==================== block 1
==> block_1/cell_classes.png <==
Drawn at 4 px/um.
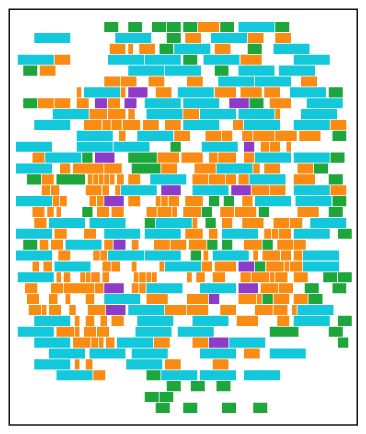

File: config.mk
export PLATFORM = sky130hd
export DESIGN_NAME = tube_scan_display
export DESIGN_NICKNAME = d
export VERILOG_FILES = /design/src/rtl/tube_scan_display.sv
export SDC_FILE = /design/constraint.sdc
export NUM_CORES = 1
export LEC_CHECK = 0
export CORE_ASPECT_RATIO = 1.2
export CORE_UTILIZATION = 51
export CTS_CLUSTER_DIAMETER = 50
export DETAILED_ROUTE_END_ITERATION = 8
export HOLD_SLACK_MARGIN = 0.05
export PLACE_DENSITY = 0.79
export SETUP_SLACK_MARGIN = 0.05
export SLEW_MARGIN = 25
export SYNTH_ARGS = -nofsm -noshare
export SYNTH_HDL_FRONTEND = slang
export SYNTH_SLANG_ARGS = --single-unit
File: constraint.sdc
create_clock -name clk -period 2.45 [get_ports clk]
set_input_delay 0.735 -clock clk [delete_from_list [all_inputs] [get_ports clk]]
set_output_delay 0.735 -clock clk [all_outputs]
set_load 0.005 [all_outputs]
File: src/rtl/tube_scan_display.sv
// Multiplexed N-digit seven-segment scanner with blank gap, PWM dimming,
// per-digit blink, frame-synchronous double buffering and pin polarity.
//
// Ports:
//   clk          system clock
//   rst_n        asynchronous active-low reset
//   digits       packed 4-bit digit codes, digit k at [4k+3:4k]
//   dp           decimal point per digit
//   blink        blink enable per digit
//   bright       brightness 0 (dimmest) .. 15 (full)
//   load         capture digits/dp/blink/bright into the pending buffer
//   en           one-hot digit enable
//   out          segments PGFEDCBA, bit 7 = dp
//   frame_start  one-cycle pulse at the start of digit 0's slot

module bcd_to_tube (
  input  logic [3:0] bcd,
  output logic [6:0] seg
);
  always_comb begin
    seg = 7'h00;
    unique case (bcd)
      4'h0: seg = 7'h3F;
      4'h1: seg = 7'h06;
      4'h2: seg = 7'h5B;
      4'h3: seg = 7'h4F;
      4'h4: seg = 7'h66;
      4'h5: seg = 7'h6D;
      4'h6: seg = 7'h7D;
      4'h7: seg = 7'h07;
      4'h8: seg = 7'h7F;
      4'h9: seg = 7'h6F;
      4'hA: seg = 7'h77;
      4'hB: seg = 7'h7C;
      4'hC: seg = 7'h39;
      4'hD: seg = 7'h5E;
      4'hE: seg = 7'h79;
      4'hF: seg = 7'h71;
      default: seg = 7'h00;
    endcase
  end
endmodule

module tube_scan_display #(
  parameter int DIGITS         = 4,
  parameter int DIV_W          = 16,
  parameter int BLANK          = 16,
  parameter int BLINK_W        = 8,
  parameter int EN_ACTIVE_LOW  = 0,
  parameter int SEG_ACTIVE_LOW = 0
) (
  input  logic                  clk,
  input  logic                  rst_n,
  input  logic [4*DIGITS-1:0]   digits,
  input  logic [DIGITS-1:0]     dp,
  input  logic [DIGITS-1:0]     blink,
  input  logic [3:0]            bright,
  input  logic                  load,
  output logic [DIGITS-1:0]     en,
  output logic [7:0]            out,
  output logic                  frame_start
);

  localparam int IDW = (DIGITS > 1) ? $clog2(DIGITS) : 1;

  logic [DIV_W-1:0]    cnt;
  logic [IDW-1:0]      id;
  logic [BLINK_W-1:0]  frame_cnt;

  logic                pend;
  logic [4*DIGITS-1:0] pend_dig;
  logic [DIGITS-1:0]   pend_dp;
  logic [DIGITS-1:0]   pend_bl;
  logic [3:0]          pend_br;

  logic [4*DIGITS-1:0] disp_dig;
  logic [DIGITS-1:0]   disp_dp;
  logic [DIGITS-1:0]   disp_bl;
  logic [3:0]          disp_br;

  logic [DIGITS-1:0]   en_q;
  logic [7:0]          out_q;
  logic                fs_q;

  logic                slot_end;
  logic                frame_end;
  logic [3:0]          cur_code;
  logic                cur_dp;
  logic                cur_bl;
  logic                lit;
  logic [DIGITS-1:0]   en_nx;
  logic [6:0]          seg;

  assign slot_end  = &cnt;
  assign frame_end = slot_end && (id == IDW'(DIGITS - 1));

  always_comb begin
    cur_code = 4'h0;
    cur_dp   = 1'b0;
    cur_bl   = 1'b0;
    for (int k = 0; k < DIGITS; k++) begin
      if (id == IDW'(k)) begin
        cur_code = disp_dig[4*k +: 4];
        cur_dp   = disp_dp[k];
        cur_bl   = disp_bl[k];
      end
    end
  end

  // Dark during the blank gap, past the PWM threshold, or in the
  // off half of the blink period.
  assign lit = (cnt >= DIV_W'(BLANK))
            && (cnt[DIV_W-1 -: 4] <= disp_br)
            && !(cur_bl && frame_cnt[BLINK_W-1]);

  always_comb begin
    en_nx = '0;
    for (int k = 0; k < DIGITS; k++) begin
      en_nx[k] = lit && (id == IDW'(k));
    end
  end

  bcd_to_tube u_dec (
    .bcd (cur_code),
    .seg (seg)
  );

  always_ff @(posedge clk or negedge rst_n) begin
    if (!rst_n) begin
      cnt       <= '0;
      id        <= '0;
      frame_cnt <= '0;
    end else begin
      cnt <= cnt + 1'b1;
      if (slot_end) begin
        id <= frame_end ? '0 : id + 1'b1;
      end
      if (frame_end) begin
        frame_cnt <= frame_cnt + 1'b1;
      end
    end
  end

  // A load coinciding with the boundary bypasses the pending buffer.
  always_ff @(posedge clk or negedge rst_n) begin
    if (!rst_n) begin
      pend     <= 1'b0;
      pend_dig <= '0;
      pend_dp  <= '0;
      pend_bl  <= '0;
      pend_br  <= '0;
      disp_dig <= '0;
      disp_dp  <= '0;
      disp_bl  <= '0;
      disp_br  <= '0;
    end else begin
      if (load) begin
        pend_dig <= digits;
        pend_dp  <= dp;
        pend_bl  <= blink;
        pend_br  <= bright;
      end
      if (frame_end) begin
        pend <= 1'b0;
        if (load) begin
          disp_dig <= digits;
          disp_dp  <= dp;
          disp_bl  <= blink;
          disp_br  <= bright;
        end else if (pend) begin
          disp_dig <= pend_dig;
          disp_dp  <= pend_dp;
          disp_bl  <= pend_bl;
          disp_br  <= pend_br;
        end
      end else if (load) begin
        pend <= 1'b1;
      end
    end
  end

  always_ff @(posedge clk or negedge rst_n) begin
    if (!rst_n) begin
      en_q  <= '0;
      out_q <= '0;
      fs_q  <= 1'b0;
    end else begin
      en_q  <= en_nx;
      out_q <= {cur_dp, seg};
      fs_q  <= (cnt == '0) && (id == '0);
    end
  end

  assign en          = (EN_ACTIVE_LOW != 0) ? ~en_q : en_q;
  assign out         = (SEG_ACTIVE_LOW != 0) ? ~out_q : out_q;
  assign frame_start = fs_q;

endmodule

==================== block 2
--- config.mk ---
export PLATFORM = sky130hd
export DESIGN_NAME = parity_vector_gen_flat
export DESIGN_NICKNAME = d
export VERILOG_FILES = /design/src/rtl/parity_vector_gen_pkg.sv /design/src/rtl/parity_vector_gen_if.sv /design/src/rtl/parity_lfsr.sv /design/src/rtl/parity_vector_gen.sv /design/src/flat_wrapper.sv
export SDC_FILE = /design/constraint.sdc
export NUM_CORES = 1
export LEC_CHECK = 0
export ABC_AREA = 1
export CAP_MARGIN = 15
export CORE_UTILIZATION = 50
export DETAILED_ROUTE_END_ITERATION = 12
export PLACE_DENSITY = 0.7
export SLEW_MARGIN = 10
export SYNTH_ARGS = -nofsm -noshare
export SYNTH_HDL_FRONTEND = slang
export SYNTH_SLANG_ARGS = --single-unit
--- constraint.sdc ---
create_clock -name clk -period 2.4 [get_ports clk]
set_input_delay 0.36 -clock clk [delete_from_list [all_inputs] [get_ports clk]]
set_output_delay 0.36 -clock clk [all_outputs]
set_load 0.005 [all_outputs]
--- src/rtl/parity_vector_gen_pkg.sv ---
// Shared encodings for the parity vector generator: vector sources and FSM states.
package parity_vector_pkg;

    typedef enum logic [1:0] {
        SRC_TABLE = 2'd0,
        SRC_LFSR  = 2'd1,
        SRC_WALK  = 2'd2,
        SRC_RSVD  = 2'd3
    } src_e;

    typedef enum logic [1:0] {
        ST_IDLE = 2'd0,
        ST_EMIT = 2'd1,
        ST_HOLD = 2'd2,
        ST_DONE = 2'd3
    } state_e;

endpackage

--- src/rtl/parity_vector_gen_if.sv ---
// Vector stream from the generator to a parity checker: data, expected parity, index, valid/ready.
interface parity_vector_gen_if #(
    parameter int WIDTH = 8,
    parameter int AW    = 2
);
    logic [WIDTH-1:0] data_out;
    logic             exp_parity;
    logic             data_valid;
    logic             data_ready;
    logic [AW-1:0]    vec_idx;

    modport master (output data_out, exp_parity, data_valid, vec_idx, input data_ready);
    modport slave  (input data_out, exp_parity, data_valid, vec_idx, output data_ready);
endinterface

--- src/rtl/parity_lfsr.sv ---
// Galois LFSR (right-shifting) with synchronous reload; nxt exposes the stepped value combinationally.
module parity_lfsr #(
    parameter int               WIDTH = 8,
    parameter logic [WIDTH-1:0] TAPS  = 8'hB8,
    parameter logic [WIDTH-1:0] SEED  = 8'h01
) (
    input  logic             clk,
    input  logic             rst_n,
    input  logic             load,
    input  logic             step,
    output logic [WIDTH-1:0] q,
    output logic [WIDTH-1:0] nxt
);
    // An all-zero seed would lock the register, so it is replaced by 1.
    localparam logic [WIDTH-1:0] SEED_FIX = (SEED == '0) ? WIDTH'(1) : SEED;

    assign nxt = {1'b0, q[WIDTH-1:1]} ^ (q[0] ? TAPS : '0);

    always_ff @(posedge clk or negedge rst_n) begin
        if (!rst_n)    q <= SEED_FIX;
        else if (load) q <= SEED_FIX;
        else if (step) q <= nxt;
    end
endmodule

--- src/rtl/parity_vector_gen.sv ---
// Clocked parity stimulus source: table / LFSR / walking-one vectors with expected even parity
// over a valid/ready stream, one-shot or looping, with a programmable hold between vectors.
module parity_vector_gen
    import parity_vector_pkg::*;
#(
    parameter int               WIDTH       = 8,
    parameter int               DEPTH       = 4,
    parameter int               HOLD_CYCLES = 20,
    parameter logic [WIDTH-1:0] LFSR_TAPS   = 8'hB8,
    parameter logic [WIDTH-1:0] LFSR_SEED   = 8'h01,
    localparam int              AW          = $clog2(DEPTH)
) (
    input  logic                 clk,
    input  logic                 rst_n,
    input  logic                 start,
    input  logic                 stop_req,
    input  logic                 loop_en,
    input  logic [1:0]           src_sel,
    input  logic                 wr_en,
    input  logic [AW-1:0]        wr_addr,
    input  logic [WIDTH-1:0]     wr_data,
    parity_vector_gen_if.master  vo,
    output logic                 busy,
    output logic                 done
);
    localparam logic [WIDTH-1:0] SEED_FIX  = (LFSR_SEED == '0) ? WIDTH'(1) : LFSR_SEED;
    localparam int               HW        = (HOLD_CYCLES > 1) ? $clog2(HOLD_CYCLES) : 1;
    localparam logic [HW-1:0]    HOLD_LAST = HW'((HOLD_CYCLES > 0) ? HOLD_CYCLES - 1 : 0);

    state_e                      state;
    src_e                        src_q;
    logic                        loop_q;
    logic [AW-1:0]               idx;
    logic [HW-1:0]               hold_cnt;
    logic [DEPTH-1:0][WIDTH-1:0] tbl;
    logic [WIDTH-1:0]            dout;
    logic                        par, vld, busy_q, done_q;
    logic [WIDTH-1:0]            lfsr_q, lfsr_nxt;
    logic                        start_go, accept, last;
    logic [AW-1:0]               nidx;
    logic [WIDTH-1:0]            nv_start, nv_b2b, nv_hold;

    function automatic logic [WIDTH-1:0] vec_of(src_e s, logic [AW-1:0] i, logic [WIDTH-1:0] l);
        logic [WIDTH-1:0] v;
        logic [WIDTH-1:0] one;
        one = WIDTH'(1);
        case (s)
            SRC_LFSR: v = l;
            SRC_WALK: v = one << (int'(i) % WIDTH);
            default:  v = tbl[i];
        endcase
        return v;
    endfunction

    assign start_go = (state == ST_IDLE || state == ST_DONE) && start && !stop_req;
    assign accept   = (state == ST_EMIT) && vo.data_ready && !stop_req;
    assign last     = (idx == AW'(DEPTH - 1));
    assign nidx     = last ? '0 : idx + 1'b1;

    // Back-to-back advance sees the LFSR value it is about to step to; after a hold it has already stepped.
    assign nv_start = vec_of(src_e'(src_sel), '0, SEED_FIX);
    assign nv_b2b   = vec_of(src_q, nidx, lfsr_nxt);
    assign nv_hold  = vec_of(src_q, nidx, lfsr_q);

    parity_lfsr #(.WIDTH(WIDTH), .TAPS(LFSR_TAPS), .SEED(LFSR_SEED)) u_lfsr (
        .clk   (clk),
        .rst_n (rst_n),
        .load  (start_go),
        .step  (accept),
        .q     (lfsr_q),
        .nxt   (lfsr_nxt)
    );

    always_ff @(posedge clk or negedge rst_n) begin
        if (!rst_n) begin
            state    <= ST_IDLE;
            src_q    <= SRC_TABLE;
            loop_q   <= 1'b0;
            idx      <= '0;
            hold_cnt <= '0;
            tbl      <= '0;
            dout     <= '0;
            par      <= 1'b0;
            vld      <= 1'b0;
            busy_q   <= 1'b0;
            done_q   <= 1'b0;
        end else begin
            // The table is frozen for the duration of a run.
            if (wr_en && !busy_q && int'(wr_addr) < DEPTH) tbl[wr_addr] <= wr_data;

            if (stop_req) begin
                state  <= ST_IDLE;
                vld    <= 1'b0;
                busy_q <= 1'b0;
            end else begin
                case (state)
                    ST_IDLE, ST_DONE: begin
                        if (start) begin
                            state  <= ST_EMIT;
                            src_q  <= src_e'(src_sel);
                            loop_q <= loop_en;
                            idx    <= '0;
                            dout   <= nv_start;
                            par    <= ^nv_start;
                            vld    <= 1'b1;
                            busy_q <= 1'b1;
                            done_q <= 1'b0;
                        end
                    end
                    ST_EMIT: begin
                        if (vo.data_ready) begin
                            if (last && !loop_q) begin
                                state  <= ST_DONE;
                                vld    <= 1'b0;
                                busy_q <= 1'b0;
                                done_q <= 1'b1;
                            end else if (HOLD_CYCLES > 0) begin
                                state    <= ST_HOLD;
                                vld      <= 1'b0;
                                hold_cnt <= '0;
                            end else begin
                                idx  <= nidx;
                                dout <= nv_b2b;
                                par  <= ^nv_b2b;
                            end
                        end
                    end
                    ST_HOLD: begin
                        if (hold_cnt == HOLD_LAST) begin
                            state <= ST_EMIT;
                            idx   <= nidx;
                            dout  <= nv_hold;
                            par   <= ^nv_hold;
                            vld   <= 1'b1;
                        end else begin
                            hold_cnt <= hold_cnt + 1'b1;
                        end
                    end
                    default: state <= ST_IDLE;
                endcase
            end
        end
    end

    assign vo.data_out   = dout;
    assign vo.exp_parity = par;
    assign vo.data_valid = vld;
    assign vo.vec_idx    = idx;
    assign busy          = busy_q;
    assign done          = done_q;
endmodule

--- src/flat_wrapper.sv ---
// flat-port wrapper written by rule: the top's interface ports become plain ports
module parity_vector_gen_flat import parity_vector_pkg::*;
#(
    parameter int               WIDTH       = 8,
    parameter int               DEPTH       = 4,
    parameter int               HOLD_CYCLES = 20,
    parameter logic [WIDTH-1:0] LFSR_TAPS   = 8'hB8,
    parameter logic [WIDTH-1:0] LFSR_SEED   = 8'h01,
    localparam int              AW          = $clog2(DEPTH)
)
  (clk, rst_n, start, stop_req, loop_en, src_sel, wr_en, wr_addr, wr_data, busy, done, vo_data_out, vo_exp_parity, vo_data_valid, vo_vec_idx, vo_data_ready);
  parity_vector_gen_if #(.WIDTH(WIDTH), .AW((2))) vo_i ();
  input  logic clk;
  input  logic rst_n;
  input  logic start;
  input  logic stop_req;
  input  logic loop_en;
  input  logic [1:0] src_sel;
  input  logic wr_en;
  input  logic [AW-1:0] wr_addr;
  input  logic [WIDTH-1:0] wr_data;
  output logic busy;
  output logic done;
  output wire logic [$bits(vo_i.data_out)-1:0] vo_data_out;
  output wire logic [$bits(vo_i.exp_parity)-1:0] vo_exp_parity;
  output wire logic [$bits(vo_i.data_valid)-1:0] vo_data_valid;
  output wire logic [$bits(vo_i.vec_idx)-1:0] vo_vec_idx;
  input wire logic [$bits(vo_i.data_ready)-1:0] vo_data_ready;
  assign vo_data_out = vo_i.data_out;
  assign vo_exp_parity = vo_i.exp_parity;
  assign vo_data_valid = vo_i.data_valid;
  assign vo_vec_idx = vo_i.vec_idx;
  assign vo_i.data_ready = vo_data_ready;
  parity_vector_gen #(.WIDTH(WIDTH), .DEPTH(DEPTH), .HOLD_CYCLES(HOLD_CYCLES), .LFSR_TAPS(LFSR_TAPS), .LFSR_SEED(LFSR_SEED)) u_core (.clk(clk), .rst_n(rst_n), .start(start), .stop_req(stop_req), .loop_en(loop_en), .src_sel(src_sel), .wr_en(wr_en), .wr_addr(wr_addr), .wr_data(wr_data), .vo(vo_i), .busy(busy), .done(done));
endmodule
==================== block 3
File: src/rtl/silent_sched.sv
// -----------------------------------------------------------------------------
// silent_sched
//
// Sequencer for the silent-mode step limiter. A programmable cycle counter
// produces periodic update ticks; each accepted tick launches one sweep of a
// shared step-limit lane over all DEPTH transducer channels through a
// valid/ready handshake, so one time-multiplexed LPF lane serves every channel.
//
// Parameters:
//   WIDTH  - width of cycle and step quantities
//   DEPTH  - channels per sweep
//   ADDR_W - channel index width (2**ADDR_W must be >= DEPTH)
//
// Ports:
//   i_clk           system clock
//   i_rst_n         synchronous active-low reset
//   i_sync          single-cycle pulse, realigns the tick counter to 0
//   i_enable        silent-mode enable, gates tick acceptance
//   i_update_cycle  tick period in clock cycles (0 behaves as 1)
//   i_step          step limit, sampled when a sweep starts
//   o_ch_valid      channel request valid
//   i_ch_ready      LPF lane accepts the current request
//   o_ch_addr       channel index of the current request
//   o_ch_step       step value latched for the running sweep
//   o_ch_last       high with o_ch_valid on the final channel
//   o_busy          sweep in progress
//   o_overrun       sticky: a tick was dropped
//   i_clr_overrun   clears o_overrun and o_overrun_cnt
//   o_overrun_cnt   dropped-tick count
//
// Build option:
//   SILENT_SCHED_OVERRUN_CNT_EN - when defined, o_overrun_cnt is a saturating
//   16-bit dropped-tick counter; otherwise it is tied to zero and no counter
//   logic exists. The o_overrun flag is present in both builds.
// -----------------------------------------------------------------------------
module silent_sched #(
  parameter int WIDTH  = 13,
  parameter int DEPTH  = 249,
  parameter int ADDR_W = 8
) (
  input  logic              i_clk,
  input  logic              i_rst_n,
  input  logic              i_sync,
  input  logic              i_enable,
  input  logic [WIDTH-1:0]  i_update_cycle,
  input  logic [WIDTH-1:0]  i_step,
  output logic              o_ch_valid,
  input  logic              i_ch_ready,
  output logic [ADDR_W-1:0] o_ch_addr,
  output logic [WIDTH-1:0]  o_ch_step,
  output logic              o_ch_last,
  output logic              o_busy,
  output logic              o_overrun,
  input  logic              i_clr_overrun,
  output logic [15:0]       o_overrun_cnt
);

  localparam logic [ADDR_W-1:0] LAST_ADDR = ADDR_W'(DEPTH - 1);

  typedef enum logic {ST_IDLE, ST_SWEEP} state_t;

  state_t            r_state;
  logic [WIDTH-1:0]  r_cnt;
  logic              r_tick;
  logic              r_pend;
  logic              r_valid;
  logic [ADDR_W-1:0] r_addr;
  logic [WIDTH-1:0]  r_step;
  logic              r_last;
  logic              r_overrun;

  logic [WIDTH-1:0]  w_limit_m1;
  logic              w_wrap;
  logic              w_tick_acc;
  logic              w_xfer;
  logic              w_drop;
  logic [ADDR_W-1:0] w_addr_nxt;

  // ---- stage: tick generation ----
  // A period of 0 behaves as 1. The >= compare makes a shortened period take
  // effect on the next cycle instead of letting the counter run to wrap-around.
  assign w_limit_m1 = (i_update_cycle == '0) ? '0 : i_update_cycle - WIDTH'(1);
  assign w_wrap     = (r_cnt >= w_limit_m1);

  always_ff @(posedge i_clk) begin
    if (!i_rst_n) begin
      r_cnt  <= '0;
      r_tick <= 1'b0;
    end else if (i_sync) begin
      // realignment suppresses any tick that would have fired this cycle
      r_cnt  <= '0;
      r_tick <= 1'b0;
    end else if (w_wrap) begin
      r_cnt  <= '0;
      r_tick <= 1'b1;
    end else begin
      r_cnt  <= r_cnt + WIDTH'(1);
      r_tick <= 1'b0;
    end
  end

  // ---- stage: sweep sequencer ----
  assign w_tick_acc = r_tick & i_enable;
  assign w_xfer     = r_valid & i_ch_ready;
  // one tick may wait in PEND; a second one arriving mid-sweep is lost
  assign w_drop     = (r_state == ST_SWEEP) & w_tick_acc & r_pend;
  assign w_addr_nxt = r_addr + ADDR_W'(1);

  always_ff @(posedge i_clk) begin
    if (!i_rst_n) begin
      r_state <= ST_IDLE;
      r_pend  <= 1'b0;
      r_valid <= 1'b0;
      r_addr  <= '0;
      r_step  <= '0;
      r_last  <= 1'b0;
    end else begin
      case (r_state)
        ST_IDLE: begin
          // a pending tick is serviced even if enable has since dropped
          if (w_tick_acc || r_pend) begin
            r_state <= ST_SWEEP;
            r_valid <= 1'b1;
            r_addr  <= '0;
            r_step  <= i_step;
            r_last  <= (DEPTH == 1);
            // a fresh tick coinciding with a pending start becomes the next pend
            r_pend  <= r_pend & w_tick_acc;
          end
        end
        ST_SWEEP: begin
          if (w_tick_acc) r_pend <= 1'b1;
          if (w_xfer) begin
            if (r_last) begin
              r_state <= ST_IDLE;
              r_valid <= 1'b0;
              r_last  <= 1'b0;
            end else begin
              r_addr <= w_addr_nxt;
              r_last <= (w_addr_nxt == LAST_ADDR);
            end
          end
        end
        default: r_state <= ST_IDLE;
      endcase
    end
  end

  // ---- stage: overrun tracking ----
  always_ff @(posedge i_clk) begin
    if (!i_rst_n)          r_overrun <= 1'b0;
    else if (w_drop)       r_overrun <= 1'b1;  // set beats a same-cycle clear
    else if (i_clr_overrun) r_overrun <= 1'b0;
  end

`ifdef SILENT_SCHED_OVERRUN_CNT_EN
  logic [15:0] r_ovr_cnt;

  function automatic logic [15:0] sat_inc16(input logic [15:0] v);
    return (v == 16'hFFFF) ? v : v + 16'd1;
  endfunction

  always_ff @(posedge i_clk) begin
    if (!i_rst_n) begin
      r_ovr_cnt <= '0;
    end else if (w_drop) begin
      // a clear in the same cycle still counts the tick being dropped now
      r_ovr_cnt <= i_clr_overrun ? 16'd1 : sat_inc16(r_ovr_cnt);
    end else if (i_clr_overrun) begin
      r_ovr_cnt <= '0;
    end
  end

  assign o_overrun_cnt = r_ovr_cnt;
`else
  assign o_overrun_cnt = '0;
`endif

  assign o_ch_valid = r_valid;
  assign o_ch_addr  = r_addr;
  assign o_ch_step  = r_step;
  assign o_ch_last  = r_last;
  assign o_busy     = (r_state == ST_SWEEP);
  assign o_overrun  = r_overrun;

endmodule

File: config.mk
export PLATFORM = sky130hd
export DESIGN_NAME = silent_sched
export DESIGN_NICKNAME = d
export VERILOG_FILES = /design/src/rtl/silent_sched.sv
export SDC_FILE = /design/constraint.sdc
export NUM_CORES = 1
export LEC_CHECK = 0
export ABC_AREA = 1
export CORE_ASPECT_RATIO = 2
export CORE_MARGIN = 2
export CORE_UTILIZATION = 30
export CTS_CLUSTER_DIAMETER = 40
export DETAILED_ROUTE_END_ITERATION = 6
export PLACE_DENSITY = 0.57
export SETUP_SLACK_MARGIN = 0.05
export SLEW_MARGIN = 20
export SYNTH_ARGS = -nofsm -noshare
export SYNTH_HDL_FRONTEND = slang
export SYNTH_SLANG_ARGS = --single-unit
File: constraint.sdc
create_clock -name i_clk -period 3.3 [get_ports i_clk]
set_input_delay 0.825 -clock i_clk [delete_from_list [all_inputs] [get_ports i_clk]]
set_output_delay 0.825 -clock i_clk [all_outputs]
set_load 0.03 [all_outputs]
==> block_1/wire_density.png <==
Drawn at 4 px/um. The die is cut into 17 by 21 equal tiles; dark purple is low, yellow is high, scaled to the fullest tile. Values are wire area over tile area, all layers added.
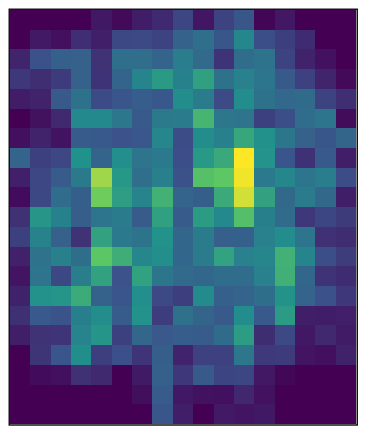
emptiest ninth of the die: south-east
mean over tiles: 0.14
fullest tile: 0.51
densest ninth of the die: centre
nearly empty tiles: 12%
tiles over half the peak: 12%
final wirelength: 8090 um
WL/cell: 16.0 um
All-Layer GR Usage: 0.202

About block_1/cell_classes.png:
| class | colour | cells | share of their area |
|---|---|---|---|
| all other logic | orange | 219 | 37% |
| other buffers and delay cells | green | 62 | 12% |
| flip-flops | cyan | 96 | 47% |
| clock drivers and dummy loads | purple | 16 | 3.7% |

==> flow_summary.json, block 1 <==
{
  "outcome": "finished clean",
  "yosys_area_sq_mm": 0.00438,
  "logic_gate_count": 204,
  "ys_async_sr_fraction": 1.00,
  "cp-endpoint": "out[0]",
  "hold_violations": 0,
  "met1_length_um": 3430,
  "cp.arrival_ns": 2.49,
  "power_density_mw_per_mm2": 530,
  "chip_area_sq_mm": 0.00897,
  "die_w_um": 86.6,
  "cts_tree": "yes",
  "top_cells_by_area": "dfrtp_1 (55%), mux2_2 (11%), mux2_4 (6.9%)",
  "min_period_over_period": 0.909,
  "p_int_w": 0.00213,
  "met3_usage": 0.0375,
  "r2r-end": "out[0]",
  "routed.top_layer": "met4",
  "maxPowerGroup": "sequential cells",
  "clk-power_w": 0.000990,
  "clockBufferDepth": 2,
  "post-cts-setup-buffer-count": 0,
  "numCtsBuffers": 9
}
block 1: flip-flops by register name, summed over array words and instances (netlist names):
| register | count |
|---|---|
| disp_bl | 4 |
| disp_br | 4 |
| disp_dp | 4 |
| pend | 1 |
| pend_dig | 16 |
| frame_cnt | 8 |
| pend_bl | 4 |
| cnt | 16 |
| disp_dig | 16 |
| out | 8 |
| en | 4 |
| frame_start | 1 |
| id | 2 |
| pend_dp | 4 |
| pend_br | 4 |
block 1: critical path, cell delays in order, from the launching register on:
cell,delay (ns)
dfrtp_1,0.43
inv_1,0.09
ha_1,0.21
nor2b_1,0.15
a221o_1,0.32
a22oi_2,0.22
inv_1,0.09
ha_1,0.24
and3b_1,0.19
a221oi_1,0.21
block 1: layout by cell type (no fill, tap or decap), drive strengths merged, types with 2 or more instances in the layout:
cell type	count
and4	2
clkdlybuf4s50	42
a22oi	2
dfrtp	96
mux2i	4
ha	18
o211ai	2
xor2	2
a21oi	5
buf	20
nor3	7
nand4	5
clkbuf	10
a211oi	5
clkinvlp	2
xnor2	20
nand3	14
a221oi	3
a2bb2oi	2
nand2	15
and3	5
nor4	5
nor3b	3
nor2b	6
nand3b	4
nor2	6
inv	17
a221o	2
mux2	62
clkinv	2
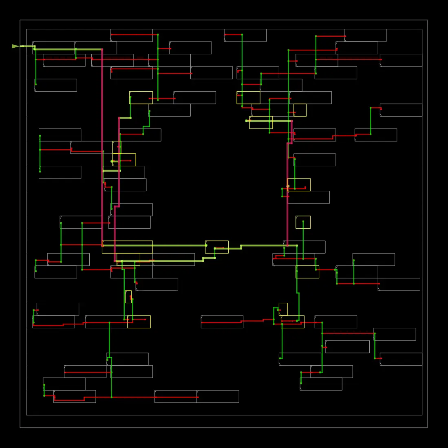
(block_2/final_clocks.png)
seq_cells: 64
clock sinks: 64

==> block_2/cell_classes.png <==
Drawn at 6 px/um.
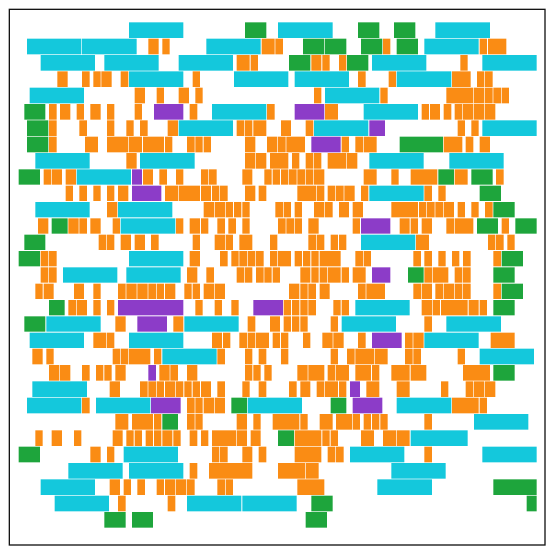
| class | colour | cells | share of their area |
|---|---|---|---|
| other buffers and delay cells | green | 42 | 9.7% |
| all other logic | orange | 436 | 48% |
| clock drivers and dummy loads | purple | 16 | 4.6% |
| flip-flops | cyan | 64 | 37% |
core area: 0.00729 sq mm
post-layout util: 0.604

==> flow_summary.json, block 2 <==
{
  "warnings": 32,
  "rsz0062_at_grt": "no",
  "antenna_found_initial": 0,
  "grt_pass1_vias": 3065,
  "layout_top_cell": "nand2_1",
  "syn_inst": 516,
  "synth_area_sq_mm": 0.00379,
  "tightest_slew_ns": 0.509,
  "relSlewSlack": 0.660,
  "ys_types": 34,
  "grt_first_pass_wirelength_um": 14300,
  "yosys_cells": 516,
  "p_total_w": 0.00594,
  "r2r-end": "u_core.vo.exp_parity",
  "htreeDepth": 3,
  "yosys.area.top_type": "dfrtp_1",
  "outcome": "finished clean",
  "cp.depth": 13,
  "maxSlewViolCount": 0,
  "overflow": 0,
  "hold_buffers": 0,
  "port_buffers": 32,
  "cp-end-kind": "flop",
  "pwr.group.sequential_w": 0.00176,
  "clock_buffers": 11,
  "avgSynthCellArea_sq_um": 7.34,
  "cts_tree": "yes",
  "yosysMostFrequentCell": "nand2_1",
  "nonClkBufAreaFrac": 0.0942,
  "post-cts-setup-buffer-count": 0,
  "p_switching_w": 0.00269,
  "p_clk_frac": 0.156,
  "top_cells_by_area": "dfrtp_1 (42%), nand2_1 (16%), inv_1 (7.0%)"
}
==> block 2: metrics by stage <==
step / cell area (sq um) / cells / util / setup slack [ns]
4_1_cts: 4410 / 657 / 0.604 / 0.261
2_1_floorplan: 3790 / 516 / - / 0.424
3_3_place_gp: 4210 / 641 / 0.577 / 0.269
5_1_grt: 4410 / 657 / 0.604 / 0.0570
6_report: 4410 / 657 / 0.604 / 0.249
3_5_place_dp: 4210 / 641 / 0.577 / 0.175
==> block 2: kinds of logic after synthesis <==
kind of cell,share of synthesized area
AND/OR/NAND/NOR,0.291
buffers and inverters,0.108
AND-OR/OR-AND,0.124
flip-flops,0.423
adder cells (fa/ha/maj),0.0330
XOR/XNOR,0.0185
multiplexers,0.00297
==> block 2: layer usage <==
| layer | vias to the layer above | part of all wire | GRT usage | wire, um |
|---|---|---|---|---|
| met4 | 0 | 0.016 | 0.0895 | 141 |
| met3 | 14 | 0.034 | 0.0332 | 294 |
| met5 | - | 0 | 0 | 0 |
| met1 | 1581 | 0.46 | 0.313 | 3990 |
| li1 | 1706 | - | - | - |
| met2 | 78 | 0.49 | 0.413 | 4340 |
==> block_3/drive_strength.png <==
Drawn at 3 px/um.
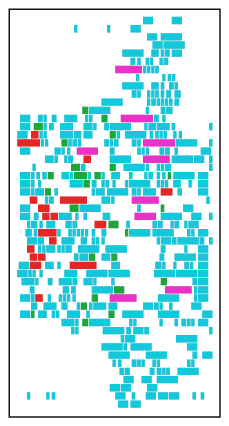
| size | colour | cells |
|---|---|---|
| drive 3 to 4 | red | 18 |
| drive 2 | green | 26 |
| drive 1 or less | cyan | 379 |
| drive 6 and up | magenta | 9 |
non-clock buffer count: 67
Final WS setup: 0.248 ns
Area Overhead vs Synth: 35.1%

==> flow_summary.json, block 3 <==
{
  "outcome": "finished clean",
  "ff2ff_path_depth": 9,
  "io_pins": 73,
  "critPathBufInv": 4,
  "cp.depth": 18,
  "yosys_area_sq_mm": 0.00259,
  "cp-end-kind": "flop",
  "chip_area_sq_mm": 0.00944,
  "final_util": 0.410,
  "ys_async_sr_fraction": 0,
  "fp_util": 0.304,
  "synth_flops": 40,
  "port_buffers": 56,
  "min_from": "r_cnt[0]",
  "dpl-instance-area_sq_mm": 0.00326,
  "setup_viol": 0,
  "yosysMostFrequentCell": "nand2_1",
  "rows": 48,
  "fin_crit_ns": 3.05,
  "p_total_w": 0.00125,
  "num_antenna_cells": 0,
  "yosys.area.top_type": "dfxtp_1",
  "ys_types": 34,
  "min_path_cells": 1
}
block 3: what timing repair did:
action,in CTS,in global routing
gates resized,0,7
endpoints found under the setup margin,0,13
hold buffers,0,0
setup buffers,0,1
block 3: logic make-up (layout without fill, tap and decap cells):
kind of cell	count (synthesis)	count (layout)	synth area share
simple gates	185	185	0.342
buf+inv	66	117	0.125
compound gates	41	41	0.0864
flops	40	40	0.309
fa+ha+maj	17	17	0.0821
xor+xnor	16	16	0.0541
other cells	1	16	0.00145
block 3: registers in the layout, summed over array words and instances, names as in the netlist:
name / count
o_overrun: 1
r_tick: 1
o_ch_step: 13
r_pend: 1
o_ch_valid: 1
r_cnt: 13
o_ch_last: 1
o_busy: 1
o_ch_addr: 8
block 3: area by class of cell:
cell class	count	share of cell area
Clock buffer	5	0.0358
Clock inverter	2	0.0172
Inverter	43	0.0461
Multi-Input combinational cell	275	0.449
Sequential cell	40	0.229
Tap cell	100	0.0358
Timing Repair Buffer	67	0.187
block 3: report_power, final:
group | internal (W) | switching (W)
Sequential | 0.000485 | 0.00000252
Clock | 0.000429 | 0.000186
Combinational | 0.0000645 | 0.0000837
Total | 0.000979 | 0.000272

## Gallery

M3 wires.
Drawn at 4 px/um. Cells faint in the background.
shot_01.png
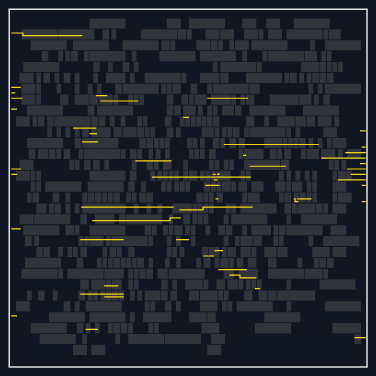
shot_02.png
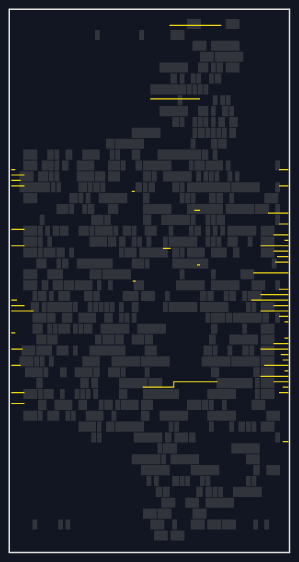
shot_03.png
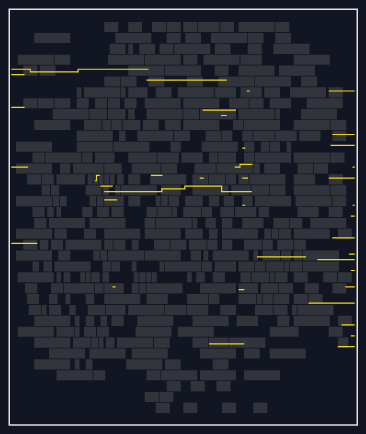
- shot_02.png = block 3
- shot_01.png = block 2
- shot_03.png = block 1

Key to shot_02.png:
nets with wire on the layer: 47
share of all routed wire: 3.1%
longest straight run: 12.6 um
main direction: horizontal


==================== block 4
==> block_4/cell_classes.png <==
Drawn at 6 px/um.
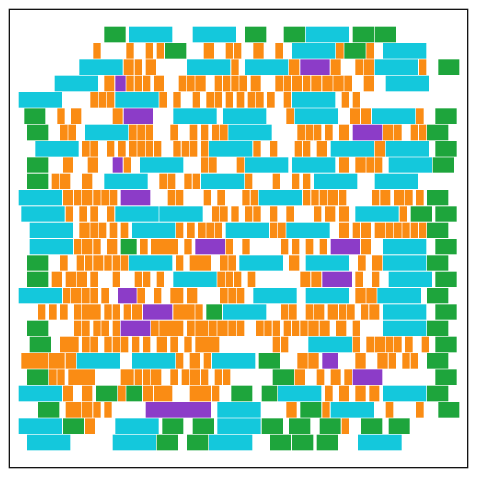

===== src/rtl/instruction_loader_pkg.sv =====
// Shared constants, FSM state encoding and width helper for the instruction loader.
package instruction_loader_pkg;

  localparam int unsigned BYTE_SIZE = 8;
  localparam logic [31:0] HALT_INSTRUCTION_DEFAULT = 32'h0000_0001;

  typedef enum logic [2:0] {
    ST_IDLE    = 3'd0,
    ST_CLEAR   = 3'd1,
    ST_RECEIVE = 3'd2,
    ST_WRITE   = 3'd3,
    ST_DONE    = 3'd4,
    ST_ERROR   = 3'd5
  } state_e;

  // Counter width for values 0..n-1, never below one bit.
  function automatic int unsigned min_width(input int unsigned n);
    return (n < 2) ? 1 : $clog2(n);
  endfunction

endpackage


===== src/rtl/instruction_loader_if.sv =====
// Byte-stream input and instruction-memory side outputs of the instruction loader.
interface instruction_loader_if
  import instruction_loader_pkg::*;
#(
  parameter int unsigned MEM_SIZE_IN_WORDS = 64,
  parameter int unsigned WORD_W            = 32
);

  localparam int unsigned CNT_W = $clog2(MEM_SIZE_IN_WORDS + 1);

  logic                 i_start;
  logic                 i_byte_valid;
  logic [BYTE_SIZE-1:0] i_byte;
  logic                 o_clear_mem;
  logic                 o_instruction_write;
  logic [WORD_W-1:0]    o_instruction;
  logic [CNT_W-1:0]     o_word_count;
  logic                 o_busy;
  logic                 o_done;
  logic                 o_error;

  modport master (
    output i_start, i_byte_valid, i_byte,
    input  o_clear_mem, o_instruction_write, o_instruction, o_word_count,
           o_busy, o_done, o_error
  );

  modport slave (
    input  i_start, i_byte_valid, i_byte,
    output o_clear_mem, o_instruction_write, o_instruction, o_word_count,
           o_busy, o_done, o_error
  );

endinterface


===== src/rtl/instruction_loader_byte_packer.sv =====
// MSB-first byte shift register with a byte counter; flags the byte that completes a word.
module instruction_loader_byte_packer
  import instruction_loader_pkg::*;
#(
  parameter int unsigned WORD_SIZE_IN_BYTES = 4
) (
  input  logic                                    clk_i,
  input  logic                                    rst_i,
  input  logic                                    clear_i,
  input  logic                                    shift_i,
  input  logic [BYTE_SIZE-1:0]                    byte_i,
  output logic [WORD_SIZE_IN_BYTES*BYTE_SIZE-1:0] word_next_c_o,
  output logic                                    word_ready_c_o
);

  localparam int unsigned WORD_W = WORD_SIZE_IN_BYTES * BYTE_SIZE;
  localparam int unsigned CNT_W  = min_width(WORD_SIZE_IN_BYTES);

  logic [WORD_W-1:0] word_q, word_d;
  logic [CNT_W-1:0]  cnt_q, cnt_d;

  assign word_next_c_o  = {word_q[WORD_W-BYTE_SIZE-1:0], byte_i};
  assign word_ready_c_o = shift_i && (cnt_q == CNT_W'(WORD_SIZE_IN_BYTES - 1));

  always_comb begin
    word_d = word_q;
    cnt_d  = cnt_q;
    if (clear_i) begin
      word_d = '0;
      cnt_d  = '0;
    end else if (shift_i) begin
      word_d = word_next_c_o;
      cnt_d  = word_ready_c_o ? '0 : cnt_q + CNT_W'(1);
    end
  end

  always_ff @(posedge clk_i) begin
    if (rst_i) begin
      word_q <= '0;
      cnt_q  <= '0;
    end else begin
      word_q <= word_d;
      cnt_q  <= cnt_d;
    end
  end

endmodule


===== src/rtl/instruction_loader.sv =====
// Packs a debug-unit byte stream into instruction words and writes them to instruction memory,
// clearing the memory first and stopping on the HALT word or when the memory is full.
module instruction_loader
  import instruction_loader_pkg::*;
#(
  parameter int unsigned WORD_SIZE_IN_BYTES = 4,
  parameter int unsigned MEM_SIZE_IN_WORDS  = 64,
  parameter logic [31:0] HALT_INSTRUCTION   = HALT_INSTRUCTION_DEFAULT
) (
  input logic           i_clk,
  input logic           i_reset,
  instruction_loader_if.slave bus
);

  localparam int unsigned WORD_W = WORD_SIZE_IN_BYTES * BYTE_SIZE;
  localparam int unsigned CW     = $clog2(MEM_SIZE_IN_WORDS + 1);
  localparam logic [WORD_W-1:0] HALT_W = WORD_W'(HALT_INSTRUCTION);

  state_e            state_q, state_d;
  logic              clear_mem_q, clear_mem_d;
  logic              wr_q, wr_d;
  logic              busy_q, busy_d;
  logic              done_q, done_d;
  logic              err_q, err_d;
  logic [WORD_W-1:0] instr_q, instr_d;
  logic [CW-1:0]     cnt_q, cnt_d;

  logic              pk_clear;
  logic              pk_shift;
  logic              pk_ready;
  logic [WORD_W-1:0] pk_word;

  logic              write_continues;

  // A WRITE that returns to RECEIVE already accepts the first byte of the next word.
  assign write_continues = (instr_q != HALT_W) && (cnt_q != CW'(MEM_SIZE_IN_WORDS));
  assign pk_clear = (state_q == ST_IDLE) && bus.i_start;
  assign pk_shift = bus.i_byte_valid &&
                    ((state_q == ST_RECEIVE) || ((state_q == ST_WRITE) && write_continues));

  instruction_loader_byte_packer #(
    .WORD_SIZE_IN_BYTES(WORD_SIZE_IN_BYTES)
  ) u_packer (
    .clk_i         (i_clk),
    .rst_i         (i_reset),
    .clear_i       (pk_clear),
    .shift_i       (pk_shift),
    .byte_i        (bus.i_byte),
    .word_next_c_o (pk_word),
    .word_ready_c_o(pk_ready)
  );

  // Next-state and registered-output logic.
  always_comb begin
    state_d = state_q;
    instr_d = instr_q;
    cnt_d   = cnt_q;
    done_d  = done_q;
    err_d   = err_q;

    unique case (state_q)
      ST_IDLE: begin
        if (bus.i_start) begin
          state_d = ST_CLEAR;
          done_d  = 1'b0;
          err_d   = 1'b0;
          cnt_d   = '0;
        end
      end
      ST_CLEAR:   state_d = ST_RECEIVE;
      ST_RECEIVE: begin
        if (pk_ready) begin
          state_d = ST_WRITE;
          instr_d = pk_word;
          cnt_d   = (cnt_q == CW'(MEM_SIZE_IN_WORDS)) ? cnt_q : cnt_q + CW'(1);
        end
      end
      ST_WRITE: begin
        if (instr_q == HALT_W)                         state_d = ST_DONE;
        else if (cnt_q == CW'(MEM_SIZE_IN_WORDS))      state_d = ST_ERROR;
        else                                           state_d = ST_RECEIVE;
      end
      ST_DONE: begin
        done_d  = 1'b1;
        state_d = ST_IDLE;
      end
      ST_ERROR: begin
        err_d   = 1'b1;
        state_d = ST_IDLE;
      end
      default:    state_d = ST_IDLE;
    endcase

    clear_mem_d = (state_d == ST_CLEAR);
    wr_d        = (state_d == ST_WRITE);
    busy_d      = (state_d == ST_CLEAR) || (state_d == ST_RECEIVE) || (state_d == ST_WRITE);
  end

  always_ff @(posedge i_clk) begin
    if (i_reset) begin
      state_q     <= ST_IDLE;
      clear_mem_q <= 1'b0;
      wr_q        <= 1'b0;
      busy_q      <= 1'b0;
      done_q      <= 1'b0;
      err_q       <= 1'b0;
      instr_q     <= '0;
      cnt_q       <= '0;
    end else begin
      state_q     <= state_d;
      clear_mem_q <= clear_mem_d;
      wr_q        <= wr_d;
      busy_q      <= busy_d;
      done_q      <= done_d;
      err_q       <= err_d;
      instr_q     <= instr_d;
      cnt_q       <= cnt_d;
    end
  end

  assign bus.o_clear_mem         = clear_mem_q;
  assign bus.o_instruction_write = wr_q;
  assign bus.o_instruction       = instr_q;
  assign bus.o_word_count        = cnt_q;
  assign bus.o_busy              = busy_q;
  assign bus.o_done              = done_q;
  assign bus.o_error             = err_q;

endmodule


===== src/flat_wrapper.sv =====
// flat-port wrapper written by rule: the top's interface ports become plain ports
module instruction_loader_flat import instruction_loader_pkg::*;
#(
  parameter int unsigned WORD_SIZE_IN_BYTES = 4,
  parameter int unsigned MEM_SIZE_IN_WORDS  = 64,
  parameter logic [31:0] HALT_INSTRUCTION   = HALT_INSTRUCTION_DEFAULT
)
  (i_clk, i_reset, bus_i_start, bus_i_byte_valid, bus_i_byte, bus_o_clear_mem, bus_o_instruction_write, bus_o_instruction, bus_o_word_count, bus_o_busy, bus_o_done, bus_o_error);
  instruction_loader_if #(.MEM_SIZE_IN_WORDS(MEM_SIZE_IN_WORDS)) bus_i ();
  input logic i_clk;
  input logic i_reset;
  input wire logic [$bits(bus_i.i_start)-1:0] bus_i_start;
  input wire logic [$bits(bus_i.i_byte_valid)-1:0] bus_i_byte_valid;
  input wire logic [$bits(bus_i.i_byte)-1:0] bus_i_byte;
  output wire logic [$bits(bus_i.o_clear_mem)-1:0] bus_o_clear_mem;
  output wire logic [$bits(bus_i.o_instruction_write)-1:0] bus_o_instruction_write;
  output wire logic [$bits(bus_i.o_instruction)-1:0] bus_o_instruction;
  output wire logic [$bits(bus_i.o_word_count)-1:0] bus_o_word_count;
  output wire logic [$bits(bus_i.o_busy)-1:0] bus_o_busy;
  output wire logic [$bits(bus_i.o_done)-1:0] bus_o_done;
  output wire logic [$bits(bus_i.o_error)-1:0] bus_o_error;
  assign bus_i.i_start = bus_i_start;
  assign bus_i.i_byte_valid = bus_i_byte_valid;
  assign bus_i.i_byte = bus_i_byte;
  assign bus_o_clear_mem = bus_i.o_clear_mem;
  assign bus_o_instruction_write = bus_i.o_instruction_write;
  assign bus_o_instruction = bus_i.o_instruction;
  assign bus_o_word_count = bus_i.o_word_count;
  assign bus_o_busy = bus_i.o_busy;
  assign bus_o_done = bus_i.o_done;
  assign bus_o_error = bus_i.o_error;
  instruction_loader #(.WORD_SIZE_IN_BYTES(WORD_SIZE_IN_BYTES), .MEM_SIZE_IN_WORDS(MEM_SIZE_IN_WORDS), .HALT_INSTRUCTION(HALT_INSTRUCTION)) u_core (.i_clk(i_clk), .i_reset(i_reset), .bus(bus_i));
endmodule

===== config.mk =====
export PLATFORM = sky130hd
export DESIGN_NAME = instruction_loader_flat
export DESIGN_NICKNAME = d
export VERILOG_FILES = /design/src/rtl/instruction_loader_pkg.sv /design/src/rtl/instruction_loader_if.sv /design/src/rtl/instruction_loader_byte_packer.sv /design/src/rtl/instruction_loader.sv /design/src/flat_wrapper.sv
export SDC_FILE = /design/constraint.sdc
export NUM_CORES = 1
export LEC_CHECK = 0
export ABC_AREA = 1
export ABC_CLOCK_PERIOD_IN_PS = 3600
export CORE_UTILIZATION = 56
export DETAILED_ROUTE_END_ITERATION = 10
export PLACE_DENSITY_LB_ADDON = 0.08
export SETUP_SLACK_MARGIN = 0.15
export SYNTH_ARGS = -nofsm -noshare
export SYNTH_HDL_FRONTEND = slang
export SYNTH_SLANG_ARGS = --single-unit

===== constraint.sdc =====
create_clock -name i_clk -period 3.6 [get_ports i_clk]
set_input_delay 0.72 -clock i_clk [delete_from_list [all_inputs] [get_ports i_clk]]
set_output_delay 0.72 -clock i_clk [all_outputs]
set_load 0.01 [all_outputs]

==================== block 5
--- src/rtl/relogio_pkg.sv ---
// relogio_pkg: shared types and 7-segment constants for the clock display path.
package relogio_pkg;
    typedef logic [2:0] slot_t;
    localparam logic [6:0] SEG_DASH = 7'h3F;
    localparam logic [6:0] SEG_OFF = 7'h7F;
    localparam logic [6:0] SEG_LUT [10] = '{7'h40, 7'h79, 7'h24, 7'h30, 7'h19,
                                            7'h12, 7'h02, 7'h78, 7'h00, 7'h10};
    localparam logic [1:0] F_HOUR = 2'd2;
    localparam logic [1:0] F_MIN = 2'd1;
    localparam logic [1:0] F_SEC = 2'd0;
    // Two display slots per field, left to right: hour, minute, second.
    function automatic logic [1:0] field_of(input slot_t s);
        return s < 3'd2 ? F_HOUR : s < 3'd4 ? F_MIN : F_SEC;
    endfunction
endpackage

--- src/rtl/bcd_to_7seg.sv ---
// bcd_to_7seg: BCD digit to active-low {g..a} pattern, dash for non-decimal codes.
module bcd_to_7seg
    import relogio_pkg::*;
(
    input  logic [3:0] bcd,
    output logic [6:0] seg
);
    always_comb seg = bcd > 4'd9 ? SEG_DASH : SEG_LUT[bcd];
endmodule

--- src/rtl/disp_hms.sv ---
// disp_hms: scans a frame-snapshotted HH:MM:SS onto a 6-digit multiplexed common-anode display.
module disp_hms
    import relogio_pkg::*;
#(
    parameter int CLK_DIV = 50000,
    parameter int BLINK_FRAMES = 64,
    parameter bit BLANK_LZ = 1'b1
) (
    input  logic       disp_clock,
    input  logic       disp_reset,
    input  logic [1:0] disp_h_msd,
    input  logic [3:0] disp_h_lsd,
    input  logic [2:0] disp_m_msd,
    input  logic [3:0] disp_m_lsd,
    input  logic [2:0] disp_s_msd,
    input  logic [3:0] disp_s_lsd,
    input  logic [2:0] disp_blink,
    input  logic       disp_colon,
    output logic [5:0] disp_anode,
    output logic [6:0] disp_seg,
    output logic       disp_dp
);
    localparam int CW = CLK_DIV > 1 ? $clog2(CLK_DIV) : 1;
    localparam int FW = BLINK_FRAMES > 1 ? $clog2(BLINK_FRAMES) : 1;
    logic [CW-1:0] count;
    logic [FW-1:0] frame;
    slot_t slot;
    logic phase;
    logic [1:0] snap_h_msd;
    logic [3:0] snap_h_lsd, snap_m_lsd, snap_s_lsd;
    logic [2:0] snap_m_msd, snap_s_msd;
    logic tick, wrap, frame_end, lit;
    logic [3:0] digit;
    logic [6:0] seg_next;
    assign tick = count == CW'(CLK_DIV - 1);
    assign wrap = tick && slot == 3'd5;
    assign frame_end = frame == FW'(BLINK_FRAMES - 1);
    always_comb begin
        digit = slot == 3'd0 ? {2'b00, snap_h_msd} :
                slot == 3'd1 ? snap_h_lsd :
                slot == 3'd2 ? {1'b0, snap_m_msd} :
                slot == 3'd3 ? snap_m_lsd :
                slot == 3'd4 ? {1'b0, snap_s_msd} :
                slot == 3'd5 ? snap_s_lsd : 4'hF;
        lit = !(BLANK_LZ && slot == 3'd0 && snap_h_msd == 2'd0) &&
              (phase || !disp_blink[field_of(slot)]);
    end
    bcd_to_7seg u_dec (
        .bcd(digit),
        .seg(seg_next)
    );
    // The tick edge blanks every anode so the old digit never ghosts onto the new slot.
    always_ff @(posedge disp_clock or posedge disp_reset)
        if (disp_reset) begin
            count <= '0;
            slot <= '0;
            frame <= '0;
            phase <= 1'b1;
            snap_h_msd <= '0;
            snap_h_lsd <= '0;
            snap_m_msd <= '0;
            snap_m_lsd <= '0;
            snap_s_msd <= '0;
            snap_s_lsd <= '0;
            disp_anode <= 6'h3F;
            disp_seg <= SEG_OFF;
            disp_dp <= 1'b1;
        end else begin
            count <= tick ? '0 : count + CW'(1);
            if (tick)
                slot <= slot == 3'd5 ? 3'd0 : slot + 3'd1;
            if (wrap) begin
                snap_h_msd <= disp_h_msd;
                snap_h_lsd <= disp_h_lsd;
                snap_m_msd <= disp_m_msd;
                snap_m_lsd <= disp_m_lsd;
                snap_s_msd <= disp_s_msd;
                snap_s_lsd <= disp_s_lsd;
                frame <= frame_end ? '0 : frame + FW'(1);
                if (frame_end)
                    phase <= !phase;
            end
            disp_anode <= (tick || !lit) ? 6'h3F : ~(6'd1 << slot);
            disp_seg <= seg_next;
            disp_dp <= !(disp_colon && (slot == 3'd1 || slot == 3'd3));
        end
endmodule

--- config.mk ---
export PLATFORM = sky130hd
export DESIGN_NAME = disp_hms
export DESIGN_NICKNAME = d
export VERILOG_FILES = /design/src/rtl/relogio_pkg.sv /design/src/rtl/bcd_to_7seg.sv /design/src/rtl/disp_hms.sv
export SDC_FILE = /design/constraint.sdc
export NUM_CORES = 1
export LEC_CHECK = 0
export CAP_MARGIN = 40
export CELL_PAD_IN_SITES_DETAIL_PLACEMENT = 0
export CELL_PAD_IN_SITES_GLOBAL_PLACEMENT = 1
export CORE_ASPECT_RATIO = 0.75
export CORE_MARGIN = 4
export CORE_UTILIZATION = 47
export CTS_BUF_LIST = sky130_fd_sc_hd__clkbuf_4 sky130_fd_sc_hd__clkbuf_8
export DETAILED_ROUTE_END_ITERATION = 8
export PLACE_DENSITY = 0.89
export SYNTH_ARGS = -nofsm -noshare
export SYNTH_HDL_FRONTEND = slang
export SYNTH_SLANG_ARGS = --single-unit
--- constraint.sdc ---
create_clock -name disp_clock -period 7.4 [get_ports disp_clock]
set_clock_uncertainty 0.1 [all_clocks]
set_input_delay 2.22 -clock disp_clock [delete_from_list [all_inputs] [get_ports disp_clock]]
set_output_delay 2.22 -clock disp_clock [all_outputs]
set_load 0.05 [all_outputs]
==================== block 6
===== src/rtl/lsu_pkg.sv =====
// Shared definitions for the load/store unit: funct3 codes, FSM states, lane helpers.
package lsu_pkg;

   localparam logic [2:0] F3_LB  = 3'b000;
   localparam logic [2:0] F3_LH  = 3'b001;
   localparam logic [2:0] F3_LW  = 3'b010;
   localparam logic [2:0] F3_LBU = 3'b100;
   localparam logic [2:0] F3_LHU = 3'b101;

   typedef enum logic [2:0] {
      ST_IDLE     = 3'd0,
      ST_RD_ISSUE = 3'd1,
      ST_RD_WAIT  = 3'd2,
      ST_WR       = 3'd3,
      ST_RMW_WR   = 3'd4
   } lsu_state_t;

   typedef enum logic [1:0] {
      SZ_BYTE = 2'd0,
      SZ_HALF = 2'd1,
      SZ_WORD = 2'd2
   } lsu_size_t;

   // Store funct3 with bit 2 set has no sub-word meaning, so it falls back to a word.
   function automatic lsu_size_t access_size(input logic we, input logic [2:0] f3);
      if (we && f3[2])          return SZ_WORD;
      else if (f3[1:0] == 2'b00) return SZ_BYTE;
      else if (f3[1:0] == 2'b01) return SZ_HALF;
      else                       return SZ_WORD;
   endfunction

   function automatic logic [31:0] lane_extract(input logic [2:0] f3, input logic [1:0] lane,
                                                input logic [31:0] word);
      logic [7:0]  b;
      logic [15:0] h;
      b = word[{lane, 3'b000} +: 8];
      h = lane[1] ? word[31:16] : word[15:0];
      case (f3)
         F3_LB:   return {{24{b[7]}}, b};
         F3_LBU:  return {24'h0, b};
         F3_LH:   return {{16{h[15]}}, h};
         F3_LHU:  return {16'h0, h};
         default: return word;
      endcase
   endfunction

   function automatic logic [31:0] lane_merge(input logic [2:0] f3, input logic [1:0] lane,
                                              input logic [31:0] word, input logic [31:0] wdata);
      logic [31:0] m;
      m = word;
      case (f3)
         F3_LB:   m[{lane, 3'b000} +: 8] = wdata[7:0];
         F3_LH:   m[{lane[1], 4'b0000} +: 16] = wdata[15:0];
         default: m = wdata;
      endcase
      return m;
   endfunction

endpackage


===== src/rtl/load_store_unit_lane_align.sv =====
// Combinational lane steering: extends sub-word load data and merges sub-word store data.
module lsu_lane_align
   import lsu_pkg::*;
(
   input  logic [2:0]  funct3,
   input  logic [1:0]  addr_lo,
   input  logic [31:0] rword,
   input  logic [31:0] wdata,
   output logic [31:0] load_val,
   output logic [31:0] merged
);

   assign load_val = lane_extract(funct3, addr_lo, rword);
   assign merged   = lane_merge(funct3, addr_lo, rword, wdata);

endmodule


===== src/rtl/load_store_unit.sv =====
// RV32 load/store initiator for a single-port word memory without byte enables.
// Optional misaligned-access trap: define MISALIGN_TRAP_EN.
module load_store_unit
   import lsu_pkg::*;
#(
   parameter int MEM_ADDR_W = 7,
   parameter int RDATA_LAT  = 1
) (
   input  logic                  clk,
   input  logic                  rst,
   input  logic                  i_req_valid,
   output logic                  o_req_ready,
   input  logic                  i_req_we,
   input  logic [2:0]            i_req_funct3,
   input  logic [31:0]           i_req_addr,
   input  logic [31:0]           i_req_wdata,
   output logic                  o_rsp_valid,
   output logic [31:0]           o_rsp_rdata,
   output logic                  o_rsp_err,
   output logic [MEM_ADDR_W-1:0] o_mem_addr,
   output logic [31:0]           o_mem_data,
   output logic                  o_mem_rw,
   input  logic [31:0]           i_mem_data,
   output logic [2:0]            dbg_state
);

   // Handshake: a request transfers on a rising edge with i_req_valid & o_req_ready;
   // the requester holds all request fields stable until that edge.

   localparam int CNT_W = (RDATA_LAT > 1) ? $clog2(RDATA_LAT) : 1;

   lsu_state_t       state;
   logic [CNT_W-1:0] cnt;
   logic [2:0]       req_f3;
   logic [1:0]       req_lo;
   logic [31:0]      req_wdata;
   logic             req_we;

   lsu_size_t        req_size;
   logic [1:0]       eff_lo;
   logic             trap;
   logic [31:0]      load_val;
   logic [31:0]      merged;
   logic             unused_addr_hi;

   assign o_req_ready    = (state == ST_IDLE) && !rst;
   assign dbg_state      = state;
   assign unused_addr_hi = ^i_req_addr[31:MEM_ADDR_W];
   assign req_size       = access_size(i_req_we, i_req_funct3);

   always_comb begin
      eff_lo = i_req_addr[1:0];
      if (req_size == SZ_HALF) eff_lo = {i_req_addr[1], 1'b0};
      if (req_size == SZ_WORD) eff_lo = 2'b00;
   end

`ifdef MISALIGN_TRAP_EN
   assign trap = ((req_size == SZ_HALF) && i_req_addr[0]) ||
                 ((req_size == SZ_WORD) && (i_req_addr[1:0] != 2'b00));
`else
   assign trap = 1'b0;
`endif

   lsu_lane_align u_lane_align (
      .funct3   (req_f3),
      .addr_lo  (req_lo),
      .rword    (i_mem_data),
      .wdata    (req_wdata),
      .load_val (load_val),
      .merged   (merged)
   );

   always_ff @(posedge clk) begin
      if (rst) begin
         state       <= ST_IDLE;
         cnt         <= '0;
         req_f3      <= '0;
         req_lo      <= '0;
         req_wdata   <= '0;
         req_we      <= 1'b0;
         o_mem_rw    <= 1'b0;
         o_mem_addr  <= '0;
         o_mem_data  <= '0;
         o_rsp_valid <= 1'b0;
         o_rsp_rdata <= '0;
         o_rsp_err   <= 1'b0;
      end else begin
         o_rsp_valid <= 1'b0;
         case (state)
            ST_IDLE: begin
               if (i_req_valid) begin
                  req_f3    <= i_req_funct3;
                  req_lo    <= eff_lo;
                  req_wdata <= i_req_wdata;
                  req_we    <= i_req_we;
                  if (trap) begin
                     o_rsp_valid <= 1'b1;
                     o_rsp_err   <= 1'b1;
                     o_rsp_rdata <= '0;
                  end else begin
                     o_mem_addr <= {i_req_addr[MEM_ADDR_W-1:2], eff_lo};
                     if (i_req_we && (req_size == SZ_WORD)) begin
                        o_mem_rw   <= 1'b1;
                        o_mem_data <= i_req_wdata;
                        state      <= ST_WR;
                     end else begin
                        o_mem_rw <= 1'b0;
                        state    <= ST_RD_ISSUE;
                     end
                  end
               end
            end
            ST_RD_ISSUE: begin
               cnt   <= CNT_W'(RDATA_LAT - 1);
               state <= ST_RD_WAIT;
            end
            ST_RD_WAIT: begin
               if (cnt == '0) begin
                  // Sub-word stores only reach here; full-word stores bypass the read.
                  if (req_we) begin
                     o_mem_data <= merged;
                     o_mem_rw   <= 1'b1;
                     state      <= ST_RMW_WR;
                  end else begin
                     o_rsp_valid <= 1'b1;
                     o_rsp_rdata <= load_val;
                     o_rsp_err   <= 1'b0;
                     state       <= ST_IDLE;
                  end
               end else begin
                  cnt <= cnt - 1'b1;
               end
            end
            ST_WR, ST_RMW_WR: begin
               o_mem_rw    <= 1'b0;
               o_rsp_valid <= 1'b1;
               o_rsp_rdata <= '0;
               o_rsp_err   <= 1'b0;
               state       <= ST_IDLE;
            end
            default: state <= ST_IDLE;
         endcase
      end
   end

endmodule

===== config.mk =====
export PLATFORM = sky130hd
export DESIGN_NAME = load_store_unit
export DESIGN_NICKNAME = d
export VERILOG_FILES = /design/src/rtl/lsu_pkg.sv /design/src/rtl/load_store_unit_lane_align.sv /design/src/rtl/load_store_unit.sv
export SDC_FILE = /design/constraint.sdc
export NUM_CORES = 1
export LEC_CHECK = 0
export ABC_AREA = 1
export CORE_MARGIN = 2
export CORE_UTILIZATION = 53
export DETAILED_ROUTE_END_ITERATION = 6
export GPL_ROUTABILITY_DRIVEN = 0
export PLACE_DENSITY = 0.95
export SYNTH_ARGS = -nofsm -noshare
export SYNTH_HDL_FRONTEND = slang
export SYNTH_SLANG_ARGS = --single-unit

===== constraint.sdc =====
create_clock -name clk -period 5.2 [get_ports clk]
set_input_delay 1.3 -clock clk [delete_from_list [all_inputs] [get_ports clk]]
set_output_delay 1.3 -clock clk [all_outputs]
set_load 0.01 [all_outputs]

==> block_4/drive_strength.png <==
Drawn at 4 px/um.
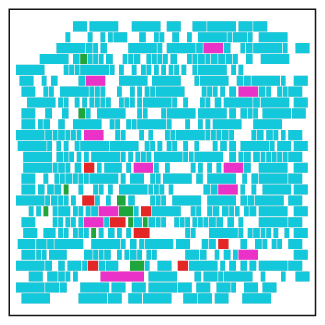
| size | colour | cells |
|---|---|---|
| drive 3 to 4 | red | 8 |
| drive 6 and up | magenta | 11 |
| drive 1 or less | cyan | 472 |
| drive 2 | green | 10 |
final instance area: 0.00385 sq mm
Final WS setup: 1.36 ns
Area Overhead vs Synth: 24.9%
non-clock buffer count: 59

About block_4/cell_classes.png:
| class | colour | cells | share of their area |
|---|---|---|---|
| all other logic | orange | 354 | 41% |
| flip-flops | cyan | 73 | 39% |
| other buffers and delay cells | green | 59 | 15% |
| clock drivers and dummy loads | purple | 15 | 5.2% |
core area: 0.00520 sq mm
post-layout util: 0.739
row cnt: 26
flop share of the area: 0.380

==> flow_summary.json, block 4 <==
{
  "dp_hpwl_um": 4840,
  "top_cells_by_count": "nand2_1 (102), nor2_1 (76), dfxtp_1 (73)",
  "min_path_type": "reg2reg",
  "syn_nets": 462,
  "yosys_cells": 447,
  "grt_max_degree": 52,
  "min_from": "u_core.bus.o_instruction[27]",
  "dr_wl_met3_um": 342,
  "antenna_left": 0,
  "setup_viol": 0,
  "overflow": 0,
  "p_total_w": 0.00160,
  "htreeDepth": 3,
  "ys_types": 24,
  "syn_inst": 447,
  "p_int_w": 0.00120,
  "num_vias": 2810,
  "xor_area_frac": 0.00569,
  "outcome": "finished clean",
  "cp-endpoint": "u_core.u_packer.word_q[12]",
  "avgSynthCellArea_sq_um": 6.89
}
block 4: sequential cells by signal, indices dropped and copies added, names as in the netlist:
name	count
u_core.bus.o_instruction	32
u_core.u_packer.word_q	24
u_core.bus.o_word_count	7
u_core.state_q	3
u_core.u_packer.cnt_q	2
u_core.bus.o_busy	1
u_core.bus.o_clear_mem	1
u_core.bus.o_done	1
u_core.bus.o_error	1
u_core.bus.o_instruction_write	1
block 4: final cells by class:
type                       instances  area [sq um]  share of cell area
sequential                        73          1460               0.380
multi-input combinational        279          1240               0.323
timing repair buffer              59           581               0.151
inverter                          75           282              0.0731
clock buffer                      10           138              0.0358
tap                               70          87.6              0.0228
clock inverter                     5          56.3              0.0146
block 4: worst max-delay path, delay by kind of cell:
| family | cells | cell delay [ns] |
|---|---|---|
| buffers and inverters | 5 | 1.49 |
| and+or+nand+nor | 3 | 0.29 |
block 4: power by group through the flow:
stage                     registers (W)   logic, W  clock network [W]
after floorplan                0.000854  0.0000810                  0
after global placement         0.000855   0.000118                  0
after global routing           0.000839   0.000138           0.000679
after detailed placement       0.000855   0.000121                  0
after CTS                      0.000836   0.000122           0.000640
final                          0.000837   0.000122           0.000637
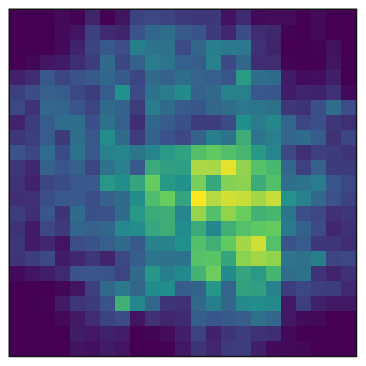
(block_6/wire_density.png)
Drawn at 3 px/um. The die is cut into 23 by 23 equal tiles; dark purple is low, yellow is high, scaled to the fullest tile. Values are wire area over tile area, all layers added.
tiles over half the peak: 15%
nearly empty tiles: 11%
mean over tiles: 0.27
fullest tile: 0.95

==> flow_summary.json, block 6 <==
{
  "grtUsageMet1": 0.398,
  "hold_buffers": 0,
  "crit_family": "buffers and inverters",
  "min_from": "req_wdata[22]",
  "combPwrFrac": 0.295,
  "final_util": 0.692,
  "yosys.area.top_type": "dfxtp_1",
  "dp_slack_ns": 1.73,
  "min_period_over_period": 0.664,
  "syn_nets": 1158,
  "maxPowerGroup": "sequential cells",
  "fp_util": 0.544,
  "wl_met2_um": 9260,
  "netSwitchingFraction": 0.335,
  "drc": 0,
  "port_buffers": 154,
  "fillers": 992,
  "ff2ff_path_depth": 10,
  "met2_usage": 0.473,
  "maxCapViolations": 0,
  "fin_cells": 1330,
  "ys_seq_share": 0.342,
  "startpoint": "rst",
  "p_total_w": 0.00247,
  "crit_fanout": 2,
  "met3_usage": 0.0654,
  "ys_types": 34,
  "cp.depth": 3,
  "outcome": "finished clean",
  "min_path_type": "reg2reg",
  "lay_top_cells": "nand2_1 (241), a21oi_1 (184), clkdlybuf4s50_1 (153)",
  "dp_hpwl_um": 14600,
  "clock_latency_ns": 0.37,
  "num_vias": 7504,
  "die_h_um": 115,
  "dp_cells": 1315,
  "clk-power_w": 0.000754,
  "grt_pass1_vias": 6808,
  "antenna_left": 0,
  "tightest_slew_ns": 1.06,
  "postCtsResizedCells": 0,
  "htreeDepth": 3,
  "cts_sinks": 112,
  "critPathBufInv": 2,
  "cp-start-kind": "primary input",
  "drt_pass1_iterations": 7,
  "antenna_found_initial": 0,
  "synthAoiAreaFrac": 0.244
}
block 6: Yosys cell counts:
library cell and count:
conb_1 1, buf_6 2, o21ai_1 4, o21ai_0 104, nand2_1 241, nor2_1 82
nand3_4 2, nand3_1 74, inv_1 119, nor2_8 1, dfxtp_1 112, a31oi_1 1
nand3_2 1, buf_2 16, or2_1 2, buf_4 11, clkbuf_1 26, nand3b_1 1
a211oi_1 2, a21oi_1 184, o2111ai_1 1, nor3_1 7, nand2_2 7, inv_2 9
clkinv_1 1, buf_1 7, nor2_4 4, nand2_4 2, or2_2 5, nor2_2 1
or2_0 1, o21a_1 1, ha_1 5, o211ai_1 13
block 6: tightest hold or removal path: stages, from the launching register on:
cell,delay [ns]
dfxtp_1,0.30
inv_1,0.06
a21oi_1,0.05
block 6: area by class of cell:
type	instances	area (sq um)	share of cell area
clock buffers	10	229	0.0274
clock inverters	5	86.3	0.0103
inverters	129	484	0.0580
multi-input cells	747	3520	0.422
flip-flops and latches	112	2240	0.269
well taps	168	210	0.0252
repair buffers	159	1570	0.189
==> block_5/cell_classes.png <==
Drawn at 4 px/um.
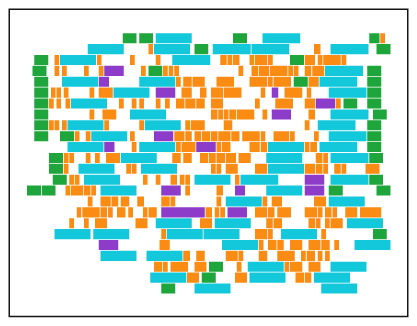
| class | colour | cells | share of their area |
|---|---|---|---|
| other buffers and delay cells | green | 40 | 12% |
| all other logic | orange | 228 | 38% |
| clock drivers and dummy loads | purple | 16 | 6.1% |
| flip-flops | cyan | 60 | 44% |
post-layout util: 0.595
final instance area: 0.00354 sq mm
flop share of the area: 0.430

==> flow_summary.json, block 5 <==
{
  "met2_usage": 0.221,
  "synth_flops": 60,
  "fin_crit_ns": 3.97,
  "cp-end-kind": "output port",
  "inverters_excl_clock": 10,
  "avgSynthCellArea_sq_um": 9.75,
  "layout_top_cell": "nand2_1",
  "syn_nets": 337,
  "dominant_cells": "sequential cells",
  "die_h_um": 76.4,
  "relSlewSlack": 0.438,
  "clk_share": 0.0591,
  "rsz0062_at_grt": "no",
  "buffers": 40,
  "grt_first_pass_wirelength_um": 9490,
  "cpPeakStageDelay_ns": 0.80,
  "synth_area_sq_mm": 0.00293,
  "die_w_um": 99.2,
  "cts_sinks": 60,
  "first_iter_violations": 90,
  "dp_slack_ns": 3.78,
  "outcome": "finished clean",
  "syn_inst": 301,
  "num_vias": 2101,
  "adder_share": 0.0426,
  "num_antenna_cells": 0,
  "min_path_type": "reg2reg"
}
[block 5: where the power goes]
group / switching [W] / internal, W
registers: 0.0000000900 / 0.000329
clock network: 0.000119 / 0.000185
logic: 0.00000952 / 0.0000128
[block 5: routing by layer]
metal  share of wire  wire, um
met5               0         0
met4           0.011        61
met3           0.067       377
met2            0.40      2270
met1            0.52      2910
[block 5: worst paths after layout]
check | from | to | depth (start not counted)
worst min register to register | snap_h_lsd[2] | snap_h_lsd[2] | 2
worst max-delay path | disp_seg[0] | disp_seg[0] | 1
worst min-delay path | snap_h_lsd[2] | snap_h_lsd[2] | 2
min in group asynchronous | disp_reset | snap_m_lsd[3] | 3
max in group asynchronous | disp_reset | frame[5] | 3
worst max register to register | slot[0] | disp_seg[4] | 10
[block 5: registers in the layout, summed over array words and instances (netlist names)]
| signal | cells |
|---|---|
| count | 16 |
| disp_seg | 7 |
| phase | 1 |
| snap_s_msd | 3 |
| frame | 6 |
| disp_dp | 1 |
| snap_h_msd | 2 |
| snap_s_lsd | 4 |
| disp_anode | 6 |
| snap_m_lsd | 4 |
| slot | 3 |
| snap_h_lsd | 4 |
| snap_m_msd | 3 |

==================== block 7
==> block_7/final_clocks.png <==
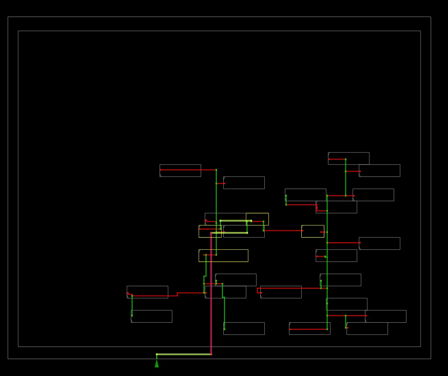

**src/rtl/vend_pkg.sv**
```systemverilog
// vend_pkg: shared types and constants for the vending controller.
//   vend_state_t : controller FSM states
//   COIN5/10/25  : coin values in cents
//   price_lookup : maps a 2-bit item index to its price
package vend_pkg;

  typedef enum logic [1:0] {
    IDLE     = 2'd0,
    CREDIT   = 2'd1,
    DISPENSE = 2'd2,
    CHANGE   = 2'd3
  } vend_state_t;

  localparam int unsigned COIN5  = 5;
  localparam int unsigned COIN10 = 10;
  localparam int unsigned COIN25 = 25;

  function automatic int unsigned price_lookup(
    input logic [1:0]  item,
    input int unsigned p0,
    input int unsigned p1,
    input int unsigned p2,
    input int unsigned p3
  );
    case (item)
      2'd0:    return p0;
      2'd1:    return p1;
      2'd2:    return p2;
      default: return p3;
    endcase
  endfunction

endpackage

```
**src/rtl/vend_credit_acc.sv**
```systemverilog
// vend_credit_acc: sums the coin pulses of one cycle, checks the result
// against the credit ceiling and produces the registered reject strobe.
//   clk_dst, rstn          : clock, async active-low reset
//   coin5_p/10_p/25_p      : synchronized coin pulses
//   accept_en              : controller is able to take coins this cycle
//   credit                 : current credit
//   add_amt                : amount to add to credit this cycle (0 if refused)
//   coin_reject_p          : registered strobe, coins of the previous cycle refused
module vend_credit_acc
  import vend_pkg::*;
#(
  parameter int unsigned CREDIT_W   = 7,
  parameter int unsigned MAX_CREDIT = 95
) (
  input  logic                clk_dst,
  input  logic                rstn,
  input  logic                coin5_p,
  input  logic                coin10_p,
  input  logic                coin25_p,
  input  logic                accept_en,
  input  logic [CREDIT_W-1:0] credit,
  output logic [CREDIT_W-1:0] add_amt,
  output logic                coin_reject_p
);

  // One extra bit so credit+sum never wraps before the ceiling compare.
  localparam int unsigned SW = CREDIT_W + 1;

  logic [SW-1:0] sum;
  logic [SW-1:0] total;
  logic          any_coin;
  logic          take;

  always_comb begin
    sum      = (coin5_p  ? SW'(COIN5)  : '0)
             + (coin10_p ? SW'(COIN10) : '0)
             + (coin25_p ? SW'(COIN25) : '0);
    total    = {1'b0, credit} + sum;
    any_coin = coin5_p | coin10_p | coin25_p;
    // All-or-nothing: the whole cycle's coins are credited or none are.
    take     = accept_en && (total <= SW'(MAX_CREDIT));
    add_amt  = take ? sum[CREDIT_W-1:0] : '0;
  end

  always_ff @(posedge clk_dst or negedge rstn) begin
    if (!rstn) coin_reject_p <= 1'b0;
    else       coin_reject_p <= any_coin && !take;
  end

endmodule

```
**src/rtl/vend_ctrl.sv**
```systemverilog
// vend_ctrl: vending-machine controller. Accumulates coin credit, accepts
// item selections, strobes the dispenser and hands change to the hopper
// through a valid/ack handshake. All outputs are registered.
//   clk_dst, rstn           : clock, async active-low reset
//   coin*_p, cancel_p       : synchronized single-cycle pulses
//   sel_valid, sel_item     : selection request (level)
//   change_ack              : hopper took change_amt
//   credit                  : current credit
//   dispense_p/_item        : dispense strobe and item index
//   change_valid/_amt       : pending change and its value
//   coin_reject_p, short_p  : refused-coin and insufficient-credit strobes
// Build option: define VEND_CANCEL_EN to let cancel_p return credit from
// the CREDIT state; otherwise cancel_p is ignored.
module vend_ctrl
  import vend_pkg::*;
#(
  parameter int unsigned PRICE0     = 15,
  parameter int unsigned PRICE1     = 25,
  parameter int unsigned PRICE2     = 35,
  parameter int unsigned PRICE3     = 50,
  parameter int unsigned MAX_CREDIT = 95,
  parameter int unsigned CREDIT_W   = 7
) (
  input  logic                clk_dst,
  input  logic                rstn,
  input  logic                coin5_p,
  input  logic                coin10_p,
  input  logic                coin25_p,
  input  logic                cancel_p,
  input  logic                sel_valid,
  input  logic [1:0]          sel_item,
  input  logic                change_ack,
  output logic [CREDIT_W-1:0] credit,
  output logic                dispense_p,
  output logic [1:0]          dispense_item,
  output logic                change_valid,
  output logic [CREDIT_W-1:0] change_amt,
  output logic                coin_reject_p,
  output logic                short_p
);

  vend_state_t         state, state_nxt;
  logic [CREDIT_W-1:0] credit_nxt, amt_nxt, add_amt, price;
  logic                cv_nxt, disp_nxt, short_nxt, accept_en, cancel_go;
  logic [1:0]          item_nxt;

`ifdef VEND_CANCEL_EN
  assign cancel_go = cancel_p && (state == CREDIT);
`else
  logic unused_cancel;
  assign unused_cancel = cancel_p;
  assign cancel_go     = 1'b0;
`endif

  // A cancelling cycle credits no coins, so those coins are refused.
  assign accept_en = ((state == IDLE) || (state == CREDIT)) && !cancel_go;
  assign price     = CREDIT_W'(price_lookup(sel_item, PRICE0, PRICE1, PRICE2, PRICE3));

  vend_credit_acc #(
    .CREDIT_W   (CREDIT_W),
    .MAX_CREDIT (MAX_CREDIT)
  ) u_acc (
    .clk_dst       (clk_dst),
    .rstn          (rstn),
    .coin5_p       (coin5_p),
    .coin10_p      (coin10_p),
    .coin25_p      (coin25_p),
    .accept_en     (accept_en),
    .credit        (credit),
    .add_amt       (add_amt),
    .coin_reject_p (coin_reject_p)
  );

  always_comb begin
    state_nxt  = state;
    credit_nxt = credit;
    amt_nxt    = change_amt;
    cv_nxt     = change_valid;
    item_nxt   = dispense_item;
    disp_nxt   = 1'b0;
    short_nxt  = 1'b0;
    case (state)
      IDLE, CREDIT: begin
        if (cancel_go) begin
          state_nxt  = CHANGE;
          amt_nxt    = credit;
          credit_nxt = '0;
          cv_nxt     = 1'b1;
        end else if (sel_valid && (credit >= price)) begin
          // Affordability uses pre-coin credit; same-cycle coins still count.
          credit_nxt = credit + add_amt - price;
          state_nxt  = DISPENSE;
          disp_nxt   = 1'b1;
          item_nxt   = sel_item;
        end else begin
          credit_nxt = credit + add_amt;
          short_nxt  = sel_valid;
          state_nxt  = (credit_nxt == '0) ? IDLE : CREDIT;
        end
      end
      DISPENSE: begin
        if (credit != '0) begin
          state_nxt  = CHANGE;
          amt_nxt    = credit;
          credit_nxt = '0;
          cv_nxt     = 1'b1;
        end else begin
          state_nxt = IDLE;
        end
      end
      CHANGE: begin
        if (change_ack) begin
          state_nxt = IDLE;
          cv_nxt    = 1'b0;
        end
      end
      default: state_nxt = IDLE;
    endcase
  end

  always_ff @(posedge clk_dst or negedge rstn) begin
    if (!rstn) begin
      state         <= IDLE;
      credit        <= '0;
      change_amt    <= '0;
      change_valid  <= 1'b0;
      dispense_p    <= 1'b0;
      dispense_item <= 2'd0;
      short_p       <= 1'b0;
    end else begin
      state         <= state_nxt;
      credit        <= credit_nxt;
      change_amt    <= amt_nxt;
      change_valid  <= cv_nxt;
      dispense_p    <= disp_nxt;
      dispense_item <= item_nxt;
      short_p       <= short_nxt;
    end
  end

endmodule

```
**config.mk**
```make
export PLATFORM = sky130hd
export DESIGN_NAME = vend_ctrl
export DESIGN_NICKNAME = d
export VERILOG_FILES = /design/src/rtl/vend_pkg.sv /design/src/rtl/vend_credit_acc.sv /design/src/rtl/vend_ctrl.sv
export SDC_FILE = /design/constraint.sdc
export NUM_CORES = 1
export LEC_CHECK = 0
export CAP_MARGIN = 20
export CORE_ASPECT_RATIO = 0.8
export CORE_MARGIN = 2
export CORE_UTILIZATION = 30
export CTS_CLUSTER_DIAMETER = 80
export DETAILED_ROUTE_END_ITERATION = 7
export GPL_TIMING_DRIVEN = 0
export HOLD_SLACK_MARGIN = 0.06
export PLACE_DENSITY_LB_ADDON = 0.1
export SYNTH_ARGS = -nofsm -noshare
export SYNTH_HDL_FRONTEND = slang
export SYNTH_SLANG_ARGS = --single-unit
```
**constraint.sdc**
```tcl
create_clock -name clk_dst -period 8.1 [get_ports clk_dst]
set_input_delay 1.62 -clock clk_dst [delete_from_list [all_inputs] [get_ports clk_dst]]
set_output_delay 1.62 -clock clk_dst [all_outputs]
set_load 0.03 [all_outputs]
```
==================== block 8
File: src/rtl/result_mem_pkg.sv
// Shared sizing, FSM state type and FIFO payload for the result readback path.
package result_mem_pkg;
  localparam int MEM_WIDTH = 32;
  localparam int MEM_DEPTH = 8;
  localparam int AW        = $clog2(MEM_DEPTH);
  localparam int CW        = AW + 1;

  typedef enum logic [1:0] {IDLE, READ, DRAIN, DONE} rr_state_e;

  typedef struct packed {
    logic                 last;
    logic [MEM_WIDTH-1:0] data;
  } rr_word_t;
endpackage

File: src/rtl/result_reader_if.sv
// Request, memory read port and output stream of the result reader.
interface result_reader_if;
  import result_mem_pkg::*;

  logic                 start_i;
  logic [AW-1:0]        base_addr_i;
  logic [CW-1:0]        count_i;
  logic                 mem_rd_en_o;
  logic [AW-1:0]        mem_addr_o;
  logic [MEM_WIDTH-1:0] mem_data_i;
  logic [MEM_WIDTH-1:0] data_o;
  logic                 valid_o;
  logic                 ready_i;
  logic                 last_o;
  logic                 busy_o;
  logic                 done_o;

  // reader side
  modport master (
    input  start_i, base_addr_i, count_i, mem_data_i, ready_i,
    output mem_rd_en_o, mem_addr_o, data_o, valid_o, last_o, busy_o, done_o
  );

  // requester / memory / stream consumer side
  modport slave (
    output start_i, base_addr_i, count_i, mem_data_i, ready_i,
    input  mem_rd_en_o, mem_addr_o, data_o, valid_o, last_o, busy_o, done_o
  );
endinterface

File: src/rtl/result_rd_fifo.sv
// Two-entry FIFO holding {last,data} words between the memory port and the stream.
module result_rd_fifo
  import result_mem_pkg::*;
(
  input  logic     clk_i,
  input  logic     rst_i,
  input  logic     push_i,
  input  rr_word_t wdata_i,
  input  logic     pop_i,
  output rr_word_t rdata_o,
  output logic [1:0] occ_o,
  output logic     full_o,
  output logic     empty_o
);
  rr_word_t   mem_q [2];
  rr_word_t   mem_d [2];
  logic       wr_ptr_q, wr_ptr_d;
  logic       rd_ptr_q, rd_ptr_d;
  logic [1:0] occ_q, occ_d;

  // next-state: write at wr_ptr, read at rd_ptr, occupancy tracks push minus pop
  always_comb begin
    mem_d    = mem_q;
    wr_ptr_d = wr_ptr_q;
    rd_ptr_d = rd_ptr_q;
    if (push_i) begin
      mem_d[wr_ptr_q] = wdata_i;
      wr_ptr_d        = ~wr_ptr_q;
    end
    if (pop_i) rd_ptr_d = ~rd_ptr_q;
    occ_d = occ_q + 2'(push_i) - 2'(pop_i);
  end

  // storage and pointers; entries cleared so the stream reads 0 out of reset
  always_ff @(posedge clk_i) begin
    if (rst_i) begin
      mem_q[0] <= '0;
      mem_q[1] <= '0;
      wr_ptr_q <= 1'b0;
      rd_ptr_q <= 1'b0;
      occ_q    <= 2'd0;
    end else begin
      mem_q    <= mem_d;
      wr_ptr_q <= wr_ptr_d;
      rd_ptr_q <= rd_ptr_d;
      occ_q    <= occ_d;
    end
  end

  assign rdata_o = mem_q[rd_ptr_q];
  assign occ_o   = occ_q;
  assign full_o  = (occ_q == 2'd2);
  assign empty_o = (occ_q == 2'd0);
endmodule

File: src/rtl/result_reader.sv
// Reads COUNT words from BASE (wrapping) and streams them out with last/done.
module result_reader
  import result_mem_pkg::*;
(
  input logic             clk_i,
  input logic             rst_i,
  result_reader_if.master bus
);
  rr_state_e     state_q, state_d;
  logic [AW-1:0] addr_q, addr_d;
  logic [CW-1:0] rem_q, rem_d;
  logic          infl_q, infl_d;
  logic          infl_last_q, infl_last_d;

  logic          issue, pop, push;
  logic [1:0]    occ;
  logic          fifo_full, fifo_empty;
  rr_word_t      fifo_wdata, fifo_rdata;

  assign pop  = ~fifo_empty & bus.ready_i;
  assign push = infl_q;

  // Count this cycle's pop as freed space so a continuously ready consumer
  // sees one word per cycle; slot usage never exceeds two entries.
  assign issue = (state_q == READ) && ((occ + 2'(infl_q) - 2'(pop)) < 2'd2);

  // FSM, address/remaining counters and in-flight tracking
  always_comb begin
    state_d     = state_q;
    addr_d      = addr_q;
    rem_d       = rem_q;
    infl_d      = issue;
    infl_last_d = issue && (rem_q == CW'(1));
    case (state_q)
      IDLE: begin
        if (bus.start_i) begin
          addr_d  = bus.base_addr_i;
          rem_d   = bus.count_i;
          state_d = (bus.count_i == '0) ? DONE : READ;
        end
      end
      READ: begin
        if (issue) begin
          addr_d = addr_q + AW'(1);
          rem_d  = rem_q - CW'(1);
          if (rem_q == CW'(1)) state_d = DRAIN;
        end
      end
      DRAIN: begin
        if (pop && fifo_rdata.last) state_d = DONE;
      end
      DONE:    state_d = IDLE;
      default: state_d = IDLE;
    endcase
  end

  // control registers; reset also drops any read still in flight
  always_ff @(posedge clk_i) begin
    if (rst_i) begin
      state_q     <= IDLE;
      addr_q      <= '0;
      rem_q       <= '0;
      infl_q      <= 1'b0;
      infl_last_q <= 1'b0;
    end else begin
      state_q     <= state_d;
      addr_q      <= addr_d;
      rem_q       <= rem_d;
      infl_q      <= infl_d;
      infl_last_q <= infl_last_d;
    end
  end

  assign fifo_wdata = '{last: infl_last_q, data: bus.mem_data_i};

  result_rd_fifo u_fifo (
    .clk_i   (clk_i),
    .rst_i   (rst_i),
    .push_i  (push),
    .wdata_i (fifo_wdata),
    .pop_i   (pop),
    .rdata_o (fifo_rdata),
    .occ_o   (occ),
    .full_o  (fifo_full),
    .empty_o (fifo_empty)
  );

  assign bus.mem_rd_en_o = issue;
  assign bus.mem_addr_o  = addr_q;
  assign bus.valid_o     = ~fifo_empty;
  assign bus.data_o      = fifo_rdata.data;
  assign bus.last_o      = fifo_rdata.last & ~fifo_empty;
  assign bus.busy_o      = (state_q == READ) || (state_q == DRAIN);
  assign bus.done_o      = (state_q == DONE);
endmodule
File: src/flat_wrapper.sv
// flat-port wrapper written by rule: the top's interface ports become plain ports
module result_reader_flat import result_mem_pkg::*;
  (clk_i, rst_i, bus_start_i, bus_base_addr_i, bus_count_i, bus_mem_data_i, bus_ready_i, bus_mem_rd_en_o, bus_mem_addr_o, bus_data_o, bus_valid_o, bus_last_o, bus_busy_o, bus_done_o);
  result_reader_if bus_i ();
  input logic clk_i;
  input logic rst_i;
  input wire logic [$bits(bus_i.start_i)-1:0] bus_start_i;
  input wire logic [$bits(bus_i.base_addr_i)-1:0] bus_base_addr_i;
  input wire logic [$bits(bus_i.count_i)-1:0] bus_count_i;
  input wire logic [$bits(bus_i.mem_data_i)-1:0] bus_mem_data_i;
  input wire logic [$bits(bus_i.ready_i)-1:0] bus_ready_i;
  output wire logic [$bits(bus_i.mem_rd_en_o)-1:0] bus_mem_rd_en_o;
  output wire logic [$bits(bus_i.mem_addr_o)-1:0] bus_mem_addr_o;
  output wire logic [$bits(bus_i.data_o)-1:0] bus_data_o;
  output wire logic [$bits(bus_i.valid_o)-1:0] bus_valid_o;
  output wire logic [$bits(bus_i.last_o)-1:0] bus_last_o;
  output wire logic [$bits(bus_i.busy_o)-1:0] bus_busy_o;
  output wire logic [$bits(bus_i.done_o)-1:0] bus_done_o;
  assign bus_i.start_i = bus_start_i;
  assign bus_i.base_addr_i = bus_base_addr_i;
  assign bus_i.count_i = bus_count_i;
  assign bus_i.mem_data_i = bus_mem_data_i;
  assign bus_i.ready_i = bus_ready_i;
  assign bus_mem_rd_en_o = bus_i.mem_rd_en_o;
  assign bus_mem_addr_o = bus_i.mem_addr_o;
  assign bus_data_o = bus_i.data_o;
  assign bus_valid_o = bus_i.valid_o;
  assign bus_last_o = bus_i.last_o;
  assign bus_busy_o = bus_i.busy_o;
  assign bus_done_o = bus_i.done_o;
  result_reader u_core (.clk_i(clk_i), .rst_i(rst_i), .bus(bus_i));
endmodule
File: config.mk
export PLATFORM = sky130hd
export DESIGN_NAME = result_reader_flat
export DESIGN_NICKNAME = d
export VERILOG_FILES = /design/src/rtl/result_mem_pkg.sv /design/src/rtl/result_reader_if.sv /design/src/rtl/result_rd_fifo.sv /design/src/rtl/result_reader.sv /design/src/flat_wrapper.sv
export SDC_FILE = /design/constraint.sdc
export NUM_CORES = 1
export LEC_CHECK = 0
export CORE_MARGIN = 2
export CORE_UTILIZATION = 50
export CTS_BUF_LIST = sky130_fd_sc_hd__clkbuf_8 sky130_fd_sc_hd__clkbuf_16
export DETAILED_ROUTE_END_ITERATION = 10
export GPL_TIMING_DRIVEN = 1
export PLACE_DENSITY = 0.83
export SYNTH_ARGS = -nofsm -noshare
export SYNTH_HDL_FRONTEND = slang
export SYNTH_HIERARCHICAL = 1
export SYNTH_SLANG_ARGS = --single-unit
File: constraint.sdc
create_clock -name clk_i -period 2.7 [get_ports clk_i]
set_clock_uncertainty 0.05 [all_clocks]
set_input_delay 0.54 -clock clk_i [delete_from_list [all_inputs] [get_ports clk_i]]
set_output_delay 0.54 -clock clk_i [all_outputs]
set_load 0.02 [all_outputs]
==> block_8/final_clocks.png <==
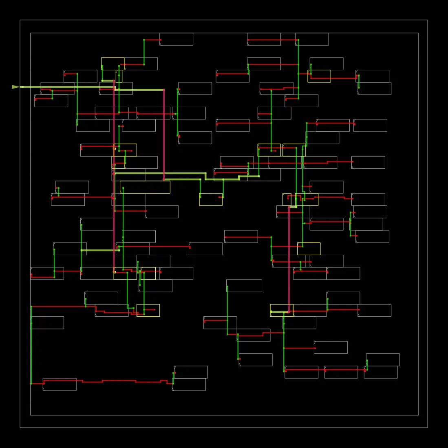
CLK BUF: 11
clock sinks: 81
seq_cells: 81

==> flow_summary.json, block 8 <==
{
  "grtUsageMet1": 0.251,
  "wl_met2_um": 4240,
  "cpPeakStageDelay_ns": 0.55,
  "syn_inst": 436,
  "cp.required_ns": 2.11,
  "antenna_found_initial": 0,
  "clk_pin_slew_ns": 0.08,
  "grt_pass1_vias": 3101,
  "first_iter_violations": 100,
  "grt_max_degree": 51,
  "syn2layout_area_growth_pct": 29.3,
  "die_w_um": 89.9,
  "post-cts-setup-buffer-count": 0,
  "antenna_left": 0,
  "hold_ws_ns": 0.404,
  "drt_pass1_iterations": 4,
  "io_pins": 83,
  "cp.arrival_ns": 2.01,
  "layout-drive-gt1-share": 0.147,
  "met2_usage": 0.389,
  "dp_slack_ns": -0.417,
  "crit_fanout": 26,
  "num_vias": 3165,
  "critPathBufInv": 2,
  "top_usage_layer": "met2",
  "crit_family": "buffers and inverters",
  "numCtsBuffers": 9,
  "hold_buffers": 0,
  "drc": 0,
  "p_total_w": 0.00383,
  "maxPowerGroup": "sequential cells",
  "comb_area_sq_mm": 0.00183,
  "maxCapViolations": 0,
  "dr_wl_met3_um": 389,
  "syn_nets": 489,
  "fp_util": 0.511,
  "final_util": 0.661,
  "grt_first_pass_wirelength_um": 14300,
  "wl_per_cell_um": 13.9,
  "outcome": "finished clean",
  "min_period_over_period": 0.962,
  "fillers": 601,
  "rsz0062_at_grt": "no",
  "crit_chain": "buf_12, mux2_2, clkdlybuf4s50_1",
  "tightest_slew_ns": 0.746,
  "dp_cells": 598,
  "place.gp.congestion": 0.757,
  "largest_reg_flops": 66,
  "dpl-instance-area_sq_mm": 0.00455,
  "fin_ws_ns": 0.104,
  "fin_area_sq_mm": 0.00477,
  "p_seq_frac": 0.385,
  "power_leakage_nw": 1.75,
  "warnings": 31,
  "met3_usage": 0.0394,
  "nets": 564,
  "power_density_mw_per_mm2": 803
}
## block 8: area by class of cell
type,instances,share of cell area
clock buffer,11,0.0317
inverter,9,0.00708
clock inverter,5,0.0115
sequential,81,0.340
tap,99,0.0260
timing repair buffer,95,0.200
multi-input combinational,315,0.383
## block 8: worst paths after layout
| check | cells past startpoint | slack (ns) | start | to |
|---|---|---|---|---|
| worst max-delay path | 3 | 0.10 | u_core/u_fifo/rd_ptr_q | bus_data_o[1] |
| worst min-delay path | 2 | 0.40 | u_core/u_fifo/mem_q[43] | u_core/u_fifo/mem_q[43] |
| worst max register to register | 7 | 0.46 | u_core/u_fifo/occ_o[0] | u_core/bus.mem_addr_o[0] |
| worst min register to register | 2 | 0.40 | u_core/u_fifo/mem_q[43] | u_core/u_fifo/mem_q[43] |
## block 8: layout by cell type, fill, tap and decap left out, drive strengths merged, types with 6 or more instances in the layout
cell / n
mux2: 35
a21oi: 73
clkdlybuf4s50: 79
nand2: 138
inv: 10
ha: 10
dfxtp: 81
nor2: 11
buf: 15
nor2b: 6
clkbuf: 11
==> block_7/drive_strength.png <==
Drawn at 3 px/um.
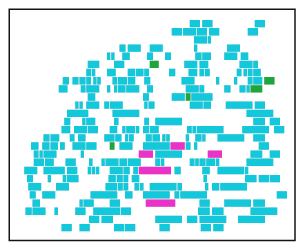
| size | colour | cells |
|---|---|---|
| drive 1 or less | cyan | 237 |
| drive 2 | green | 5 |
| drive 6 and up | magenta | 5 |
Area Overhead vs Synth: 24.5%
final instance area: 0.00246 sq mm

## Picture notes: block_7/final_clocks.png
CLK BUF: 3
clock sinks: 22
seq_cells: 22

==> flow_summary.json, block 7 <==
{
  "outcome": "finished clean",
  "p_seq_frac": 0.199,
  "yosys_area_sq_mm": 0.00198,
  "maxSlewViolCount": 0,
  "synth.top_cell.area_share": 0.278,
  "fp_util": 0.310,
  "maxPowerGroup": "combinational logic",
  "met1_length_um": 2670,
  "fin_cells": 331,
  "p_total_w": 0.00114,
  "drc": 0,
  "lay_top_cells": "ha_1 (28), clkdlybuf4s50_1 (28), dfrtp_1 (22)",
  "dr_wl_met3_um": 179,
  "grt_first_pass_wirelength_um": 8190,
  "rsz0062_at_grt": "no",
  "buffers": 36,
  "n_tap_cell": 84,
  "overflow": 0
}
-- block 7: final timing paths --
check	slack, ns	cells past startpoint	to
worst max-delay path	1.52	23	credit[6]
worst min-delay path	0.49	1	change_amt[5]
worst max register to register	3.54	19	credit[6]
worst min register to register	0.49	1	change_amt[5]
max in group asynchronous	6.15	2	credit[2]
min in group asynchronous	1.58	1	dispense_item[1]
-- block 7: critical path, cell delays in order --
cell and delay (ns):
clkdlybuf4s50_1 0.51, ha_1 0.29, ha_1 0.21, a31oi_1 0.20
xnor2_1 0.12, ha_1 0.36, nand4_1 0.13, a31oi_1 0.20
o211ai_1 0.13, nor3_2 0.42, and2_1 0.22, ha_1 0.18
inv_1 0.05, fa_1 0.41, nand2b_1 0.20, a21o_1 0.18
a21boi_0 0.16, ha_1 0.36, o21ai_0 0.09, o21bai_1 0.17
a21oi_1 0.11, and3_1 0.18, o31a_1 0.23
-- block 7: metal layers --
metal,global-route usage,vias to the layer above
met2,0.199,31
met5,0,-
li1,-,849
met3,0.0178,2
met4,0.0174,0
met1,0.237,743

==> notes/layouts.md <==
Pictures saved along the way, in no particular order.

Wiring heat map.
image #1
Drawn at 4 px/um. The die is cut into 19 by 15 equal tiles; dark purple is low, yellow is high, scaled to the fullest tile. Values are wire area over tile area, all layers added.
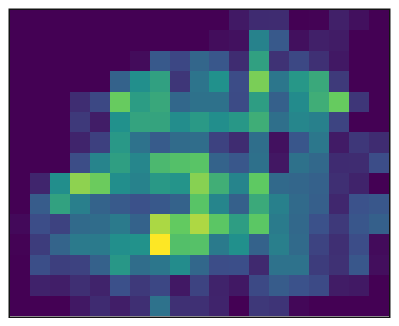
image #2
Drawn at 4 px/um. The die is cut into 18 by 18 equal tiles; dark purple is low, yellow is high, scaled to the fullest tile. Values are wire area over tile area, all layers added.
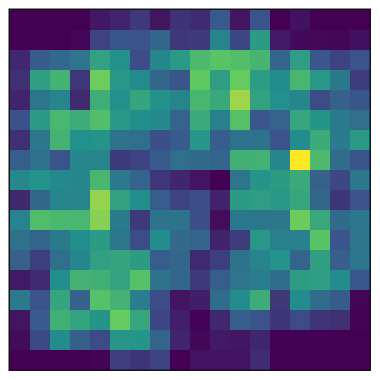
image #2 -> block 8
image #1 -> block 7


==================== block 9
==> block_9/met3.png <==
Drawn at 3 px/um. Cells faint in the background.
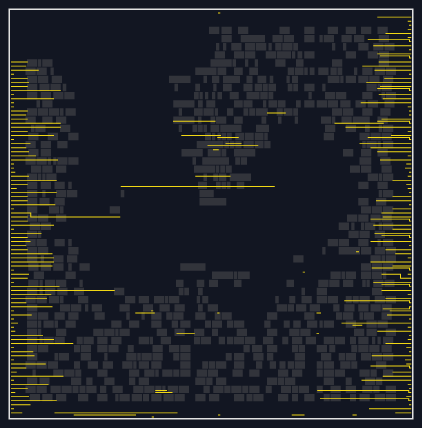

===== src/rtl/cbus_arbiter_n.sv =====
// ---------------------------------------------------------------------------
// cbus_arbiter_n -- N-channel cache-bus burst arbiter
//
// Grants one of NUM_CH burst masters to a single downstream cache bus and
// holds that grant until the downstream side returns ready && last. The
// selected request, including its per-beat data and strobe, passes to oreq
// combinationally with no added latency. The granted channel sees oresp on
// its iresps slot, and every other channel sees zeros. One idle cycle always
// separates consecutive bursts.
//
// Optional feature macro: CBUS_ARB_ROUND_ROBIN_EN
//   undefined : fixed priority, the lowest valid index wins
//   defined   : round robin, the first valid index at or after a pointer
//               wins; the pointer moves past the owner when a burst ends
//
// Parameters
//   NUM_CH  number of master channels (2..16)
//   IDX_W   grant index width
//
// Ports
//   clk        in   clock; all state changes on its rising edge
//   reset      in   synchronous, active-high reset
//   ireqs      in   per-channel burst requests      [NUM_CH] cbus_req_t
//   iresps     out  per-channel responses           [NUM_CH] cbus_resp_t
//   oreq       out  arbitrated downstream request   cbus_req_t
//   oresp      in   downstream response             cbus_resp_t
//   busy       out  high while a grant is held
//   grant_idx  out  index of the current or last owner
//   len_err    out  one-cycle pulse after a last beat whose burst length
//                   did not match the request length
// ---------------------------------------------------------------------------
package cbus_arbiter_n_pkg;
  // len encodes (beats - 1)
  localparam logic [7:0] MLEN1 = 8'd0;
  localparam logic [7:0] MLEN2 = 8'd1;
  localparam logic [7:0] MLEN4 = 8'd3;
  localparam logic [7:0] MLEN8 = 8'd7;

  typedef struct packed {
    logic        valid;
    logic [31:0] addr;
    logic [7:0]  len;
    logic [31:0] data;
    logic [3:0]  strb;
  } cbus_req_t;

  typedef struct packed {
    logic        ready;
    logic        last;
    logic [31:0] rdata;
  } cbus_resp_t;
endpackage

module cbus_arbiter_n
  import cbus_arbiter_n_pkg::*;
#(
  parameter int NUM_CH = 2,
  parameter int IDX_W  = $clog2(NUM_CH)
) (
  input  logic             clk,
  input  logic             reset,
  input  cbus_req_t        ireqs  [NUM_CH],
  output cbus_resp_t       iresps [NUM_CH],
  output cbus_req_t        oreq,
  input  cbus_resp_t       oresp,
  output logic             busy,
  output logic [IDX_W-1:0] grant_idx,
  output logic             len_err
);

  typedef enum logic {S_IDLE, S_BUSY} state_e;

  state_e           state_q, state_d;
  logic [IDX_W-1:0] grant_q, grant_d;
  logic [8:0]       cnt_q, cnt_d;
  logic             len_err_q, len_err_d;
  logic             sel_valid;
  logic [IDX_W-1:0] sel_idx;
  logic             done;

`ifdef CBUS_ARB_ROUND_ROBIN_EN
  logic [IDX_W-1:0] ptr_q, ptr_d;
  int               cand;
`endif

  // Winner selection among currently valid requests
  always_comb begin
    sel_valid = 1'b0;
    sel_idx   = '0;
`ifdef CBUS_ARB_ROUND_ROBIN_EN
    cand      = 0;
    for (int k = 0; k < NUM_CH; k++) begin
      cand = (int'(ptr_q) + k) % NUM_CH;
      if (!sel_valid && ireqs[cand].valid) begin
        sel_valid = 1'b1;
        sel_idx   = IDX_W'(cand);
      end
    end
`else
    // Scan downward so the lowest valid index is the last one written
    for (int k = NUM_CH - 1; k >= 0; k--) begin
      if (ireqs[k].valid) begin
        sel_valid = 1'b1;
        sel_idx   = IDX_W'(k);
      end
    end
`endif
  end

  // Next state and datapath muxing
  always_comb begin
    state_d   = state_q;
    grant_d   = grant_q;
    cnt_d     = cnt_q;
    len_err_d = 1'b0;
    done      = 1'b0;
    oreq      = '0;
    for (int i = 0; i < NUM_CH; i++) begin
      iresps[i] = '0;
    end

    unique case (state_q)
      S_IDLE: begin
        if (sel_valid) begin
          state_d = S_BUSY;
          grant_d = sel_idx;
          cnt_d   = '0;
        end
      end
      S_BUSY: begin
        // The owner's valid passes through as well, so a mid-burst drop is
        // visible downstream while the grant stays put
        oreq            = ireqs[grant_q];
        iresps[grant_q] = oresp;
        if (oresp.ready) begin
          cnt_d = cnt_q + 9'd1;
        end
        if (oresp.ready && oresp.last) begin
          state_d   = S_IDLE;
          done      = 1'b1;
          len_err_d = (cnt_q + 9'd1) != ({1'b0, ireqs[grant_q].len} + 9'd1);
        end
      end
      default: state_d = S_IDLE;
    endcase
  end

`ifdef CBUS_ARB_ROUND_ROBIN_EN
  always_comb begin
    ptr_d = ptr_q;
    if (done) begin
      ptr_d = (grant_q == IDX_W'(NUM_CH - 1)) ? '0 : grant_q + 1'b1;
    end
  end
`endif

  always_ff @(posedge clk) begin
    if (reset) begin
      state_q   <= S_IDLE;
      grant_q   <= '0;
      cnt_q     <= '0;
      len_err_q <= 1'b0;
`ifdef CBUS_ARB_ROUND_ROBIN_EN
      ptr_q     <= '0;
`endif
    end else begin
      state_q   <= state_d;
      grant_q   <= grant_d;
      cnt_q     <= cnt_d;
      len_err_q <= len_err_d;
`ifdef CBUS_ARB_ROUND_ROBIN_EN
      ptr_q     <= ptr_d;
`endif
    end
  end

  assign busy      = (state_q == S_BUSY);
  assign grant_idx = grant_q;
  assign len_err   = len_err_q;

endmodule


===== config.mk =====
export PLATFORM = sky130hd
export DESIGN_NAME = cbus_arbiter_n
export DESIGN_NICKNAME = d
export VERILOG_FILES = /design/src/rtl/cbus_arbiter_n.sv
export SDC_FILE = /design/constraint.sdc
export NUM_CORES = 1
export LEC_CHECK = 0
export CORE_AREA = 5 5 129 131
export CTS_CLUSTER_DIAMETER = 80
export DETAILED_ROUTE_END_ITERATION = 7
export DIE_AREA = 0 0 134 136
export PLACE_DENSITY = 0.66
export SLEW_MARGIN = 40
export SYNTH_ARGS = -nofsm -noshare
export SYNTH_HDL_FRONTEND = slang
export SYNTH_SLANG_ARGS = --single-unit

===== constraint.sdc =====
create_clock -name clk -period 6.48 [get_ports clk]
set_input_delay 1.296 -clock clk [delete_from_list [all_inputs] [get_ports clk]]
set_output_delay 1.296 -clock clk [all_outputs]
set_load 0.005 [all_outputs]

==================== block 10
===== config.mk =====
export PLATFORM = sky130hd
export DESIGN_NAME = fetch_unit
export DESIGN_NICKNAME = d
export VERILOG_FILES = /design/src/rtl/fetch_unit_pkg.sv /design/src/rtl/fetch_unit_next_pc_calc.sv /design/src/rtl/fetch_unit.sv
export SDC_FILE = /design/constraint.sdc
export NUM_CORES = 1
export LEC_CHECK = 0
export ABC_AREA = 1
export CAP_MARGIN = 20
export CORE_MARGIN = 2
export CORE_UTILIZATION = 52
export DETAILED_ROUTE_END_ITERATION = 12
export PLACE_DENSITY = 0.93
export SLEW_MARGIN = 15
export SYNTH_ARGS = -nofsm -noshare
export SYNTH_HDL_FRONTEND = slang
export SYNTH_SLANG_ARGS = --single-unit

===== constraint.sdc =====
create_clock -name clk -period 5.5 [get_ports clk]
set_input_delay 1.65 -clock clk [delete_from_list [all_inputs] [get_ports clk]]
set_output_delay 1.65 -clock clk [all_outputs]
set_load 0.02 [all_outputs]

===== src/rtl/fetch_unit_pkg.sv =====
// Shared core definitions: fetch FSM states, next-PC select encodings and base opcodes.
package fetch_unit_pkg;

    typedef enum logic [1:0] {
        FETCH_IDLE = 2'd0,
        FETCH_REQ  = 2'd1,
        FETCH_HOLD = 2'd2
    } fetch_state_t;

    typedef enum logic [1:0] {
        PC_INC_4    = 2'b00,
        PC_INC_IMM  = 2'b01,
        PC_INC_ALU  = 2'b10,
        PC_INC_RSVD = 2'b11
    } pc_inc_src_t;

    localparam logic [6:0] OPC_LUI    = 7'b0110111;
    localparam logic [6:0] OPC_AUIPC  = 7'b0010111;
    localparam logic [6:0] OPC_JAL    = 7'b1101111;
    localparam logic [6:0] OPC_JALR   = 7'b1100111;
    localparam logic [6:0] OPC_BRANCH = 7'b1100011;
    localparam logic [6:0] OPC_LOAD   = 7'b0000011;
    localparam logic [6:0] OPC_STORE  = 7'b0100011;
    localparam logic [6:0] OPC_OP_IMM = 7'b0010011;
    localparam logic [6:0] OPC_OP     = 7'b0110011;

    localparam logic [31:0] PC_STEP = 32'd4;

endpackage


===== src/rtl/fetch_unit_next_pc_calc.sv =====
// Combinational next-PC select: sequential, PC-relative or indirect (bit 0 cleared).
module next_pc_calc
    import fetch_unit_pkg::*;
(
    input  logic [31:0] pc,
    input  logic [1:0]  pc_inc_src,
    input  logic        pc_branch,
    input  logic [31:0] imm,
    input  logic [31:0] alu_out,
    output logic [31:0] next_pc
);

    always_comb begin
        next_pc = pc + PC_STEP;
        case (pc_inc_src_t'(pc_inc_src))
            PC_INC_IMM: if (pc_branch) next_pc = pc + imm;
            PC_INC_ALU: if (pc_branch) next_pc = {alu_out[31:1], 1'b0};
            default:    next_pc = pc + PC_STEP;
        endcase
    end

endmodule


===== src/rtl/fetch_unit.sv =====
// Instruction fetch: request/hold FSM, PC register with write-back commit, retire counter.
//  state | meaning
//  IDLE  | no fetch outstanding, waiting for if_stage
//  REQ   | imem_req asserted, waiting for imem_ready
//  HOLD  | instr valid, waiting for wb_stage to commit next PC
module fetch_unit
    import fetch_unit_pkg::*;
#(
    parameter logic [31:0] RESET_PC = 32'h0000_0000
) (
    input  logic        clk,
    input  logic        rst_n,
    input  logic        en,
    input  logic        if_stage,
    input  logic        wb_stage,
    input  logic [1:0]  pc_inc_src,
    input  logic        pc_branch,
    input  logic [31:0] imm,
    input  logic [31:0] alu_out,
    output logic        imem_req,
    output logic [31:0] imem_addr,
    input  logic        imem_ready,
    input  logic [31:0] imem_rdata,
    output logic [31:0] instr,
    output logic        instr_valid,
    output logic [31:0] pc,
    output logic [31:0] pc_plus4,
    output logic        stall,
    output logic        misalign,
    output logic [31:0] instret
);

    fetch_state_t state, state_nxt;
    logic [31:0]  next_pc;
    logic         capture;
    logic         commit;

    next_pc_calc u_next_pc_calc (
        .pc         (pc),
        .pc_inc_src (pc_inc_src),
        .pc_branch  (pc_branch),
        .imm        (imm),
        .alu_out    (alu_out),
        .next_pc    (next_pc)
    );

    always_ff @(posedge clk or negedge rst_n) begin
        if (!rst_n) state <= FETCH_IDLE;
        else        state <= state_nxt;
    end

    always_comb begin
        state_nxt = state;
        imem_req  = 1'b0;
        stall     = 1'b0;
        capture   = 1'b0;
        commit    = 1'b0;
        if (!en) begin
            state_nxt = FETCH_IDLE;
            imem_req  = (state == FETCH_REQ);
            stall     = (state == FETCH_REQ);
        end else begin
            case (state)
                FETCH_IDLE: if (if_stage) state_nxt = FETCH_REQ;
                FETCH_REQ: begin
                    imem_req = 1'b1;
                    stall    = 1'b1;
                    if (imem_ready) begin
                        capture   = 1'b1;
                        state_nxt = FETCH_HOLD;
                    end
                end
                FETCH_HOLD: if (wb_stage) begin
                    commit    = 1'b1;
                    state_nxt = FETCH_IDLE;
                end
                default: state_nxt = FETCH_IDLE;
            endcase
        end
    end

    assign imem_addr = pc;
    assign pc_plus4  = pc + PC_STEP;

    always_ff @(posedge clk or negedge rst_n) begin
        if (!rst_n) begin
            instr       <= 32'h0;
            instr_valid <= 1'b0;
        end else if (!en || commit) begin
            instr_valid <= 1'b0;
        end else if (capture) begin
            instr       <= imem_rdata;
            instr_valid <= 1'b1;
        end
    end

    // A misaligned target is refused: pc holds, the fault is latched until reset.
    always_ff @(posedge clk or negedge rst_n) begin
        if (!rst_n) begin
            pc       <= RESET_PC;
            instret  <= 32'h0;
            misalign <= 1'b0;
        end else if (commit) begin
            if (next_pc[1:0] == 2'b00) begin
                pc      <= next_pc;
                instret <= instret + 32'd1;
            end else begin
                misalign <= 1'b1;
            end
        end
    end

endmodule


==================== block 11
$ cat config.mk
export PLATFORM = sky130hd
export DESIGN_NAME = usb_line_state_det
export DESIGN_NICKNAME = d
export VERILOG_FILES = /design/src/rtl/usb_line_pkg.sv /design/src/rtl/usb_run_counter.sv /design/src/rtl/usb_line_state_det.sv
export SDC_FILE = /design/constraint.sdc
export NUM_CORES = 1
export LEC_CHECK = 0
export CORE_MARGIN = 5
export CORE_UTILIZATION = 50
export DETAILED_ROUTE_END_ITERATION = 10
export PLACE_DENSITY_LB_ADDON = 0.12
export SLEW_MARGIN = 25
export SYNTH_ARGS = -nofsm -noshare
export SYNTH_HDL_FRONTEND = slang
export SYNTH_HIERARCHICAL = 1
export SYNTH_SLANG_ARGS = --single-unit
$ cat constraint.sdc
create_clock -name clk -period 2.7 [get_ports clk]
set_input_delay 0.54 -clock clk [delete_from_list [all_inputs] [get_ports clk]]
set_output_delay 0.54 -clock clk [all_outputs]
set_load 0.005 [all_outputs]
$ cat src/rtl/usb_line_pkg.sv
// Shared types for the USB receive line-state detector: line symbols, EOP error causes, FSM states.
package usb_line_pkg;

  typedef enum logic [1:0] {
    LS_SE0 = 2'b00,
    LS_K   = 2'b01,
    LS_J   = 2'b10,
    LS_SE1 = 2'b11
  } line_state_t;

  typedef enum logic [2:0] {
    ERR_NONE  = 3'd0,
    ERR_SHORT = 3'd1,
    ERR_LONG  = 3'd2,
    ERR_SE0_K = 3'd3,
    ERR_SE1   = 3'd4
  } err_code_t;

  typedef enum logic [1:0] {
    S_ACTIVE,
    S_SE0,
    S_ERR
  } state_t;

  function automatic int max3(input int a, input int b, input int c);
    int m;
    m = (a > b) ? a : b;
    return (m > c) ? m : c;
  endfunction

endpackage

$ cat src/rtl/usb_run_counter.sv
// Saturating run-length counter; zero has priority over inc.
module usb_run_counter #(
  parameter int WIDTH = 4,
  parameter int MAX   = 15
) (
  input  logic             clk,
  input  logic             n_rst,
  input  logic             inc,
  input  logic             zero,
  output logic [WIDTH-1:0] cnt
);

  localparam logic [WIDTH-1:0] MAX_C = WIDTH'(MAX);

  always_ff @(posedge clk or negedge n_rst) begin
    if (!n_rst) begin
      cnt <= '0;
    end else if (zero) begin
      cnt <= '0;
    end else if (inc && (cnt != MAX_C)) begin
      cnt <= cnt + 1'b1;
    end
  end

endmodule

$ cat src/rtl/usb_line_state_det.sv
// USB RX line-state detector: decodes {dp,dm}, validates EOP, flags malformed EOPs, reports idle.
// Optional bus-reset detection is built when USB_BUS_RESET_EN is defined.
//
// state    | meaning
// S_ACTIVE | normal traffic, no SE0 run in progress
// S_SE0    | inside an SE0 run that may still become a valid EOP
// S_ERR    | error flagged; waiting for J before flagging anything again
module usb_line_state_det
  import usb_line_pkg::*;
#(
  parameter int SE0_MIN    = 2,
  parameter int SE0_MAX    = 2,
  parameter int IDLE_BITS  = 7,
  parameter int RESET_BITS = 16
) (
  input  logic       clk,
  input  logic       n_rst,
  input  logic       en,
  input  logic       clear,
  input  logic       dp_in,
  input  logic       dm_in,
  output logic [1:0] line_state,
  output logic       eop,
  output logic       eop_error,
  output logic [2:0] err_code,
  output logic       idle,
  output logic       bus_reset
);

  localparam int CNT_W = $clog2(max3(SE0_MAX + 2, RESET_BITS + 1, IDLE_BITS + 1));
  localparam int SE0_SAT = (1 << CNT_W) - 1;

  localparam logic [CNT_W-1:0] SE0_MIN_C = CNT_W'(SE0_MIN);
  localparam logic [CNT_W-1:0] SE0_MAX_C = CNT_W'(SE0_MAX);
  localparam logic [CNT_W-1:0] IDLE_M1_C = CNT_W'(IDLE_BITS - 1);

  logic [1:0]       ls_in;
  logic             sample;
  logic             is_se0;
  logic             is_j;
  logic             is_se1;
  logic [CNT_W-1:0] se0_cnt;
  logic [CNT_W-1:0] j_cnt;
  state_t           state;

  assign ls_in  = {dp_in, dm_in};
  assign sample = en && !clear;
  assign is_se0 = (ls_in == LS_SE0);
  assign is_j   = (ls_in == LS_J);
  assign is_se1 = (ls_in == LS_SE1);

  usb_run_counter #(.WIDTH(CNT_W), .MAX(SE0_SAT)) u_se0_run (
    .clk   (clk),
    .n_rst (n_rst),
    .inc   (sample && is_se0),
    .zero  (clear || (sample && !is_se0)),
    .cnt   (se0_cnt)
  );

  usb_run_counter #(.WIDTH(CNT_W), .MAX(IDLE_BITS)) u_j_run (
    .clk   (clk),
    .n_rst (n_rst),
    .inc   (sample && is_j),
    .zero  (clear || (sample && !is_j)),
    .cnt   (j_cnt)
  );

  always_ff @(posedge clk or negedge n_rst) begin
    if (!n_rst) begin
      line_state <= LS_J;
      state      <= S_ACTIVE;
      eop        <= 1'b0;
      eop_error  <= 1'b0;
      err_code   <= ERR_NONE;
      idle       <= 1'b0;
    end else begin
      eop       <= 1'b0;
      eop_error <= 1'b0;
      if (clear) begin
        state    <= S_ACTIVE;
        idle     <= 1'b0;
        err_code <= ERR_NONE;
      end else if (en) begin
        line_state <= ls_in;
        idle       <= is_j && (j_cnt >= IDLE_M1_C);
        // SE1 overrides everything, but S_ERR stays silent until a J re-arms it
        if (is_se1) begin
          if (state != S_ERR) begin
            eop_error <= 1'b1;
            err_code  <= ERR_SE1;
          end
          state <= S_ERR;
        end else begin
          case (state)
            S_ACTIVE: if (is_se0) state <= S_SE0;
            S_SE0: begin
              if (is_se0) begin
                if (se0_cnt == SE0_MAX_C) begin
                  eop_error <= 1'b1;
                  err_code  <= ERR_LONG;
                  state     <= S_ERR;
                end
              end else if (is_j) begin
                if ((se0_cnt >= SE0_MIN_C) && (se0_cnt <= SE0_MAX_C)) begin
                  eop <= 1'b1;
                end else begin
                  eop_error <= 1'b1;
                  err_code  <= ERR_SHORT;
                end
                state <= S_ACTIVE;
              end else begin
                eop_error <= 1'b1;
                err_code  <= ERR_SE0_K;
                state     <= S_ACTIVE;
              end
            end
            S_ERR: if (is_j) state <= S_ACTIVE;
            default: state <= S_ACTIVE;
          endcase
        end
      end
    end
  end

`ifdef USB_BUS_RESET_EN
  localparam logic [CNT_W-1:0] RESET_M1_C = CNT_W'(RESET_BITS - 1);

  always_ff @(posedge clk or negedge n_rst) begin
    if (!n_rst) begin
      bus_reset <= 1'b0;
    end else if (clear) begin
      bus_reset <= 1'b0;
    end else if (en) begin
      bus_reset <= is_se0 && (se0_cnt >= RESET_M1_C);
    end
  end
`else
  assign bus_reset = 1'b0;
`endif

endmodule


==> layout pictures side by side <==
Clock wiring as the flow saved it.
Plate I
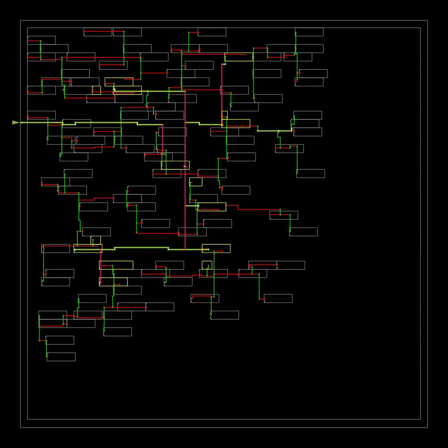
Plate II
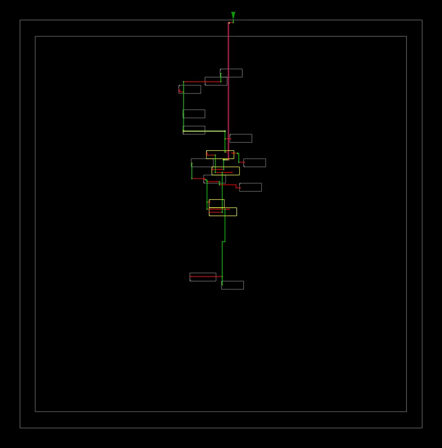
Plate III
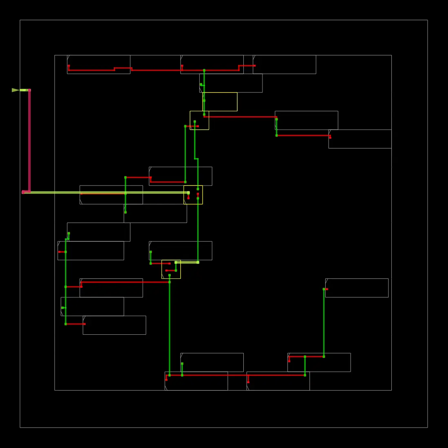
The one with the fewest sequential cells is Plate II.
The one with the most clock buffers is Plate I.
For block 11, see Plate III.
For block 10, see Plate I.
For block 9, see Plate II.

==> block_11/cell_classes.png <==
Drawn at 8 px/um.
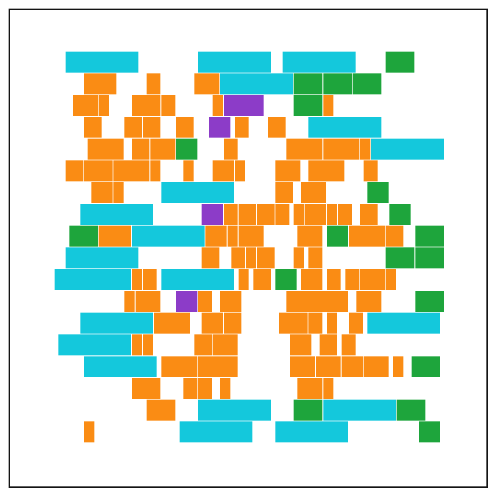
| class | colour | cells | share of their area |
|---|---|---|---|
| flip-flops | cyan | 20 | 35% |
| all other logic | orange | 102 | 50% |
| clock drivers and dummy loads | purple | 4 | 2.6% |
| other buffers and delay cells | green | 19 | 12% |
final instance area: 0.00146 sq mm
flop share of the area: 0.345

==> flow_summary.json, block 11 <==
{
  "overflow": 0,
  "postCtsResizedCells": 0,
  "fin_crit_ns": 2.16,
  "yosysMostFrequentCell": "dfrtp_1",
  "nonClkBufAreaFrac": 0.120,
  "clk_share": 0.0249,
  "inverters_excl_clock": 9,
  "layout_top_cell": "dfrtp_1",
  "ys_sh_simple": 0.234,
  "yosys_area_sq_mm": 0.00123,
  "syn_nets": 139,
  "fmax_mhz": 462,
  "adder_share": 0.0714,
  "ys_async_sr_fraction": 1.00,
  "outcome": "finished clean",
  "min_period_over_period": 0.801,
  "dp_slack_ns": 0.248,
  "place.gp.congestion": 0.855,
  "track_usage": 0.160,
  "grt_first_pass_wirelength_um": 4330,
  "fin_cells": 175,
  "power_density_mw_per_mm2": 400,
  "coreArea_sq_mm": 0.00241,
  "p_total_w": 0.000582
}
==> block 11: power breakdown <==
part	switching [W]	leakage [nW]	total (W)	internal, W
clock	0.0000925	0.0210	0.000175	0.0000822
combinational	0.0000469	0.391	0.0000905	0.0000436
sequential	0.00000680	0.272	0.000317	0.000310
==> block 11: path summary, 6_finish.rpt <==
kind | start | endpoint
setup / recovery | dp_in | state[0]
hold / removal | line_state[1] | line_state[1]
setup reg to reg | u_se0_run/cnt[0] | u_se0_run/cnt[3]
hold reg to reg | line_state[1] | line_state[1]
max in group asynchronous | n_rst | line_state[1]
min in group asynchronous | n_rst | err_code[1]
==> block 11: state kept, by name, indices dropped and copies added, names as in the netlist <==
| name | flops |
|---|---|
| eop | 1 |
| idle | 1 |
| state | 2 |
| eop_error | 1 |
| u_se0_run/cnt | 5 |
| err_code | 3 |
| u_j_run/cnt | 5 |
| line_state | 2 |
==> block 11: metal layers <==
| metal | track usage | share of wire |
|---|---|---|
| met1 | 0.202 | 0.46 |
| met3 | 0.0196 | 0.036 |
| met4 | 0.0570 | 0.0062 |
| met5 | 0 | 0 |
| met2 | 0.278 | 0.50 |
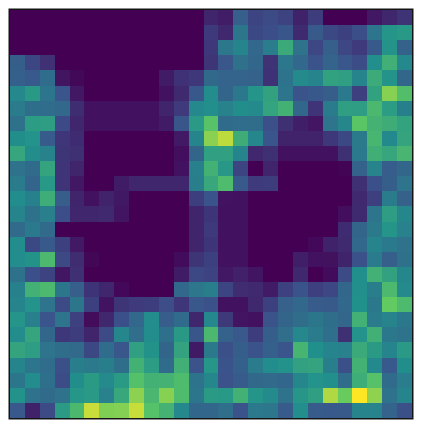
(block_9/wire_density.png)
Drawn at 3 px/um. The die is cut into 27 by 27 equal tiles; dark purple is low, yellow is high, scaled to the fullest tile. Values are wire area over tile area, all layers added.
tiles over half the peak: 16%
nearly empty tiles: 22%
fullest tile: 0.52
densest ninth of the die: south-east
mean over tiles: 0.14

Notes on block_9/met3.png above:
main direction: horizontal
longest straight run: 51.1 um
share of all routed wire: 11%
wire length on this layer: 1670 um

==> flow_summary.json, block 9 <==
{
  "nets": 885,
  "comb_area_sq_mm": 0.00219,
  "pwr.group.sequential_w": 0.0000813,
  "yosys_area_sq_mm": 0.00260,
  "rows": 46,
  "n_tap_cell": 192,
  "num_antenna_cells": 0,
  "min_from": "cnt_q[8]",
  "startpoint": "ireqs[38]",
  "ys_async_sr_fraction": 0,
  "chip_area_sq_mm": 0.0182,
  "syn2layout_area_growth_pct": 139,
  "dominant_cells": "buffers",
  "power_leakage_nw": 2.33,
  "power_density_mw_per_mm2": 95.8,
  "adder_share": 0.00962,
  "tns_ns": 0,
  "ir_worst_vdd_v": 0.0000711,
  "clock_latency_ns": 0.24,
  "layout_top_cell": "clkdlybuf4s50_1",
  "outcome": "finished clean",
  "hold_buffers": 0,
  "antenna_found_initial": 0,
  "top_cells_by_area": "mux2i_1 (28%), nor2_1 (13%), dfxtp_1 (9.2%)",
  "cts_sinks": 12
}
-- block 9: registers in the layout, summed over array words and instances, names as in the netlist --
signal / count
busy: 1
cnt_q: 9
grant_idx: 1
len_err: 1
-- block 9: layer usage --
metal | routed length, um | up-vias | global-route usage
met3 | 1670 | 20 | 0.0485
met1 | 5930 | 1691 | 0.177
met2 | 7320 | 225 | 0.271
li1 | - | 1924 | -
met5 | 0 | - | 0
met4 | 343 | 0 | 0.0411
-- block 9: worst max-delay path, cell delays in order --
cell and delay, ns:
clkdlybuf4s50_1 0.45, mux2_1 0.37, and2_1 0.21, clkdlybuf4s50_1 0.47
-- block 9: metrics by stage --
stage,worst slack [ns],hold WS [ns],std cells,utilization
after floorplan,3.41,0.473,379,-
after global placement,2.39,0.495,879,0.394
after detailed placement,2.39,0.501,880,0.395
after CTS,2.38,0.512,884,0.401
after global routing,2.30,0.580,884,0.401
final,2.40,0.509,884,0.401
-- block 9: final timing paths --
kind              end  slack (ns)  cells past startpoint
max          oreq[38]        2.40                      4
min          cnt_q[8]        0.51                      2
max reg2reg   len_err        3.65                      9
min reg2reg  cnt_q[8]        0.51                      2
==> block_10/drive_strength.png <==
Drawn at 2 px/um.
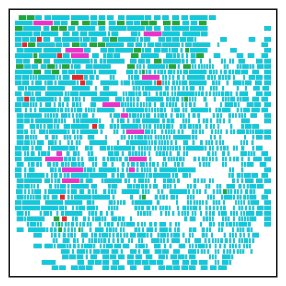
| size | colour | cells |
|---|---|---|
| drive 3 to 4 | red | 10 |
| drive 1 or less | cyan | 1529 |
| drive 6 and up | magenta | 14 |
| drive 2 | green | 42 |
final instance area: 0.0116 sq mm
Final WS setup: 0.681 ns
Area Overhead vs Synth: 34.4%

==> block_10/wire_density.png <==
Drawn at 3 px/um. The die is cut into 27 by 27 equal tiles; dark purple is low, yellow is high, scaled to the fullest tile. Values are wire area over tile area, all layers added.
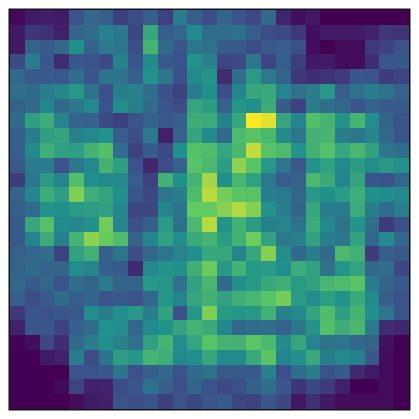
densest ninth of the die: centre
mean over tiles: 0.29
fullest tile: 0.76
tiles over half the peak: 29%
vias after detailed routing: 9803
final wirelength: 30900 um

==> flow_summary.json, block 10 <==
{
  "p_total_w": 0.00441,
  "grt_pass1_vias": 9414,
  "setup_viol": 0,
  "port_buffers": 267,
  "met1_length_um": 12000,
  "dpl-instance-area_sq_mm": 0.0113,
  "worstSetupPathType": "reg2out",
  "numCtsBuffers": 9,
  "r2r-end": "instret[9]",
  "seq_share": 0.215,
  "layout-drive-gt1-share": 0.0414,
  "r2r_slack_ns": 2.38,
  "min_path_type": "reg2reg",
  "clock_latency_ns": 0.35,
  "cp-start-kind": "flop",
  "first_iter_violations": 750,
  "inverters_excl_clock": 225,
  "top_usage_layer": "met2",
  "crit_fanout": 9,
  "outcome": "finished clean",
  "place.gp.congestion": 0.958,
  "dp_slack_ns": 0.761,
  "postCtsResizedCells": 0,
  "ys_types": 39,
  "dr_wl_met3_um": 2780,
  "p_int_w": 0.00233,
  "drc": 0,
  "cts_tree": "yes",
  "cpMaxStageDelayCell": "clkdlybuf4s50_1",
  "comb_share": 0.426,
  "tns_ns": 0,
  "ir_worst_vdd_v": 0.000255,
  "yosys_area_sq_mm": 0.00865,
  "clk_pin_slew_ns": 0.07,
  "hold_path_end": "misalign",
  "wl_met2_um": 15000,
  "htreeDepth": 3,
  "drt_pass1_iterations": 7,
  "buffers": 275,
  "p_comb_w": 0.00260,
  "track_usage": 0.342,
  "yosysWarnings": 0,
  "yosys_most_used_dff": "dfrtp_1",
  "power_leakage_nw": 6.03,
  "dp_hpwl_um": 24500,
  "clock_buffers": 9,
  "grt_max_degree": 82,
  "maxCapViolations": 0,
  "mux_area_frac": 0.0417
}
-- block 10: layout by cell type, fill, tap and decap left out, drive strengths merged, types with 4 or more instances in the layout --
master,n
ha,35
nor3,35
clkbuf,9
nor2,98
buf,9
a21oi,41
xor2,36
dfrtp,100
nand2,508
or2,4
clkdlybuf4s50,266
o21ai,47
xnor2,14
a21boi,12
a22oi,8
nand3,68
nand4,13
inv,227
mux2,32
and2,4
nor4,12
-- block 10: cell usage after synthesis, drive strengths merged, types with 13 or more instances --
| cell | instances | share of area |
|---|---|---|
| xnor2 | 14 | 0.014 |
| ha | 35 | 0.051 |
| dfrtp | 100 | 0.29 |
| nand3 | 68 | 0.039 |
| clkbuf | 16 | 0.0069 |
| o21ai | 47 | 0.028 |
| inv | 224 | 0.097 |
| mux2 | 32 | 0.042 |
| xor2 | 36 | 0.036 |
| a21oi | 41 | 0.024 |
| nor2 | 98 | 0.043 |
| nor3 | 35 | 0.022 |
| nand4 | 13 | 0.0094 |
| buf | 40 | 0.033 |
| nand2 | 508 | 0.22 |


## Gallery

Wiring heat map.
panel A
Drawn at 4 px/um. The die is cut into 14 by 27 equal tiles; dark purple is low, yellow is high, scaled to the fullest tile. Values are wire area over tile area, all layers added.
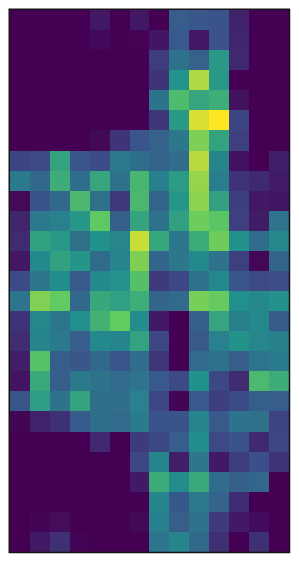
panel B
Drawn at 6 px/um. The die is cut into 12 by 12 equal tiles; dark purple is low, yellow is high, scaled to the fullest tile. Values are wire area over tile area, all layers added.
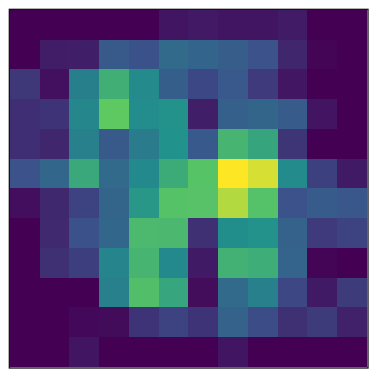
panel C
Drawn at 4 px/um. The die is cut into 18 by 18 equal tiles; dark purple is low, yellow is high, scaled to the fullest tile. Values are wire area over tile area, all layers added.
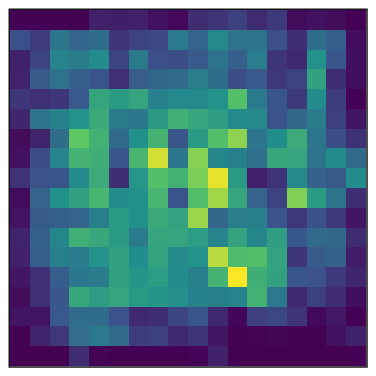
panel D
Drawn at 4 px/um. The die is cut into 15 by 15 equal tiles; dark purple is low, yellow is high, scaled to the fullest tile. Values are wire area over tile area, all layers added.
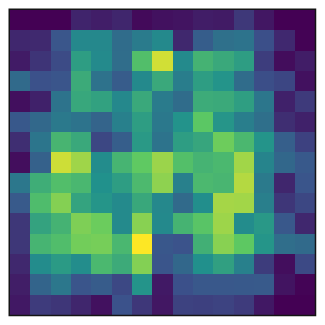
panel E
Drawn at 4 px/um. The die is cut into 20 by 15 equal tiles; dark purple is low, yellow is high, scaled to the fullest tile. Values are wire area over tile area, all layers added.
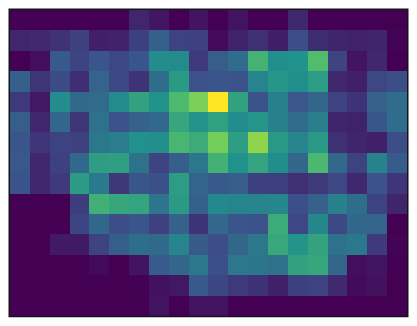
| picture | from |
|---|---|
| panel C | block 2 |
| panel A | block 3 |
| panel B | block 11 |
| panel E | block 5 |
| panel D | block 4 |
The one with the smallest die is panel B.


==> gallery <==
Clock wiring as the flow saved it.
(a)
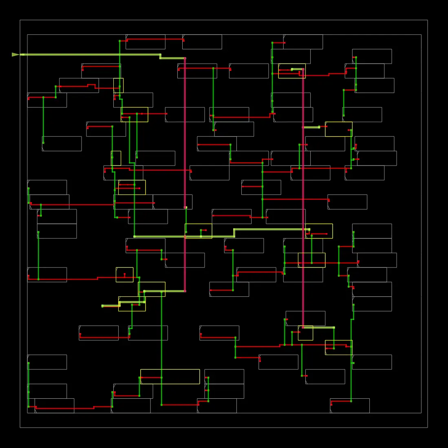
(b)
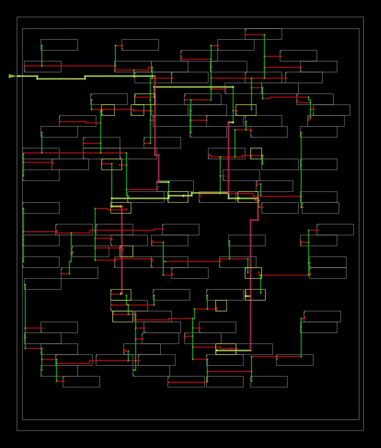
(c)
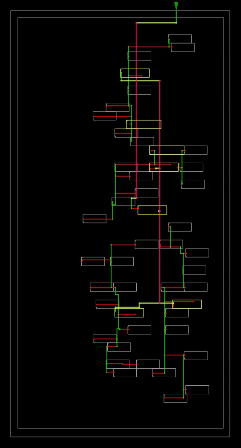
(d)
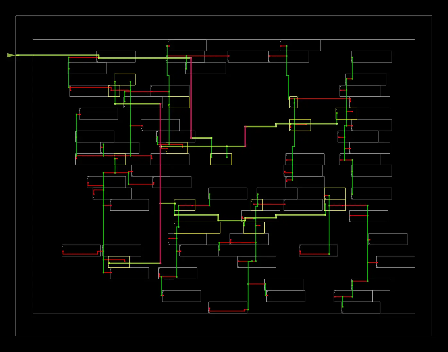
(e)
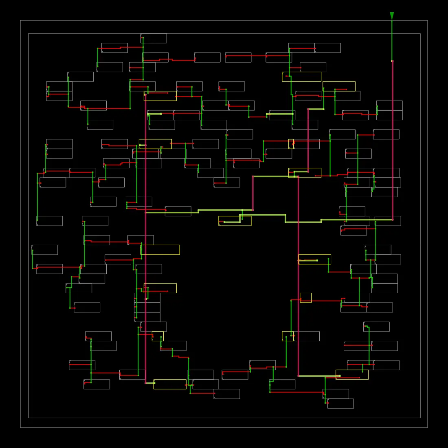
block 4: (a)
block 1: (b)
block 5: (d)
block 6: (e)
block 3: (c)
- fewest clock buffers: (c)
- most clock buffers: (d)

Power and IR drop assume default switching activity.
